# ---- fifo_wr_arbiter ----
==> fifo_wr_arbiter/placement.png <==
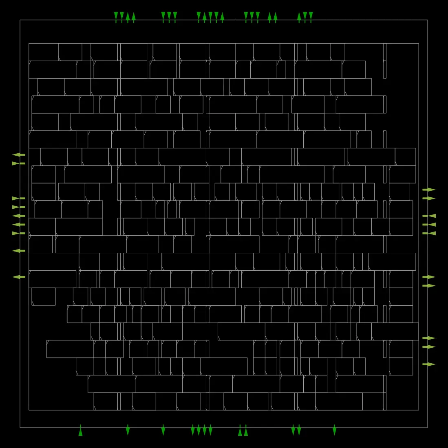

[src/rtl/fifo_wr_arbiter.sv]
// Two-requester round-robin write arbiter for the capture FIFO.
// One-entry holding register per requester, source-tagged output word, saturating drop counters.
module fifo_wr_arbiter #(
  parameter int DATA_WIDTH     = 8,
  parameter int DROP_CNT_WIDTH = 8,
  parameter int LOCK_LOW_PRIO  = 1
) (
  input  logic                      clk,
  input  logic                      rst,
  input  logic                      req0_dv,
  input  logic [DATA_WIDTH-1:0]     req0_DATA,
  output logic                      req0_rdy,
  input  logic                      req1_dv,
  input  logic [DATA_WIDTH-1:0]     req1_DATA,
  output logic                      req1_rdy,
  output logic                      fifo_wr_dv,
  output logic [DATA_WIDTH:0]       fifo_wr_DATA,
  input  logic                      fifo_wr_full,
  input  logic                      fifo_wr_almost_full,
  input  logic                      clr_drops,
  output logic [DROP_CNT_WIDTH-1:0] drop0_cnt,
  output logic [DROP_CNT_WIDTH-1:0] drop1_cnt
);

  localparam logic LOCK = (LOCK_LOW_PRIO != 0);

  logic [DATA_WIDTH-1:0] hold0, hold1;
  logic                  h0_v, h1_v;
  logic                  last_grant;
  logic                  e0, e1, blocked;
  logic                  grant0, grant1;

  assign e0      = h0_v;
  assign e1      = h1_v & ~(LOCK & fifo_wr_almost_full);
  assign blocked = rst | fifo_wr_full;

  // On a tie the requester that did not win last time gets the port.
  assign grant0 = ~blocked & e0 & (~e1 | last_grant);
  assign grant1 = ~blocked & e1 & (~e0 | ~last_grant);

  assign fifo_wr_dv   = grant0 | grant1;
  assign fifo_wr_DATA = grant1 ? {1'b1, hold1} : {1'b0, hold0};

  assign req0_rdy = ~rst & (~h0_v | grant0);
  assign req1_rdy = ~rst & (~h1_v | grant1);

  always_ff @(posedge clk) begin
    if (rst) begin
      hold0      <= '0;
      hold1      <= '0;
      h0_v       <= 1'b0;
      h1_v       <= 1'b0;
      last_grant <= 1'b1;
    end else begin
      if (grant0 | grant1)
        last_grant <= grant1;

      if (req0_dv & req0_rdy) begin
        hold0 <= req0_DATA;
        h0_v  <= 1'b1;
      end else if (grant0) begin
        h0_v  <= 1'b0;
      end

      if (req1_dv & req1_rdy) begin
        hold1 <= req1_DATA;
        h1_v  <= 1'b1;
      end else if (grant1) begin
        h1_v  <= 1'b0;
      end
    end
  end

  // Clear wins over a same-cycle drop; counts stick at all-ones.
  always_ff @(posedge clk) begin
    if (rst || clr_drops) begin
      drop0_cnt <= '0;
      drop1_cnt <= '0;
    end else begin
      if (req0_dv & ~req0_rdy & ~(&drop0_cnt))
        drop0_cnt <= drop0_cnt + 1'b1;
      if (req1_dv & ~req1_rdy & ~(&drop1_cnt))
        drop1_cnt <= drop1_cnt + 1'b1;
    end
  end

endmodule

[config.mk]
export PLATFORM = sky130hd
export DESIGN_NAME = fifo_wr_arbiter
export DESIGN_NICKNAME = d
export VERILOG_FILES = /design/src/rtl/fifo_wr_arbiter.sv
export SDC_FILE = /design/constraint.sdc
export NUM_CORES = 1
export LEC_CHECK = 0
export CAP_MARGIN = 0
export CORE_UTILIZATION = 47
export DETAILED_ROUTE_END_ITERATION = 12
export PLACE_DENSITY = 0.83
export SLEW_MARGIN = 10
export SYNTH_ARGS = -nofsm -noshare
export SYNTH_HDL_FRONTEND = slang
export SYNTH_SLANG_ARGS = --single-unit
[constraint.sdc]
create_clock -name clk -period 1.93 [get_ports clk]
set_input_delay 0.386 -clock clk [delete_from_list [all_inputs] [get_ports clk]]
set_output_delay 0.386 -clock clk [all_outputs]
set_load 0.01 [all_outputs]
# ---- mem_stage ----
==> src/rtl/mem_stage.sv <==
// mem_stage: EX->WB memory stage; waits on data_ok, aligns loads, drains after flush.
// Optional MEM_BYPASS_EN: drive ms_bypass and stall ID only while a load is outstanding.
module mem_stage #(
  parameter int DATA_W    = 32,
  parameter int REG_IDX_W = 5
) (
  input  logic                          clk,
  input  logic                          reset,
  input  logic                          flush,
  input  logic                          left_valid,
  output logic                          left_ready,
  output logic                          right_valid,
  input  logic                          right_ready,
  input  logic [DATA_W-1:0]             ex_pc,
  input  logic [DATA_W-1:0]             ex_inst,
  input  logic [DATA_W-1:0]             ex_result,
  input  logic                          ex_wreg_en,
  input  logic [REG_IDX_W-1:0]          ex_wreg_index,
  input  logic                          ex_is_load,
  input  logic [2:0]                    ex_load_op,
  input  logic                          ex_excp,
  input  logic                          data_ok,
  input  logic [DATA_W-1:0]             data_rdata,
  output logic [DATA_W-1:0]             ms_pc,
  output logic [DATA_W-1:0]             ms_inst,
  output logic [DATA_W-1:0]             ms_result,
  output logic                          ms_wreg_en,
  output logic [REG_IDX_W-1:0]          ms_wreg_index,
  output logic                          ms_excp,
  output logic [1+REG_IDX_W+DATA_W-1:0] ms_bypass,
  output logic                          ms_load_stall
);

  typedef enum logic [1:0] {
    S_IDLE  = 2'd0,
    S_WAIT  = 2'd1,
    S_READY = 2'd2,
    S_DRAIN = 2'd3
  } state_e;

  state_e state_q, state_d;

  logic [DATA_W-1:0]    pc_q;
  logic [DATA_W-1:0]    inst_q;
  logic [DATA_W-1:0]    result_q, result_d;
  logic                 wen_q;
  logic [REG_IDX_W-1:0] widx_q;
  logic                 excp_q;
  logic [2:0]           op_q;

  logic accept;
  logic start_load;
  logic load_done;
  logic [DATA_W-1:0] aligned;
  logic [7:0]        byte_v;
  logic [15:0]       half_v;

  assign accept     = left_valid & left_ready & ~flush;
  assign start_load = ex_is_load & ~ex_excp;
  assign load_done  = (state_q == S_WAIT) & data_ok & ~flush;

  always_ff @(posedge clk) begin
    if (reset) state_q <= S_IDLE;
    else       state_q <= state_d;
  end

  always_comb begin
    state_d = state_q;
    unique case (state_q)
      S_IDLE: begin
        if (accept) state_d = start_load ? S_WAIT : S_READY;
      end
      S_WAIT: begin
        if (flush)        state_d = data_ok ? S_IDLE : S_DRAIN;
        else if (data_ok) state_d = S_READY;
      end
      S_READY: begin
        if (flush)            state_d = S_IDLE;
        else if (accept)      state_d = start_load ? S_WAIT : S_READY;
        else if (right_ready) state_d = S_IDLE;
      end
      S_DRAIN: begin
        if (data_ok) state_d = S_IDLE;
      end
      default: state_d = S_IDLE;
    endcase
  end

  always_comb begin
    left_ready  = 1'b0;
    right_valid = 1'b0;
    unique case (state_q)
      S_IDLE:  left_ready = 1'b1;
      S_READY: begin
        left_ready  = right_ready;
        right_valid = 1'b1;
      end
      default: begin
        left_ready  = 1'b0;
        right_valid = 1'b0;
      end
    endcase
  end

  // result_q still holds the effective address while the load is outstanding
  assign byte_v = data_rdata[{result_q[1:0], 3'b000} +: 8];
  assign half_v = data_rdata[{result_q[1], 4'b0000} +: 16];

  always_comb begin
    aligned = data_rdata;
    unique case (1'b1)
      (op_q == 3'b001): aligned = {{(DATA_W-8){byte_v[7]}}, byte_v};
      (op_q == 3'b010): aligned = {{(DATA_W-16){half_v[15]}}, half_v};
      (op_q == 3'b011): aligned = {{(DATA_W-8){1'b0}}, byte_v};
      (op_q == 3'b100): aligned = {{(DATA_W-16){1'b0}}, half_v};
      default:          aligned = data_rdata;
    endcase
  end

  always_comb begin
    result_d = result_q;
    if (accept)         result_d = ex_result;
    else if (load_done) result_d = aligned;
  end

  always_ff @(posedge clk) begin
    if (reset) begin
      pc_q     <= '0;
      inst_q   <= '0;
      result_q <= '0;
      wen_q    <= 1'b0;
      widx_q   <= '0;
      excp_q   <= 1'b0;
      op_q     <= 3'b000;
    end else begin
      result_q <= result_d;
      if (accept) begin
        pc_q   <= ex_pc;
        inst_q <= ex_inst;
        wen_q  <= ex_wreg_en;
        widx_q <= ex_wreg_index;
        excp_q <= ex_excp;
        op_q   <= ex_load_op;
      end
    end
  end

  assign ms_pc         = pc_q;
  assign ms_inst       = inst_q;
  assign ms_result     = result_q;
  assign ms_wreg_en    = wen_q;
  assign ms_wreg_index = widx_q;
  assign ms_excp       = excp_q;

`ifdef MEM_BYPASS_EN
  assign ms_bypass     = {wen_q & (state_q == S_READY), widx_q, result_q};
  assign ms_load_stall = (state_q == S_WAIT);
`else
  // without forwarding ID must stall on any dependency held here
  assign ms_bypass     = '0;
  assign ms_load_stall = (state_q != S_IDLE);
`endif

endmodule

==> config.mk <==
export PLATFORM = sky130hd
export DESIGN_NAME = mem_stage
export DESIGN_NICKNAME = d
export VERILOG_FILES = /design/src/rtl/mem_stage.sv
export SDC_FILE = /design/constraint.sdc
export NUM_CORES = 1
export LEC_CHECK = 0
export CAP_MARGIN = 0
export CORE_MARGIN = 4
export CORE_UTILIZATION = 42
export DETAILED_ROUTE_END_ITERATION = 10
export GPL_ROUTABILITY_DRIVEN = 0
export PLACE_DENSITY_LB_ADDON = 0.12
export RECOVER_POWER = 50
export SYNTH_ARGS = -nofsm -noshare
export SYNTH_HDL_FRONTEND = slang
export SYNTH_SLANG_ARGS = --single-unit
==> constraint.sdc <==
create_clock -name clk -period 3.9 [get_ports clk]
set_input_delay 0.78 -clock clk [delete_from_list [all_inputs] [get_ports clk]]
set_output_delay 0.78 -clock clk [all_outputs]
set_load 0.02 [all_outputs]
# ---- cpu_run_ctrl ----
$ cat src/rtl/cpu_run_pkg.sv
// rtl/cpu_run_pkg.sv - shared state encoding and index-width helper for the run controller
package cpu_run_pkg;

  typedef enum logic [2:0] {
    ST_IDLE = 3'd0,
    ST_HOLD = 3'd1,
    ST_RUN  = 3'd2,
    ST_DONE = 3'd3,
    ST_TMO  = 3'd4
  } run_state_e;

  // Index width for an N-entry bank; never narrower than one bit
  function automatic int idx_w(input int n);
    return (n <= 2) ? 1 : $clog2(n);
  endfunction

endpackage

$ cat src/rtl/cpu_run_argbank.sv
// rtl/cpu_run_argbank.sv - write-gated register bank with flat output, used for arguments and results
module cpu_run_argbank
  import cpu_run_pkg::*;
#(
  parameter int N = 2,
  parameter int W = 32
) (
  input  logic           clk,
  input  logic           reset,
  input  logic [N-1:0]   we,
  input  logic [N*W-1:0] wdata,
  output logic [N*W-1:0] q
);

  logic [N*W-1:0] bank_q;
  logic [N*W-1:0] bank_d;

  // Each word takes its slice of wdata when its enable is set, otherwise holds
  always_comb begin
    bank_d = bank_q;
    for (int i = 0; i < N; i++) begin
      if (we[i]) begin
        bank_d[i*W +: W] = wdata[i*W +: W];
      end
    end
  end

  // Bank storage, cleared by reset
  always_ff @(posedge clk) begin
    if (reset) begin
      bank_q <= '0;
    end else begin
      bank_q <= bank_d;
    end
  end

  assign q = bank_q;

endmodule

$ cat src/rtl/cpu_run_ctrl.sv
// rtl/cpu_run_ctrl.sv - run controller FSM: core reset sequence, argument bank, result capture; CPU_RUN_CYCLE_COUNT_EN adds cycle counter and timeout
module cpu_run_ctrl
  import cpu_run_pkg::*;
#(
  parameter int XLEN           = 32,
  parameter int NUM_ARGS       = 2,
  parameter int NUM_RES        = 2,
  parameter int RST_CYCLES     = 2,
  parameter int CNT_W          = 24,
  parameter int TIMEOUT_CYCLES = 1000000
) (
  input  logic                        clk,
  input  logic                        reset,
  input  logic                        start,
  input  logic                        abort,
  input  logic                        arg_we,
  input  logic [idx_w(NUM_ARGS)-1:0]  arg_idx,
  input  logic [XLEN-1:0]             arg_data,
  input  logic [idx_w(NUM_RES)-1:0]   res_idx,
  output logic [XLEN-1:0]             res_data,
  output logic                        busy,
  output logic                        done,
  output logic                        timeout,
  output logic [CNT_W-1:0]            cycle_count,
  output logic                        core_reset,
  output logic                        core_started,
  output logic [NUM_ARGS*XLEN-1:0]    core_args,
  input  logic                        core_done,
  input  logic [NUM_RES*XLEN-1:0]     core_result
);

`ifdef CPU_RUN_CYCLE_COUNT_EN
  localparam bit CNT_EN = 1'b1;
`else
  localparam bit CNT_EN = 1'b0;
`endif

  localparam int               HOLD_W    = idx_w(RST_CYCLES);
  localparam logic [HOLD_W-1:0] HOLD_LAST = HOLD_W'(RST_CYCLES - 1);
  localparam logic [CNT_W-1:0]  TMO_LIMIT = CNT_W'(TIMEOUT_CYCLES);

  run_state_e          state_q, state_d;
  logic [HOLD_W-1:0]   hold_q, hold_d;
  logic [CNT_W-1:0]    cnt_q, cnt_d, cnt_inc;
  logic                done_q, done_d;
  logic                timeout_q, timeout_d;
  logic                busy_q, busy_d;
  logic                core_reset_q, core_reset_d;
  logic                core_started_q, core_started_d;
  logic                res_we;
  logic [NUM_ARGS-1:0] arg_wmask;
  logic [NUM_RES*XLEN-1:0] res_flat;

  // Next state, counters and the output decode of the state being entered
  always_comb begin
    state_d   = state_q;
    hold_d    = hold_q;
    cnt_d     = cnt_q;
    done_d    = done_q;
    timeout_d = timeout_q;
    res_we    = 1'b0;
    cnt_inc   = (&cnt_q) ? cnt_q : cnt_q + 1'b1;
    if (abort) begin
      state_d   = ST_IDLE;
      done_d    = 1'b0;
      timeout_d = 1'b0;
    end else begin
      case (state_q)
        ST_IDLE, ST_DONE, ST_TMO: begin
          if (start) begin
            state_d   = ST_HOLD;
            hold_d    = '0;
            cnt_d     = '0;
            done_d    = 1'b0;
            timeout_d = 1'b0;
          end
        end
        ST_HOLD: begin
          if (hold_q == HOLD_LAST) begin
            state_d = ST_RUN;
          end else begin
            hold_d = hold_q + 1'b1;
          end
        end
        ST_RUN: begin
          if (CNT_EN) begin
            cnt_d = cnt_inc;
          end
          // core_done takes priority over a timeout landing on the same cycle
          if (core_done) begin
            state_d = ST_DONE;
            done_d  = 1'b1;
            res_we  = 1'b1;
          end else if (CNT_EN && (cnt_inc >= TMO_LIMIT)) begin
            state_d   = ST_TMO;
            timeout_d = 1'b1;
            res_we    = 1'b1;
          end
        end
        default: state_d = ST_IDLE;
      endcase
    end
    busy_d         = (state_d == ST_HOLD) || (state_d == ST_RUN);
    core_started_d = (state_d == ST_RUN);
    core_reset_d   = !core_started_d;
  end

  // State and registered outputs; the core is held in reset out of reset
  always_ff @(posedge clk) begin
    if (reset) begin
      state_q        <= ST_IDLE;
      hold_q         <= '0;
      cnt_q          <= '0;
      done_q         <= 1'b0;
      timeout_q      <= 1'b0;
      busy_q         <= 1'b0;
      core_started_q <= 1'b0;
      core_reset_q   <= 1'b1;
    end else begin
      state_q        <= state_d;
      hold_q         <= hold_d;
      cnt_q          <= cnt_d;
      done_q         <= done_d;
      timeout_q      <= timeout_d;
      busy_q         <= busy_d;
      core_started_q <= core_started_d;
      core_reset_q   <= core_reset_d;
    end
  end

  // Host argument writes land only while idle and only for an existing index
  always_comb begin
    arg_wmask = '0;
    for (int i = 0; i < NUM_ARGS; i++) begin
      if (arg_we && !busy_q && (int'(arg_idx) == i)) begin
        arg_wmask[i] = 1'b1;
      end
    end
  end

  cpu_run_argbank #(.N(NUM_ARGS), .W(XLEN)) u_args (
    .clk   (clk),
    .reset (reset),
    .we    (arg_wmask),
    .wdata ({NUM_ARGS{arg_data}}),
    .q     (core_args)
  );

  cpu_run_argbank #(.N(NUM_RES), .W(XLEN)) u_res (
    .clk   (clk),
    .reset (reset),
    .we    ({NUM_RES{res_we}}),
    .wdata (core_result),
    .q     (res_flat)
  );

  // Result read mux; an index past the bank reads as zero
  always_comb begin
    res_data = '0;
    for (int i = 0; i < NUM_RES; i++) begin
      if (int'(res_idx) == i) begin
        res_data = res_flat[i*XLEN +: XLEN];
      end
    end
  end

  assign busy         = busy_q;
  assign done         = done_q;
  assign timeout      = timeout_q;
  assign cycle_count  = cnt_q;
  assign core_reset   = core_reset_q;
  assign core_started = core_started_q;

endmodule

$ cat config.mk
export PLATFORM = sky130hd
export DESIGN_NAME = cpu_run_ctrl
export DESIGN_NICKNAME = d
export VERILOG_FILES = /design/src/rtl/cpu_run_pkg.sv /design/src/rtl/cpu_run_argbank.sv /design/src/rtl/cpu_run_ctrl.sv
export SDC_FILE = /design/constraint.sdc
export NUM_CORES = 1
export LEC_CHECK = 0
export CAP_MARGIN = 20
export CORE_AREA = 2 2 118 120
export DETAILED_ROUTE_END_ITERATION = 6
export DIE_AREA = 0 0 120 122
export HOLD_SLACK_MARGIN = 0.08
export PLACE_DENSITY = 0.88
export SKIP_CTS_REPAIR_TIMING = 1
export SLEW_MARGIN = 0
export SYNTH_ARGS = -nofsm -noshare
export SYNTH_HDL_FRONTEND = slang
export SYNTH_HIERARCHICAL = 1
export SYNTH_SLANG_ARGS = --single-unit
$ cat constraint.sdc
create_clock -name clk -period 2 [get_ports clk]
set_input_delay 0.6 -clock clk [delete_from_list [all_inputs] [get_ports clk]]
set_output_delay 0.6 -clock clk [all_outputs]
set_load 0.01 [all_outputs]
# ---- mem_stage_sram_ctrl ----
`config.mk`:
```
export PLATFORM = sky130hd
export DESIGN_NAME = mem_stage_sram_ctrl
export DESIGN_NICKNAME = d
export VERILOG_FILES = /design/src/rtl/mem_stage_sram_ctrl.sv
export SDC_FILE = /design/constraint.sdc
export NUM_CORES = 1
export LEC_CHECK = 0
export CAP_MARGIN = 0
export CORE_MARGIN = 3
export CORE_UTILIZATION = 39
export DETAILED_ROUTE_END_ITERATION = 6
export PLACE_DENSITY_LB_ADDON = 0.2
export SYNTH_ARGS = -nofsm -noshare
export SYNTH_HDL_FRONTEND = slang
export SYNTH_SLANG_ARGS = --single-unit
```
`constraint.sdc`:
```
create_clock -name clk -period 3.4 [get_ports clk]
set_input_delay 0.85 -clock clk [delete_from_list [all_inputs] [get_ports clk]]
set_output_delay 0.85 -clock clk [all_outputs]
set_load 0.01 [all_outputs]
```
`src/rtl/mem_stage_sram_ctrl.sv`:
```
// mem_stage_sram_ctrl
//
// Memory-stage controller behind the execute ALU. Each LDR/STR performs one
// 32-bit word access on an external SRAM with a 16-bit data bus, as two
// half-word phases (low half first). Each phase lasts WAIT_CYCLES cycles.
// The pipeline stalls while ready is low.
//
// Ports:
//   clk          pipeline clock, rising edge
//   rst          synchronous, active-high reset
//   rd_en        LDR in memory stage, held until ready
//   wr_en        STR in memory stage, held until ready (wins over rd_en)
//   address      ALU result, byte address
//   write_data   store data
//   read_data    loaded word, registered
//   ready        1 = no access pending, or access completing this cycle
//   sram_addr    SRAM half-word address
//   sram_dq_out  write data to SRAM
//   sram_dq_oe   1 = drive sram_dq_out onto the bus
//   sram_dq_in   read data from SRAM
//   sram_we_n    active-low write strobe

module mem_stage_sram_ctrl #(
    parameter int unsigned ADDR_BASE   = 1024,
    parameter int unsigned WAIT_CYCLES = 2,   // 1..15
    parameter int unsigned SRAM_AW     = 18
) (
    input  logic               clk,
    input  logic               rst,
    input  logic               rd_en,
    input  logic               wr_en,
    input  logic [31:0]        address,
    input  logic [31:0]        write_data,
    output logic [31:0]        read_data,
    output logic               ready,
    output logic [SRAM_AW-1:0] sram_addr,
    output logic [15:0]        sram_dq_out,
    output logic               sram_dq_oe,
    input  logic [15:0]        sram_dq_in,
    output logic               sram_we_n
);

    localparam int unsigned WordW   = SRAM_AW - 1;
    localparam logic [3:0]  LastCnt = 4'(WAIT_CYCLES - 1);

    typedef enum logic [1:0] {StIdle, StLow, StHigh, StDone} state_e;

    state_e             state_q, state_d;
    logic [3:0]         cnt_q, cnt_d;
    logic [WordW-1:0]   word_q, word_d;
    logic [31:0]        data_q, data_d;
    logic               is_wr_q, is_wr_d;
    logic [31:0]        rdata_q, rdata_d;

    logic [31:0]        eff;
    logic               req;
    logic               unused_eff;

    // Addresses below ADDR_BASE wrap modulo 2^32 by design.
    assign eff        = address - 32'(ADDR_BASE);
    assign unused_eff = ^{eff[31:SRAM_AW+1], eff[1:0]};
    assign req        = rd_en | wr_en;

    assign read_data  = rdata_q;

    // SRAM address and data depend only on state and latched registers.
    assign sram_addr   = {word_q, (state_q == StHigh)};
    assign sram_dq_out = (state_q == StHigh) ? data_q[31:16] : data_q[15:0];

    always_comb begin
        state_d    = state_q;
        cnt_d      = cnt_q;
        word_d     = word_q;
        data_d     = data_q;
        is_wr_d    = is_wr_q;
        rdata_d    = rdata_q;
        ready      = 1'b0;
        sram_we_n  = 1'b1;
        sram_dq_oe = 1'b0;

        unique case (state_q)
            StIdle: begin
                ready = ~req;
                if (req) begin
                    word_d  = eff[SRAM_AW:2];
                    data_d  = write_data;
                    is_wr_d = wr_en;
                    cnt_d   = 4'd0;
                    state_d = StLow;
                end
            end
            StLow, StHigh: begin
                sram_we_n  = ~is_wr_q;
                sram_dq_oe = is_wr_q;
                if (cnt_q == LastCnt) begin
                    if (!is_wr_q) begin
                        if (state_q == StLow) begin
                            rdata_d[15:0] = sram_dq_in;
                        end else begin
                            rdata_d[31:16] = sram_dq_in;
                        end
                    end
                    cnt_d   = 4'd0;
                    state_d = (state_q == StLow) ? StHigh : StDone;
                end else begin
                    cnt_d = cnt_q + 4'd1;
                end
            end
            StDone: begin
                // Enables here still belong to the completing instruction.
                ready   = 1'b1;
                state_d = StIdle;
            end
            default: state_d = StIdle;
        endcase
    end

    always_ff @(posedge clk) begin
        if (rst) begin
            state_q <= StIdle;
            cnt_q   <= 4'd0;
            word_q  <= '0;
            data_q  <= 32'd0;
            is_wr_q <= 1'b0;
            rdata_q <= 32'd0;
        end else begin
            state_q <= state_d;
            cnt_q   <= cnt_d;
            word_q  <= word_d;
            data_q  <= data_d;
            is_wr_q <= is_wr_d;
            rdata_q <= rdata_d;
        end
    end

endmodule

```
==> fifo_wr_arbiter/wires.png <==
(6 px per µm) Two of the layers only.
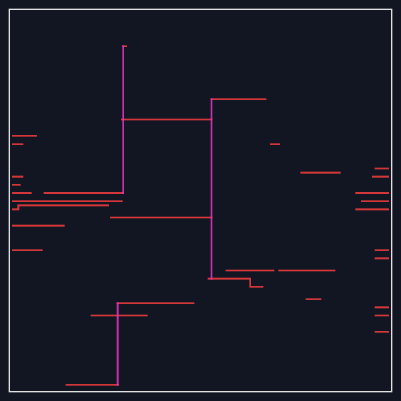
magenta -> metal 4  # wire length 68.0 µm
red -> metal 3  # wire length 211 µm

## Picture notes: fifo_wr_arbiter/placement.png
registers: 35
final cell count without fillers: 310

==> results_dict.tcl, fifo_wr_arbiter <==
# implementation run metrics
set metrics [dict create \
    status "finished with violations" \
    violations "negative setup slack" \
    clock_buffers 8 \
    dp.cells 300 \
    finalSetupViolCount 8 \
    post_cts_buffers 1 \
    utilization_pct 75.65 \
    critical_path.top_delay_family "buffers and inverters" \
    sw_frac_of_total_pct 23.59 \
    synth.area.mux_share_pct 15.77 \
    tritoncts "done" \
    n_antenna_cell 0 \
    slew_violations 0 \
    synth_top_cell_by_count "dfxtp_1" \
    cts_max_level 2 \
    regArea_um2 703.2 \
    antenna_left 0 \
    setup_ws_ns -0.1518 \
    top_area_cell "dfxtp_1" \
    critPathCaptureType "output pin" \
    wl_um 4277 \
    dr_total_vias 1667 \
    simple_gate_area_share_pct 22.96 \
    dp_hpwl_um 2917 \
    antenna_found_initial 0 \
    num_rows 21 \
    syn2layout_area_growth_pct 47.68 \
]
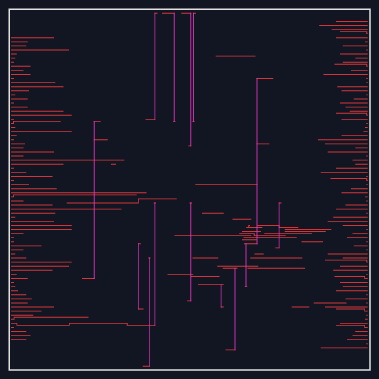
(mem_stage/wires.png)
(3 px per µm) Two of the layers only.
red -> metal 3  # wire length 1680 µm
magenta -> metal 4  # wire length 454 µm
Total Wirelength: 17760 µm
post-DR wirelength/cell: 16.90 µm

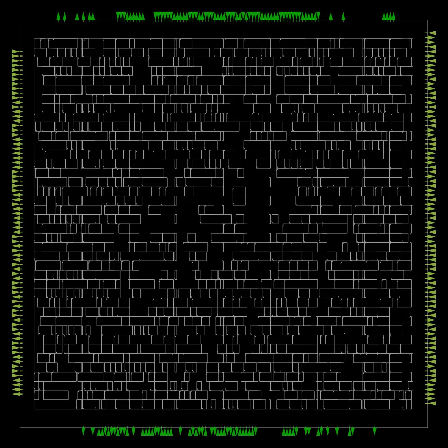
(mem_stage/placement.png)
Layout Utilization: 65.56%
CORE AREA: 0.01211 mm²
tap cells: 168
final cell count without fillers: 1051

==> results_dict.tcl, mem_stage <==
# implementation run metrics
set metrics [dict create \
    ys_ff 108 \
    worst_r2r_path_depth 4 \
    wl_met1_um 7266 \
    status "completed" \
    top_usage_layer "met2" \
    logic_area_mm2 0.002621 \
    critPathLaunch "right_ready" \
    antenna_left 0 \
    synthXorXnorAreaFrac_pct 0.1670 \
    cts_max_level 3 \
    yosysWarnings 0 \
    die_h_um 119.8 \
    tns_ns 0 \
    setup_ws_ns 0.8628 \
    dp.cells 1035 \
    tritoncts "done" \
    inverters_excl_clock 24 \
    worst-r2r-setup-slack_ns 1.56 \
    clk_pin_slew_worst_paths_ns 0.06 \
    detail_route.first_pass.iterations 4 \
    grtUsageTotal_pct 23.64 \
    clock_path_buffers 2 \
    crit_type "in2out" \
    cpPeakStageDelay_ns 0.62 \
    dpl_cell_area_mm2 0.007659 \
    syn2layout_area_growth_pct 51.38 \
]
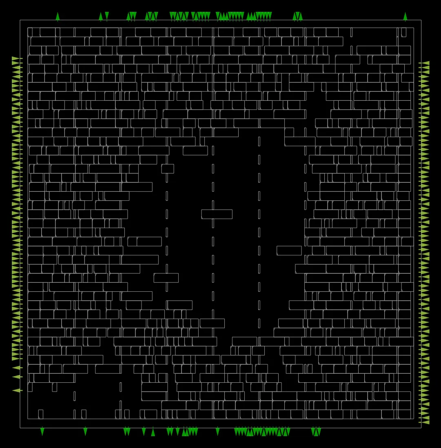
(cpu_run_ctrl/placement.png)
registers: 136
final cell count without fillers: 927
row count: 43
fill count: 1036

==> results_dict.tcl, cpu_run_ctrl <==
# implementation run metrics
set metrics [dict create \
    maxPowerGroup "the clock network" \
    worstPathArrival_ns 1.40 \
    edf_count 0 \
    regArea_mm2 0.002723 \
    drc 0 \
    pwr-share-clk_pct 46.2 \
    yosysChipArea_mm2 0.005663 \
    wl_um 13930 \
    wl_met1_um 5712 \
    setup_ws_ns 0.002149 \
    syn_avg_cell_area_um2 10.85 \
    die_area_mm2 0.01464 \
    status "completed" \
    well_tap_count 180 \
    avgRoutedWirePerCell_um 15.03 \
    pwr-share-seq_pct 43.2 \
    post-synth-top-area-fraction_pct 48.08 \
    core_mm2 0.01350 \
    synth_top_cell_by_count "dfxtp_1" \
    comb_share_pct 29.04 \
    hold_start "u_args/q[4]" \
    hold_viol 0 \
]
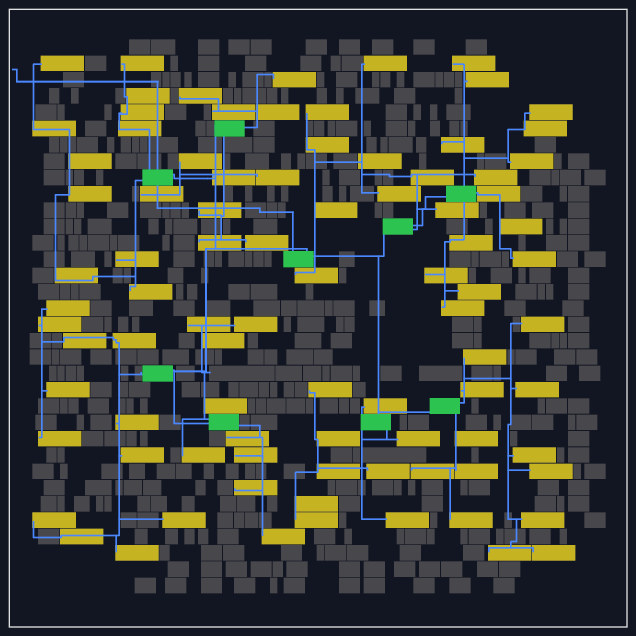
(mem_stage_sram_ctrl/clk_routes.png)
(6 px per µm)
green -> clock drivers  # count 9
blue -> clock wires  # length 1010 µm
yellow -> flip-flops  # count 88
flops lie = all over the die
routed clock nets = 10
clock skew: 0.008230 ns
worst skew pair latency: 0.34 ns
Clk. pwr: 0.000786 W
Clk network pwr share: 25.5%

==> results_dict.tcl, mem_stage_sram_ctrl <==
# implementation run metrics
set metrics [dict create \
    clock_buffers 12 \
    clk_pin_slew_worst_paths_ns 0.08 \
    critPathSlowestCell "clkdlybuf4s50_1" \
    n_antenna_cell 0 \
    required_ns 2.55 \
    slew_violations 0 \
    n_all_buffers 146 \
    nFlopsAndLatches 88 \
    drt_iter0_drc 161 \
    overflow 0 \
    synth.area.top_cells "dfxtp_1 48%, nand2_1 14%, mux2i_1 9.3%, a21oi_1 6.2%, mux2_2 4.9%" \
    warnings 46 \
    power_switching_w 0.0009420 \
    pre_cts_slack_ns 0.1338 \
    async_flop_share_pct 0 \
    routabilityCongestion 0.8248 \
    ff_type "dfxtp_1" \
    min_to "data_q[12]" \
    finalSetupViolCount 0 \
    comb_cells 294 \
    synth_top_cell_by_count "nand2_1" \
    drc 0 \
    clk_share_pct 4.134 \
    relSlewSlack_pct 37.49 \
    yosysChipArea_mm2 0.003648 \
    ys_seq_share_pct 48.29 \
    antenna_found_initial 0 \
    cpPeakStageDelay_ns 0.58 \
    status "completed" \
    n_fill_cell 784 \
]

==> notes/layouts.md <==
Pictures saved along the way, in no particular order.

Floorplan with the power grid.
picture 1
(3 px per µm) Pins as bars on the die edge.
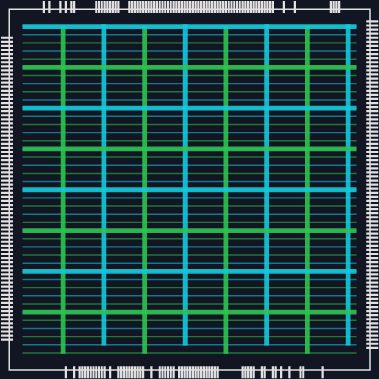
picture 2
(6 px per µm) Pins as bars on the die edge.
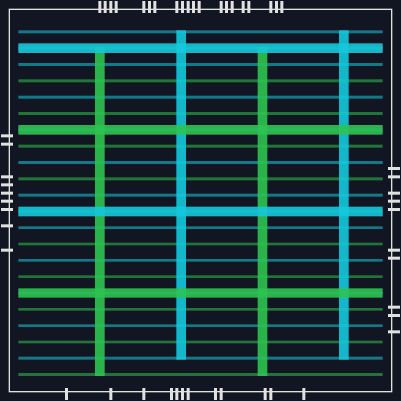
picture 3
(3 px per µm) Pins as bars on the die edge.
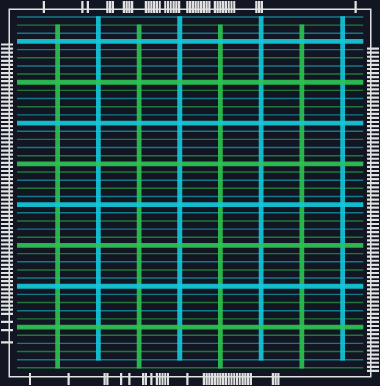
picture 4
(4 px per µm) Pins as bars on the die edge.
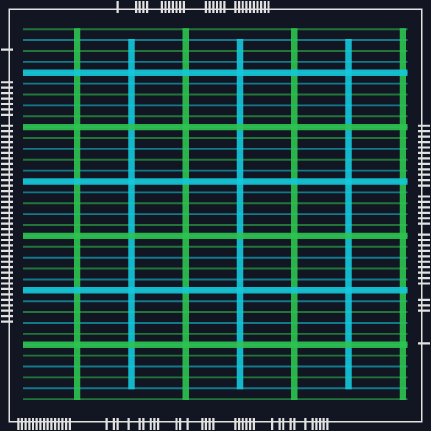
Of these, most pins: picture 1
Of these, fewest pins: picture 2
picture 2 -> fifo_wr_arbiter
picture 1 -> mem_stage
picture 3 -> cpu_run_ctrl
picture 4 -> mem_stage_sram_ctrl

Key to picture 4:
green -> VSS
cyan -> VDD
met1 rails = 35
met4 straps = 7
met5 straps = 6
rows = 34


# ---- intr_ctrl ----
## src/rtl/intr_ctrl.sv

```systemverilog
// Interrupt collector: rising edges on src_intr become sticky pending bits,
// and the lowest-index enabled pending source is presented to the consumer as irq/irq_id.
module intr_ctrl #(
  parameter int NUM_SRC = 8,
  parameter int ID_W    = 3
) (
  input  logic               clk,
  input  logic               rst,
  input  logic [NUM_SRC-1:0] src_intr,
  input  logic               en_wr,
  input  logic [NUM_SRC-1:0] en_wdata,
  output logic [NUM_SRC-1:0] en_q,
  output logic               irq,
  output logic [ID_W-1:0]    irq_id,
  input  logic               ack,
  input  logic [ID_W-1:0]    ack_id,
  output logic [NUM_SRC-1:0] pending,
  output logic [NUM_SRC-1:0] overrun,
  output logic               ack_err,
  output logic [1:0]         state_dbg
);

  typedef enum logic [1:0] {
    IDLE   = 2'd0,
    ASSERT = 2'd1,
    GAP    = 2'd2
  } state_e;

  state_e             state_q, state_d;
  logic [ID_W-1:0]    id_q, id_d;
  logic [NUM_SRC-1:0] en_d;
  logic [NUM_SRC-1:0] prev_q;
  logic [NUM_SRC-1:0] pend_q, pend_d;
  logic [NUM_SRC-1:0] ov_q, ov_d;
  logic               ack_err_q, ack_err_d;
  logic [NUM_SRC-1:0] edges;
  logic [NUM_SRC-1:0] masked;
  logic [NUM_SRC-1:0] clr_mask;
  logic [ID_W-1:0]    lowest;
  logic               any_req;
  logic               ack_ok;

  // Handshake: irq stays high with a stable irq_id until the cycle where
  // ack=1 and ack_id==irq_id; any other ack is rejected with an ack_err pulse.
  assign ack_ok   = ack && (state_q == ASSERT) && (ack_id == id_q);
  assign edges    = src_intr & ~prev_q;
  assign masked   = pend_q & en_q;
  assign clr_mask = ack_ok ? (NUM_SRC'(1) << id_q) : '0;

  always_comb begin
    lowest  = '0;
    any_req = |masked;
    for (int i = NUM_SRC - 1; i >= 0; i--) begin
      if (masked[i]) lowest = ID_W'(i);
    end
  end

  // A simultaneous edge re-sets pending, but overrun is cleared by the ack.
  always_comb begin
    pend_d    = (pend_q & ~clr_mask) | edges;
    ov_d      = (ov_q | (edges & pend_q)) & ~clr_mask;
    en_d      = en_wr ? en_wdata : en_q;
    ack_err_d = ack && !ack_ok;
  end

  always_comb begin
    state_d = state_q;
    id_d    = id_q;
    case (state_q)
      IDLE: begin
        if (any_req) begin
          id_d    = lowest;
          state_d = ASSERT;
        end
      end
      ASSERT: begin
        if (ack_ok) state_d = GAP;
      end
      GAP:     state_d = IDLE;
      default: state_d = IDLE;
    endcase
  end

  always_ff @(posedge clk) begin
    if (rst) begin
      state_q   <= IDLE;
      id_q      <= '0;
      en_q      <= '0;
      prev_q    <= '0;
      pend_q    <= '0;
      ov_q      <= '0;
      ack_err_q <= 1'b0;
    end else begin
      state_q   <= state_d;
      id_q      <= id_d;
      en_q      <= en_d;
      prev_q    <= src_intr;
      pend_q    <= pend_d;
      ov_q      <= ov_d;
      ack_err_q <= ack_err_d;
    end
  end

  assign irq       = (state_q == ASSERT);
  assign irq_id    = id_q;
  assign pending   = pend_q;
  assign overrun   = ov_q;
  assign ack_err   = ack_err_q;
  assign state_dbg = state_q;

endmodule

```

## config.mk

```make
export PLATFORM = sky130hd
export DESIGN_NAME = intr_ctrl
export DESIGN_NICKNAME = d
export VERILOG_FILES = /design/src/rtl/intr_ctrl.sv
export SDC_FILE = /design/constraint.sdc
export NUM_CORES = 1
export LEC_CHECK = 0
export ABC_CLOCK_PERIOD_IN_PS = 3380
export CORE_MARGIN = 1
export CORE_UTILIZATION = 48
export CTS_CLUSTER_SIZE = 24
export DETAILED_ROUTE_END_ITERATION = 8
export PLACE_DENSITY = 0.82
export SKIP_CTS_REPAIR_TIMING = 1
export SLEW_MARGIN = 20
export SYNTH_ARGS = -nofsm -noshare
export SYNTH_HDL_FRONTEND = slang
export SYNTH_SLANG_ARGS = --single-unit
```

## constraint.sdc

```tcl
create_clock -name clk -period 3.38 [get_ports clk]
set_clock_uncertainty 0.15 [all_clocks]
set_input_delay 0.507 -clock clk [delete_from_list [all_inputs] [get_ports clk]]
set_output_delay 0.507 -clock clk [all_outputs]
set_load 0.02 [all_outputs]
```

# ---- key_matrix_scan_flat ----
[config.mk]
export PLATFORM = sky130hd
export DESIGN_NAME = key_matrix_scan_flat
export DESIGN_NICKNAME = d
export VERILOG_FILES = /design/src/rtl/key_matrix_scan_if.sv /design/src/rtl/key_matrix_scan.sv /design/src/flat_wrapper.sv
export SDC_FILE = /design/constraint.sdc
export NUM_CORES = 1
export LEC_CHECK = 0
export ABC_AREA = 1
export CORE_UTILIZATION = 45
export DETAILED_ROUTE_END_ITERATION = 8
export DONT_BUFFER_PORTS = 1
export RECOVER_POWER = 100
export SLEW_MARGIN = 5
export SYNTH_ARGS = -nofsm -noshare
export SYNTH_HDL_FRONTEND = slang
export SYNTH_SLANG_ARGS = --single-unit
[constraint.sdc]
create_clock -name sys_clk -period 2.8 [get_ports sys_clk]
set_clock_uncertainty 0.2 [all_clocks]
set_input_delay 0.7 -clock sys_clk [delete_from_list [all_inputs] [get_ports sys_clk]]
set_output_delay 0.7 -clock sys_clk [all_outputs]
set_load 0.01 [all_outputs]
[src/rtl/key_matrix_scan_if.sv]
// Keypad-side bundle of the matrix scanner: column sense in, row drive and
// debounced key events out.
interface key_matrix_scan_if;
    logic [3:0]  col_in;
    logic [3:0]  row_out;
    logic [15:0] key_state;
    logic        key_valid;
    logic [3:0]  key_code;

    modport master (
        input  col_in,
        output row_out,
        output key_state,
        output key_valid,
        output key_code
    );

    modport slave (
        output col_in,
        input  row_out,
        input  key_state,
        input  key_valid,
        input  key_code
    );
endinterface

[src/rtl/key_matrix_scan.sv]
// 4x4 keypad scanner: active-low row drive, synchronized column sense,
// frame-level debounce and one-cycle new-press events.
module key_matrix_scan #(
    parameter int SCAN_CNT   = 50000,
    parameter int DEB_FRAMES = 5
) (
    input  logic               sys_clk,
    input  logic               sys_rst_n,
    key_matrix_scan_if.master  kp
);
    localparam int SLOT_W  = (SCAN_CNT > 1) ? $clog2(SCAN_CNT) : 1;
    localparam int MATCH_W = (DEB_FRAMES > 1) ? $clog2(DEB_FRAMES) : 1;
    localparam logic [SLOT_W-1:0]  SLOT_LAST = SLOT_W'(SCAN_CNT - 1);
    localparam logic [MATCH_W-1:0] MATCH_MAX = MATCH_W'(DEB_FRAMES - 1);

    typedef enum logic [0:0] {
        ST_SCAN,
        ST_EVAL
    } phase_t;

    phase_t             state_reg, state_next;
    logic [3:0]         col_meta_reg, col_sync_reg;
    logic [SLOT_W-1:0]  slot_cnt_reg;
    logic [1:0]         row_idx_reg;
    logic [3:0]         row_out_reg;
    logic [15:0]        snapshot_reg, snapshot_next;
    logic [15:0]        prev_frame_reg;
    logic [MATCH_W-1:0] match_reg, match_next;
    logic [15:0]        key_state_reg;
    logic               key_valid_reg;
    logic [3:0]         key_code_reg;

    logic        slot_end;
    logic        frame_end;
    logic        do_eval;
    logic        accept;
    logic [15:0] newpress;

    function automatic logic [3:0] lowest_index(input logic [15:0] v);
        lowest_index = '0;
        for (int i = 15; i >= 0; i--) begin
            if (v[i]) lowest_index = 4'(i);
        end
    endfunction

    assign slot_end  = (slot_cnt_reg == SLOT_LAST);
    assign frame_end = slot_end && (row_idx_reg == 2'd3);

    // Each row nibble of the snapshot is refreshed only at the end of its own slot.
    generate
        for (genvar gi = 0; gi < 4; gi++) begin : g_row_store
            assign snapshot_next[gi*4 +: 4] =
                (slot_end && (row_idx_reg == 2'(gi))) ? ~col_sync_reg
                                                      : snapshot_reg[gi*4 +: 4];
        end
    endgenerate

    always_comb begin
        state_next = state_reg;
        do_eval    = 1'b0;
        case (state_reg)
            ST_SCAN: begin
                if (frame_end) state_next = ST_EVAL;
            end
            ST_EVAL: begin
                do_eval    = 1'b1;
                state_next = ST_SCAN;
            end
            default: state_next = ST_SCAN;
        endcase
    end

    always_comb begin
        match_next = '0;
        if (snapshot_reg == prev_frame_reg) begin
            match_next = (match_reg == MATCH_MAX) ? MATCH_MAX : match_reg + MATCH_W'(1);
        end
    end

    // Acceptance is only meaningful when the debounced view would actually change.
    assign accept   = (match_next == MATCH_MAX) && (snapshot_reg != key_state_reg);
    assign newpress = snapshot_reg & ~key_state_reg;

    always_ff @(posedge sys_clk) begin
        if (!sys_rst_n) begin
            state_reg      <= ST_SCAN;
            col_meta_reg   <= 4'b1111;
            col_sync_reg   <= 4'b1111;
            slot_cnt_reg   <= '0;
            row_idx_reg    <= 2'd0;
            row_out_reg    <= 4'b1110;
            snapshot_reg   <= '0;
            prev_frame_reg <= '0;
            match_reg      <= '0;
            key_state_reg  <= '0;
            key_valid_reg  <= 1'b0;
            key_code_reg   <= 4'd0;
        end else begin
            state_reg     <= state_next;
            col_meta_reg  <= kp.col_in;
            col_sync_reg  <= col_meta_reg;
            slot_cnt_reg  <= slot_end ? '0 : slot_cnt_reg + SLOT_W'(1);
            snapshot_reg  <= snapshot_next;
            key_valid_reg <= 1'b0;

            if (slot_end) begin
                row_idx_reg <= row_idx_reg + 2'd1;
                row_out_reg <= {row_out_reg[2:0], row_out_reg[3]};
            end

            if (do_eval) begin
                match_reg      <= match_next;
                prev_frame_reg <= snapshot_reg;
                if (accept) begin
                    key_state_reg <= snapshot_reg;
                    if (newpress != 16'd0) begin
                        key_valid_reg <= 1'b1;
                        key_code_reg  <= lowest_index(newpress);
                    end
                end
            end
        end
    end

    assign kp.row_out   = row_out_reg;
    assign kp.key_state = key_state_reg;
    assign kp.key_valid = key_valid_reg;
    assign kp.key_code  = key_code_reg;
endmodule

[src/flat_wrapper.sv]
// flat-port wrapper written by rule: the top's interface ports become plain ports
module key_matrix_scan_flat 
#(
    parameter int SCAN_CNT   = 50000,
    parameter int DEB_FRAMES = 5
)
  (sys_clk, sys_rst_n, kp_col_in, kp_row_out, kp_key_state, kp_key_valid, kp_key_code);
  key_matrix_scan_if kp_i ();
  input  logic sys_clk;
  input  logic sys_rst_n;
  input wire logic [$bits(kp_i.col_in)-1:0] kp_col_in;
  output wire logic [$bits(kp_i.row_out)-1:0] kp_row_out;
  output wire logic [$bits(kp_i.key_state)-1:0] kp_key_state;
  output wire logic [$bits(kp_i.key_valid)-1:0] kp_key_valid;
  output wire logic [$bits(kp_i.key_code)-1:0] kp_key_code;
  assign kp_i.col_in = kp_col_in;
  assign kp_row_out = kp_i.row_out;
  assign kp_key_state = kp_i.key_state;
  assign kp_key_valid = kp_i.key_valid;
  assign kp_key_code = kp_i.key_code;
  key_matrix_scan #(.SCAN_CNT(SCAN_CNT), .DEB_FRAMES(DEB_FRAMES)) u_core (.sys_clk(sys_clk), .sys_rst_n(sys_rst_n), .kp(kp_i));
endmodule
# ---- ram_stream_reader ----
--- src/rtl/ram_stream_pkg.sv ---
// ram_stream_pkg: shared state type and constants for the RAM stream reader.
package ram_stream_pkg;

    typedef enum logic [1:0] {
        StIdle,
        StStream,
        StFinish
    } state_e;

    localparam int unsigned DEFAULT_DEPTH  = 2001;
    localparam int unsigned BYTES_PER_WORD = 4;

endpackage

--- src/rtl/ram_addr_gen.sv ---
// ram_addr_gen: RAM address register with a wrapping increment at DEPTH.
module ram_addr_gen
    import ram_stream_pkg::*;
#(
    parameter int unsigned WIDTH = 32,
    parameter int unsigned DEPTH = DEFAULT_DEPTH
) (
    input  logic             CLK,
    input  logic             RST_N,
    input  logic             load,
    input  logic [WIDTH-1:0] base,
    input  logic             advance,
    output logic [WIDTH-1:0] addr
);

    localparam logic [WIDTH-1:0] LastAddr = WIDTH'(DEPTH - 1);

    logic [WIDTH-1:0] addr_q;

    // Load takes priority over advance; advancing past the top word returns to 0.
    always_ff @(posedge CLK or negedge RST_N) begin
        if (!RST_N) begin
            addr_q <= '0;
        end else if (load) begin
            addr_q <= base;
        end else if (advance) begin
            addr_q <= (addr_q == LastAddr) ? '0 : addr_q + WIDTH'(1);
        end
    end

    assign addr = addr_q;

endmodule

--- src/rtl/ram_stream_reader.sv ---
// ram_stream_reader: fetches LEN words from BASE of a combinational-read RAM and
// emits them as a valid/ready stream with OUT_LAST and a DONE pulse.
// Optional build macro RAM_STREAM_BYTE_UNPACK_EN splits each word into four
// zero-extended byte beats, least significant byte first.
module ram_stream_reader
    import ram_stream_pkg::*;
#(
    parameter int unsigned WIDTH = 32,
    parameter int unsigned DEPTH = DEFAULT_DEPTH
) (
    input  logic             CLK,
    input  logic             RST_N,
    input  logic             START,
    input  logic [WIDTH-1:0] BASE,
    input  logic [WIDTH-1:0] LEN,
    output logic             BUSY,
    output logic             DONE,
    output logic [WIDTH-1:0] MEM_ADDR,
    output logic             MEM_WE,
    input  logic [WIDTH-1:0] MEM_RD,
    output logic [WIDTH-1:0] OUT_DATA,
    output logic             OUT_VALID,
    input  logic             OUT_READY,
    output logic             OUT_LAST
);

    localparam logic [WIDTH-1:0] DepthW = WIDTH'(DEPTH);
    localparam logic [WIDTH-1:0] One    = WIDTH'(1);

    state_e           state_q, state_d;
    logic [WIDTH-1:0] remaining_q, remaining_d;
    logic [WIDTH-1:0] out_data_q, out_data_d;
    logic             out_valid_q, out_valid_d;
    logic             out_last_q, out_last_d;
    logic             busy_q, busy_d;
    logic             addr_load, addr_advance;
    logic             degenerate, load_beat, handshake;
    logic [WIDTH-1:0] addr;

    assign degenerate = (LEN == '0) || (BASE >= DepthW);
    assign handshake  = out_valid_q && OUT_READY;
    assign load_beat  = (state_q == StStream) && (remaining_q != '0) &&
                        (!out_valid_q || OUT_READY);
    assign addr_load  = (state_q == StIdle) && START;

`ifdef RAM_STREAM_BYTE_UNPACK_EN
    localparam logic [1:0] LastByte = 2'(BYTES_PER_WORD - 1);

    logic [1:0]       byte_cnt_q, byte_cnt_d;
    logic [WIDTH-1:0] word_q, word_d;
    logic [7:0]       byte_sel;
    logic             last_byte;

    assign last_byte    = (byte_cnt_q == LastByte);
    // Byte 0 comes straight off the RAM; the rest come from the captured word.
    assign byte_sel     = (byte_cnt_q == 2'd0) ? MEM_RD[7:0]
                                               : word_q[{byte_cnt_q, 3'b000} +: 8];
    // The next word is only presented once the current one is fully emitted.
    assign addr_advance = load_beat && last_byte;
`else
    assign addr_advance = load_beat;
`endif

    ram_addr_gen #(
        .WIDTH(WIDTH),
        .DEPTH(DEPTH)
    ) u_addr_gen (
        .CLK    (CLK),
        .RST_N  (RST_N),
        .load   (addr_load),
        .base   (BASE),
        .advance(addr_advance),
        .addr   (addr)
    );

    // Next-state, word bookkeeping and stream register updates.
    always_comb begin
        state_d     = state_q;
        remaining_d = remaining_q;
        out_data_d  = out_data_q;
        out_valid_d = out_valid_q;
        out_last_d  = out_last_q;
        busy_d      = busy_q;
`ifdef RAM_STREAM_BYTE_UNPACK_EN
        byte_cnt_d  = byte_cnt_q;
        word_d      = word_q;
`endif
        unique case (state_q)
            StIdle: begin
                if (START) begin
                    busy_d      = 1'b1;
                    state_d     = StStream;
                    // Empty or out-of-range requests spend one empty STREAM cycle,
                    // so DONE always lands N+1 cycles after the START edge.
                    remaining_d = degenerate ? '0 : LEN;
`ifdef RAM_STREAM_BYTE_UNPACK_EN
                    byte_cnt_d  = '0;
`endif
                end
            end
            StStream: begin
                if (load_beat) begin
                    out_valid_d = 1'b1;
`ifdef RAM_STREAM_BYTE_UNPACK_EN
                    out_data_d  = {{(WIDTH-8){1'b0}}, byte_sel};
                    out_last_d  = last_byte && (remaining_q == One);
                    byte_cnt_d  = byte_cnt_q + 2'd1;
                    if (byte_cnt_q == 2'd0) begin
                        word_d = MEM_RD;
                    end
                    if (last_byte) begin
                        remaining_d = remaining_q - One;
                    end
`else
                    out_data_d  = MEM_RD;
                    out_last_d  = (remaining_q == One);
                    remaining_d = remaining_q - One;
`endif
                end else if (handshake) begin
                    // Nothing left to fetch: the final beat has been taken.
                    out_valid_d = 1'b0;
                    out_last_d  = 1'b0;
                end
                if ((handshake && out_last_q) || ((remaining_q == '0) && !out_valid_q)) begin
                    state_d = StFinish;
                    busy_d  = 1'b0;
                end
            end
            StFinish: begin
                state_d = StIdle;
            end
            default: begin
                state_d = StIdle;
            end
        endcase
    end

    // Control state and registered stream outputs.
    always_ff @(posedge CLK or negedge RST_N) begin
        if (!RST_N) begin
            state_q     <= StIdle;
            remaining_q <= '0;
            out_data_q  <= '0;
            out_valid_q <= 1'b0;
            out_last_q  <= 1'b0;
            busy_q      <= 1'b0;
        end else begin
            state_q     <= state_d;
            remaining_q <= remaining_d;
            out_data_q  <= out_data_d;
            out_valid_q <= out_valid_d;
            out_last_q  <= out_last_d;
            busy_q      <= busy_d;
        end
    end

`ifdef RAM_STREAM_BYTE_UNPACK_EN
    // Byte position within the current word and the captured word itself.
    always_ff @(posedge CLK or negedge RST_N) begin
        if (!RST_N) begin
            byte_cnt_q <= '0;
            word_q     <= '0;
        end else begin
            byte_cnt_q <= byte_cnt_d;
            word_q     <= word_d;
        end
    end
`endif

    assign BUSY      = busy_q;
    assign DONE      = (state_q == StFinish);
    assign MEM_ADDR  = addr;
    assign MEM_WE    = 1'b0;
    assign OUT_DATA  = out_data_q;
    assign OUT_VALID = out_valid_q;
    assign OUT_LAST  = out_last_q;

endmodule

--- config.mk ---
export PLATFORM = sky130hd
export DESIGN_NAME = ram_stream_reader
export DESIGN_NICKNAME = d
export VERILOG_FILES = /design/src/rtl/ram_stream_pkg.sv /design/src/rtl/ram_addr_gen.sv /design/src/rtl/ram_stream_reader.sv
export SDC_FILE = /design/constraint.sdc
export NUM_CORES = 1
export LEC_CHECK = 0
export ABC_AREA = 0
export CAP_MARGIN = 20
export CORE_MARGIN = 2
export CORE_UTILIZATION = 40
export CTS_BUF_LIST = sky130_fd_sc_hd__clkbuf_8
export CTS_CLUSTER_SIZE = 14
export DETAILED_ROUTE_END_ITERATION = 10
export MAX_ROUTING_LAYER = met4
export PLACE_DENSITY = 0.68
export RECOVER_POWER = 25
export SLEW_MARGIN = 30
export SYNTH_ARGS = -nofsm -noshare
export SYNTH_HDL_FRONTEND = slang
export SYNTH_SLANG_ARGS = --single-unit
--- constraint.sdc ---
create_clock -name CLK -period 4.2 [get_ports CLK]
set_clock_uncertainty 0.15 [all_clocks]
set_input_delay 0.42 -clock CLK [delete_from_list [all_inputs] [get_ports CLK]]
set_output_delay 0.42 -clock CLK [all_outputs]
set_load 0.01 [all_outputs]
# ---- wb_mem_arbiter ----
==> config.mk <==
export PLATFORM = sky130hd
export DESIGN_NAME = wb_mem_arbiter
export DESIGN_NICKNAME = d
export VERILOG_FILES = /design/src/rtl/wb_arb_pkg.sv /design/src/rtl/wb_arb_pick.sv /design/src/rtl/wb_mem_arbiter.sv
export SDC_FILE = /design/constraint.sdc
export NUM_CORES = 1
export LEC_CHECK = 0
export CAP_MARGIN = 20
export CORE_ASPECT_RATIO = 0.8
export CORE_MARGIN = 2
export CORE_UTILIZATION = 20
export CTS_CLUSTER_DIAMETER = 40
export DETAILED_ROUTE_END_ITERATION = 7
export MAX_ROUTING_LAYER = met4
export PLACE_DENSITY = 0.88
export SKIP_LAST_GASP = 1
export SLEW_MARGIN = 20
export SYNTH_ARGS = -nofsm -noshare
export SYNTH_HDL_FRONTEND = slang
export SYNTH_SLANG_ARGS = --single-unit
==> constraint.sdc <==
create_clock -name i_clk -period 1.4 [get_ports i_clk]
set_clock_uncertainty 0.2 [all_clocks]
set_input_delay 0.21 -clock i_clk [delete_from_list [all_inputs] [get_ports i_clk]]
set_output_delay 0.21 -clock i_clk [all_outputs]
set_load 0.02 [all_outputs]
==> src/rtl/wb_arb_pkg.sv <==
// ---------------------------------------------------------------------------
// wb_arb_pkg
// Shared definitions for the two-master Wishbone memory arbiter.
//   arb_state_e  : arbiter FSM states (IDLE = no owner, OWNED = owner valid)
//   NUM_MASTERS  : number of requesting masters (fixed at 2)
//   M_INST       : index of the instruction-fetch master
//   M_DATA       : index of the data master
//   owner_index  : one-hot grant -> master index
// ---------------------------------------------------------------------------
package wb_arb_pkg;

    localparam int NUM_MASTERS = 2;
    localparam int M_INST      = 0;
    localparam int M_DATA      = 1;

    typedef enum logic {
        IDLE  = 1'b0,
        OWNED = 1'b1
    } arb_state_e;

    // With two masters the index of a one-hot grant is simply the data bit.
    function automatic logic owner_index(input logic [NUM_MASTERS-1:0] onehot);
        return onehot[M_DATA];
    endfunction

endpackage

==> src/rtl/wb_arb_pick.sv <==
// ---------------------------------------------------------------------------
// wb_arb_pick
// Purely combinational request picker.
//   req_i  : per-master request vector (master cycle lines)
//   last_i : index of the master granted most recently
//   gnt_o  : one-hot grant, all zero when nothing is requested
// A lone request is granted directly. On contention the master that was
// not granted most recently wins; holding last_i at M_INST therefore gives
// fixed priority to the data master.
// ---------------------------------------------------------------------------
module wb_arb_pick
    import wb_arb_pkg::*;
(
    input  logic [NUM_MASTERS-1:0] req_i,
    input  logic                   last_i,
    output logic [NUM_MASTERS-1:0] gnt_o
);

    always_comb begin
        gnt_o = req_i;
        if (&req_i) begin
            gnt_o = '0;
            if (last_i == 1'(M_DATA)) begin
                gnt_o[M_INST] = 1'b1;
            end else begin
                gnt_o[M_DATA] = 1'b1;
            end
        end
    end

endmodule

==> src/rtl/wb_mem_arbiter.sv <==
// ---------------------------------------------------------------------------
// wb_mem_arbiter
// Arbitrates two Wishbone masters (0 = instruction fetch, 1 = data) onto a
// single main_memory slave port. Ownership is granted on a registered edge
// and held for as long as the owner keeps its cycle line high.
//
// Parameters
//   MEMORY_DEPTH : words in main_memory (AW = $clog2(MEMORY_DEPTH))
//   TIMEOUT      : max cycles a granted strobe may wait for ack
//
// Ports (master k owns slice [k*W +: W] of each master bus)
//   i_clk, i_rst_n            : clock, synchronous active-low reset
//   i_m_wb_cyc/stb/we [2]     : master cycle / strobe / write enable
//   i_m_wb_addr [2*AW]        : master addresses
//   i_m_wb_data [64]          : master write data
//   i_m_wb_sel  [8]           : master byte selects
//   o_m_wb_ack/stall [2]      : per-master ack / stall
//   o_m_wb_data [32]          : read data, broadcast to both masters
//   o_s_wb_*                  : slave-side request to main_memory
//   i_s_wb_ack/stall/data     : slave-side response from main_memory
//   o_grant [2]               : one-hot current owner, zero when idle
//   o_timeout                 : one-cycle pulse on forced release
//
// Build option
//   WB_ARB_ROUND_ROBIN_EN : contention goes to the master not granted most
//                           recently; otherwise the data master always wins.
// ---------------------------------------------------------------------------
module wb_mem_arbiter
    import wb_arb_pkg::*;
#(
    parameter  int MEMORY_DEPTH = 1024,
    parameter  int TIMEOUT      = 16,
    localparam int AW           = $clog2(MEMORY_DEPTH)
) (
    input  logic            i_clk,
    input  logic            i_rst_n,

    input  logic [1:0]      i_m_wb_cyc,
    input  logic [1:0]      i_m_wb_stb,
    input  logic [1:0]      i_m_wb_we,
    input  logic [2*AW-1:0] i_m_wb_addr,
    input  logic [63:0]     i_m_wb_data,
    input  logic [7:0]      i_m_wb_sel,
    output logic [1:0]      o_m_wb_ack,
    output logic [1:0]      o_m_wb_stall,
    output logic [31:0]     o_m_wb_data,

    output logic            o_s_wb_cyc,
    output logic            o_s_wb_stb,
    output logic            o_s_wb_we,
    output logic [AW-1:0]   o_s_wb_addr,
    output logic [31:0]     o_s_wb_data,
    output logic [3:0]      o_s_wb_sel,
    input  logic            i_s_wb_ack,
    input  logic            i_s_wb_stall,
    input  logic [31:0]     i_s_wb_data,

    output logic [1:0]      o_grant,
    output logic            o_timeout
);

    localparam int              CW       = $clog2(TIMEOUT) + 1;
    localparam logic [CW-1:0]   CNT_LAST = CW'(TIMEOUT - 1);

    arb_state_e             state_q, state_d;
    logic [NUM_MASTERS-1:0] grant_q, grant_d;
    logic [CW-1:0]          wait_q, wait_d;
    logic                   timeout_q, timeout_d;
    logic [NUM_MASTERS-1:0] tack_q, tack_d;     // forced ack on timeout release

    logic [NUM_MASTERS-1:0] pick_gnt;
    logic                   last_ptr;

    logic                   owned;
    logic                   own_idx;
    logic                   own_cyc;
    logic                   own_stb;

    // -----------------------------------------------------------------------
    // Contention pointer
    // -----------------------------------------------------------------------
`ifdef WB_ARB_ROUND_ROBIN_EN
    logic last_q, last_d;

    always_comb begin
        last_d = last_q;
        if (state_q == IDLE && |i_m_wb_cyc) begin
            last_d = owner_index(pick_gnt);
        end
    end

    always_ff @(posedge i_clk) begin
        if (!i_rst_n) begin
            last_q <= 1'(M_INST);
        end else begin
            last_q <= last_d;
        end
    end

    assign last_ptr = last_q;
`else
    // "Master 0 granted last" forever makes the picker fixed-priority.
    assign last_ptr = 1'(M_INST);
`endif

    wb_arb_pick u_pick (
        .req_i  (i_m_wb_cyc),
        .last_i (last_ptr),
        .gnt_o  (pick_gnt)
    );

    // -----------------------------------------------------------------------
    // Owner decode
    // -----------------------------------------------------------------------
    assign owned   = (state_q == OWNED);
    assign own_idx = owner_index(grant_q);
    assign own_cyc = i_m_wb_cyc[own_idx];
    assign own_stb = i_m_wb_stb[own_idx];

    // -----------------------------------------------------------------------
    // FSM state register
    // -----------------------------------------------------------------------
    always_ff @(posedge i_clk) begin
        if (!i_rst_n) begin
            state_q   <= IDLE;
            grant_q   <= '0;
            wait_q    <= '0;
            timeout_q <= 1'b0;
            tack_q    <= '0;
        end else begin
            state_q   <= state_d;
            grant_q   <= grant_d;
            wait_q    <= wait_d;
            timeout_q <= timeout_d;
            tack_q    <= tack_d;
        end
    end

    // -----------------------------------------------------------------------
    // FSM next state
    // -----------------------------------------------------------------------
    always_comb begin
        state_d   = state_q;
        grant_d   = grant_q;
        wait_d    = wait_q;
        timeout_d = 1'b0;
        tack_d    = '0;

        case (state_q)
            IDLE: begin
                wait_d = '0;
                if (|i_m_wb_cyc) begin
                    state_d = OWNED;
                    grant_d = pick_gnt;
                end
            end

            OWNED: begin
                if (!own_cyc) begin
                    state_d = IDLE;
                    grant_d = '0;
                    wait_d  = '0;
                end else if (i_s_wb_ack) begin
                    wait_d = '0;
                end else if (own_stb) begin
                    if (wait_q == CNT_LAST) begin
                        // Give up on the slave: release the bus and fake an
                        // ack so the stuck master can finish its cycle.
                        state_d   = IDLE;
                        grant_d   = '0;
                        wait_d    = '0;
                        timeout_d = 1'b1;
                        tack_d    = grant_q;
                    end else begin
                        wait_d = wait_q + CW'(1);
                    end
                end
            end

            default: begin
                state_d = IDLE;
                grant_d = '0;
                wait_d  = '0;
            end
        endcase
    end

    // -----------------------------------------------------------------------
    // Slave-side request mux
    // -----------------------------------------------------------------------
    assign o_s_wb_cyc  = owned & own_cyc;
    assign o_s_wb_stb  = owned & own_stb;
    assign o_s_wb_we   = owned & i_m_wb_we[own_idx];
    assign o_s_wb_addr = own_idx ? i_m_wb_addr[2*AW-1:AW] : i_m_wb_addr[AW-1:0];
    assign o_s_wb_data = own_idx ? i_m_wb_data[63:32]     : i_m_wb_data[31:0];
    assign o_s_wb_sel  = own_idx ? i_m_wb_sel[7:4]        : i_m_wb_sel[3:0];

    // -----------------------------------------------------------------------
    // Master-side response
    // -----------------------------------------------------------------------
    always_comb begin
        o_m_wb_ack   = '0;
        o_m_wb_stall = '0;
        for (int unsigned k = 0; k < NUM_MASTERS; k++) begin
            if (owned && grant_q[k]) begin
                o_m_wb_ack[k]   = i_s_wb_ack;
                o_m_wb_stall[k] = i_s_wb_stall;
            end else begin
                o_m_wb_ack[k]   = tack_q[k];
                o_m_wb_stall[k] = i_m_wb_cyc[k];
            end
        end
    end

    assign o_m_wb_data = i_s_wb_data;
    assign o_grant     = grant_q;
    assign o_timeout   = timeout_q;

endmodule
==> key_matrix_scan_flat/placement.png <==
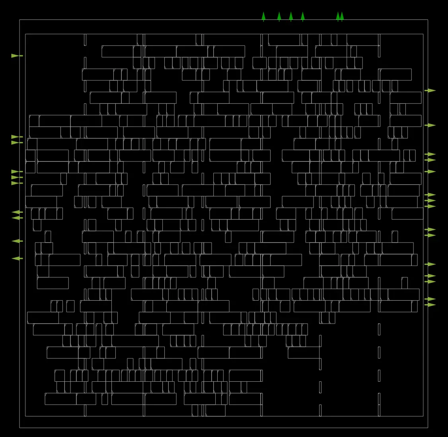
row count: 33
registers: 87

==> results_dict.tcl, key_matrix_scan_flat <==
# implementation run metrics
set metrics [dict create \
    status "completed" \
    worst_r2r_path_depth 11 \
    synth.area.top_cells "dfxtp_1 44%, a21oi_1 7.4%, ha_1 7.3%, inv_1 6.8%, nand2_1 6.3%" \
    fmax_mhz 419.4 \
    n_antenna_cell 0 \
    layout.nonclk_buf_share_pct 0.2669 \
    ff_type "dfxtp_1" \
    cts_buffers 9 \
    simple_gate_area_share_pct 20.11 \
    cpPeakStageDelay_ns 0.46 \
    ys_ff 87 \
    crit_path_frequent_cell "nand2_1" \
    critPathLaunch "u_core.snapshot_reg[8]" \
    initCoreUtil_pct 47.29 \
    crit_cells 11 \
    synth.net_count 535 \
    synth_top_cell_by_count "dfxtp_1" \
    rsz0062_at_grt "no" \
    dp_hpwl_um 5417 \
    slew_violations 0 \
    wl_um 7631 \
    top_area_cell "dfxtp_1" \
    p_comb_share_pct 1.2 \
    synthXorXnorAreaFrac_pct 2.652 \
    clk_pin_slew_worst_paths_ns 0.09 \
    grt_pass1_wl_um 13120 \
    crit_type "reg2reg" \
    min_to "u_core.col_sync_reg[3]" \
]
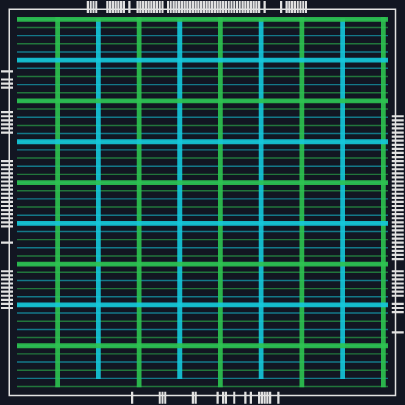
(ram_stream_reader/power_grid.png)
(3 px per µm) Pins as bars on the die edge.
green -> VSS
cyan -> VDD
rows = 45
met4 straps = 9
met5 straps = 9
signal pins = 169

==> results_dict.tcl, ram_stream_reader <==
# implementation run metrics
set metrics [dict create \
    num_rows 45 \
    status "finished with violations" \
    crit_cells 5 \
    ys_ff 101 \
    maxCapViolations 1 \
    use_met2_pct 39.77 \
    well_tap_count 188 \
    simple_gate_area_share_pct 21.58 \
    wl_um 20120 \
    slew_violations 72 \
    cp-start-kind "register" \
    cts_hold_buf 0 \
    largest_class "logic gates" \
    core_mm2 0.01515 \
    finalCritPeriodShare_pct 82.40 \
    cts_buffers 9 \
    critical_path.top_delay_family "simple AND/OR/NAND/NOR gates" \
    violations "max-capacitance violations, max-slew violations" \
    critPathCaptureType "register" \
    intPower_w 0.003223 \
    clk_share_pct 3.016 \
    synthTopLogicFamily "AND-OR/OR-AND gates" \
    hold_depth 1 \
    root_buffer "clkbuf_8" \
    fin_nets 913 \
    whs_ns 0.3622 \
    route.met2.wl_um 9664 \
    clock_buffers 10 \
]
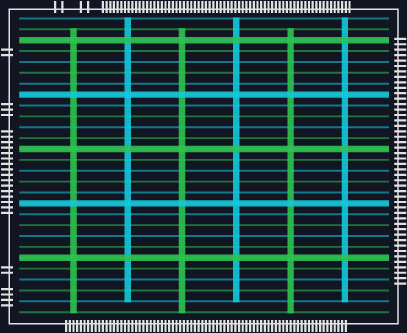
(wb_mem_arbiter/power_grid.png)
(4 px per µm) Pins as bars on the die edge.
green -> VSS
cyan -> VDD
rows = 27
met5 straps = 5
met4 straps = 6
signal pins = 222

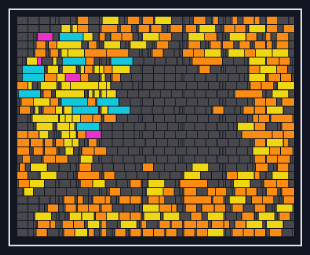
(wb_mem_arbiter/placement_by_type.png)
(3 px per µm) Fill, decap, tap and diode cells in grey.
yellow -> combinational and other logic  # cells 97
cyan -> flops  # cells 11
magenta -> clock drivers and dummy loads  # cells 4
orange -> other buffers and delay cells  # cells 195

==> results_dict.tcl, wb_mem_arbiter <==
# implementation run metrics
set metrics [dict create \
    status "finished with violations" \
    violations "negative setup slack" \
    use_met1_pct 15.85 \
    grt_pass1_wl_um 8625 \
    critPathCaptureType "output pin" \
    worstPathArrival_ns 1.52 \
    syn_avg_cell_area_um2 9.380 \
    power_switching_w 0.0006136 \
    finalSetupViolCount 65 \
    cp-start-kind "register" \
    regArea_um2 231.5 \
    cp_cell_sequence "buf_6, buf_12, buf_16, buf_12, mux2_4, buf_6" \
    hold_depth 0 \
    slew_violations 0 \
    r2r-end "wait_q[2]" \
    synth_cell_types 31 \
    dpl_cell_area_mm2 0.003161 \
    route.met2.wl_um 3246 \
    cpPeakStageDelay_ns 0.35 \
    largest_reg_flops 5 \
    synth_area_mm2 0.001379 \
    grt_max_degree 22 \
    initCoreUtil_pct 20.31 \
    setup_ws_ns -0.5305 \
    detail_route.first_pass.iterations 4 \
    pwr-share-seq_pct 16.8 \
    tritoncts "done" \
    final_area_mm2 0.003530 \
]
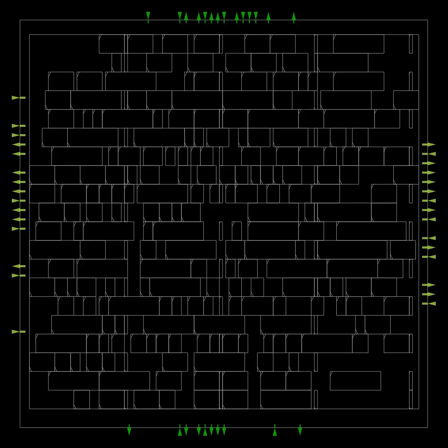
(intr_ctrl/placement.png)
fill count: 255
registers: 38
tap cells: 44
CORE AREA: 0.003078 mm²
fraction of area in registers: 34.86%

==> results_dict.tcl, intr_ctrl <==
# implementation run metrics
set metrics [dict create \
    hold_viol 0 \
    clock_buffers 7 \
    cp_cell_sequence "clkdlybuf4s50_1" \
    vias_per_cell 5.252 \
    hold_depth 3 \
    status "completed" \
    pwr-share-seq_pct 53.2 \
    crit_type "reg2out" \
    n_antenna_cell 0 \
    async_flop_share_pct 0 \
    clk_share_pct 2.752 \
    grt_max_degree 22 \
    synth_area_mm2 0.001573 \
    cp-start-kind "register" \
    edf_count 0 \
    setup_ws_ns 1.004 \
    met3_wirelength_um 210 \
    intPower_w 0.0006875 \
]


==> screenshots <==
Cells coloured by class.
Plate I
(2 px per µm) Fill, decap, tap and diode cells in grey.
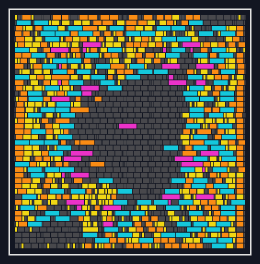
Plate II
(4 px per µm) Fill, decap, tap and diode cells in grey.
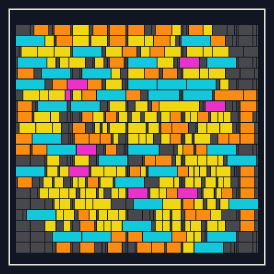
Plate III
(3 px per µm) Fill, decap, tap and diode cells in grey.
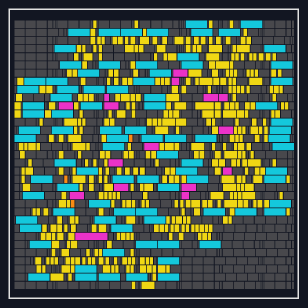
Plate IV
(2 px per µm) Fill, decap, tap and diode cells in grey.
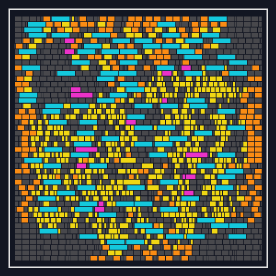
Plate V
(4 px per µm) Fill, decap, tap and diode cells in grey.
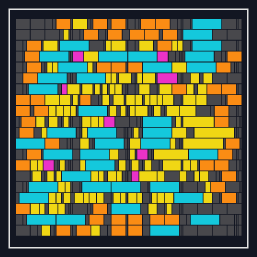
Plate VI
(3 px per µm) Fill, decap, tap and diode cells in grey.
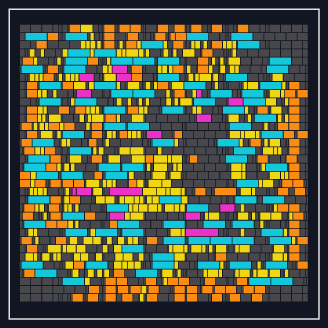
Plate IV: ram_stream_reader
Plate VI: mem_stage_sram_ctrl
Plate I: cpu_run_ctrl
Plate III: key_matrix_scan_flat
Plate II: fifo_wr_arbiter
Plate V: intr_ctrl
Of these, most sequential cells: Plate I

Key to Plate II:
orange -> other buffers and delay cells  # cells 76
magenta -> clock drivers and dummy loads  # cells 8
cyan -> flops  # cells 35
yellow -> combinational and other logic  # cells 145


## Gallery

Wiring by layer.
(a)
(6 px per µm) Two of the layers only.
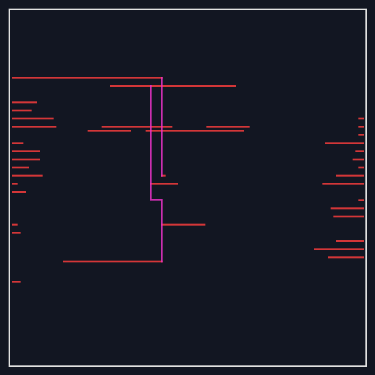
(b)
(3 px per µm) Two of the layers only.
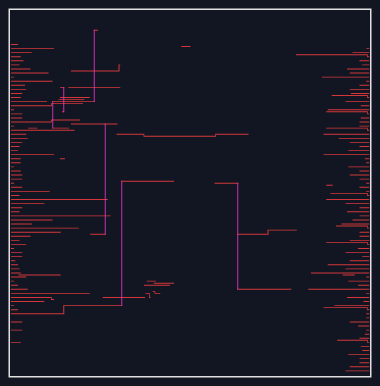
(c)
(3 px per µm) Two of the layers only.
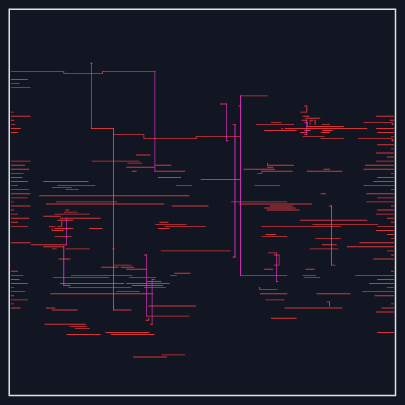
(d)
(4 px per µm) Two of the layers only.
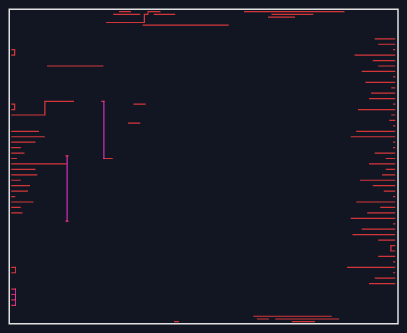
(e)
(4 px per µm) Two of the layers only.
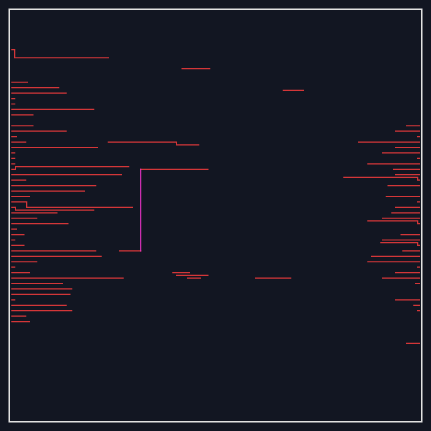
(f)
(4 px per µm) Two of the layers only.
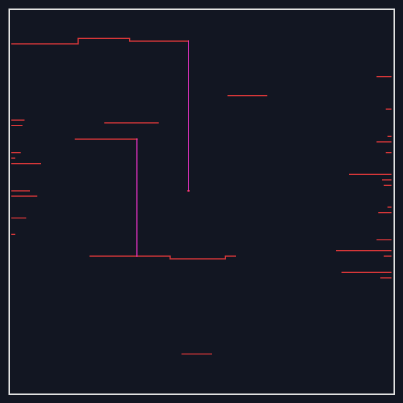
wb_mem_arbiter: (d)
key_matrix_scan_flat: (f)
ram_stream_reader: (c)
cpu_run_ctrl: (b)
mem_stage_sram_ctrl: (e)
intr_ctrl: (a)
- smallest die: (a)

Key to (b):
magenta -> metal 4  # wire length 154 µm
red -> metal 3  # wire length 1310 µm

Power and IR drop assume default switching activity.
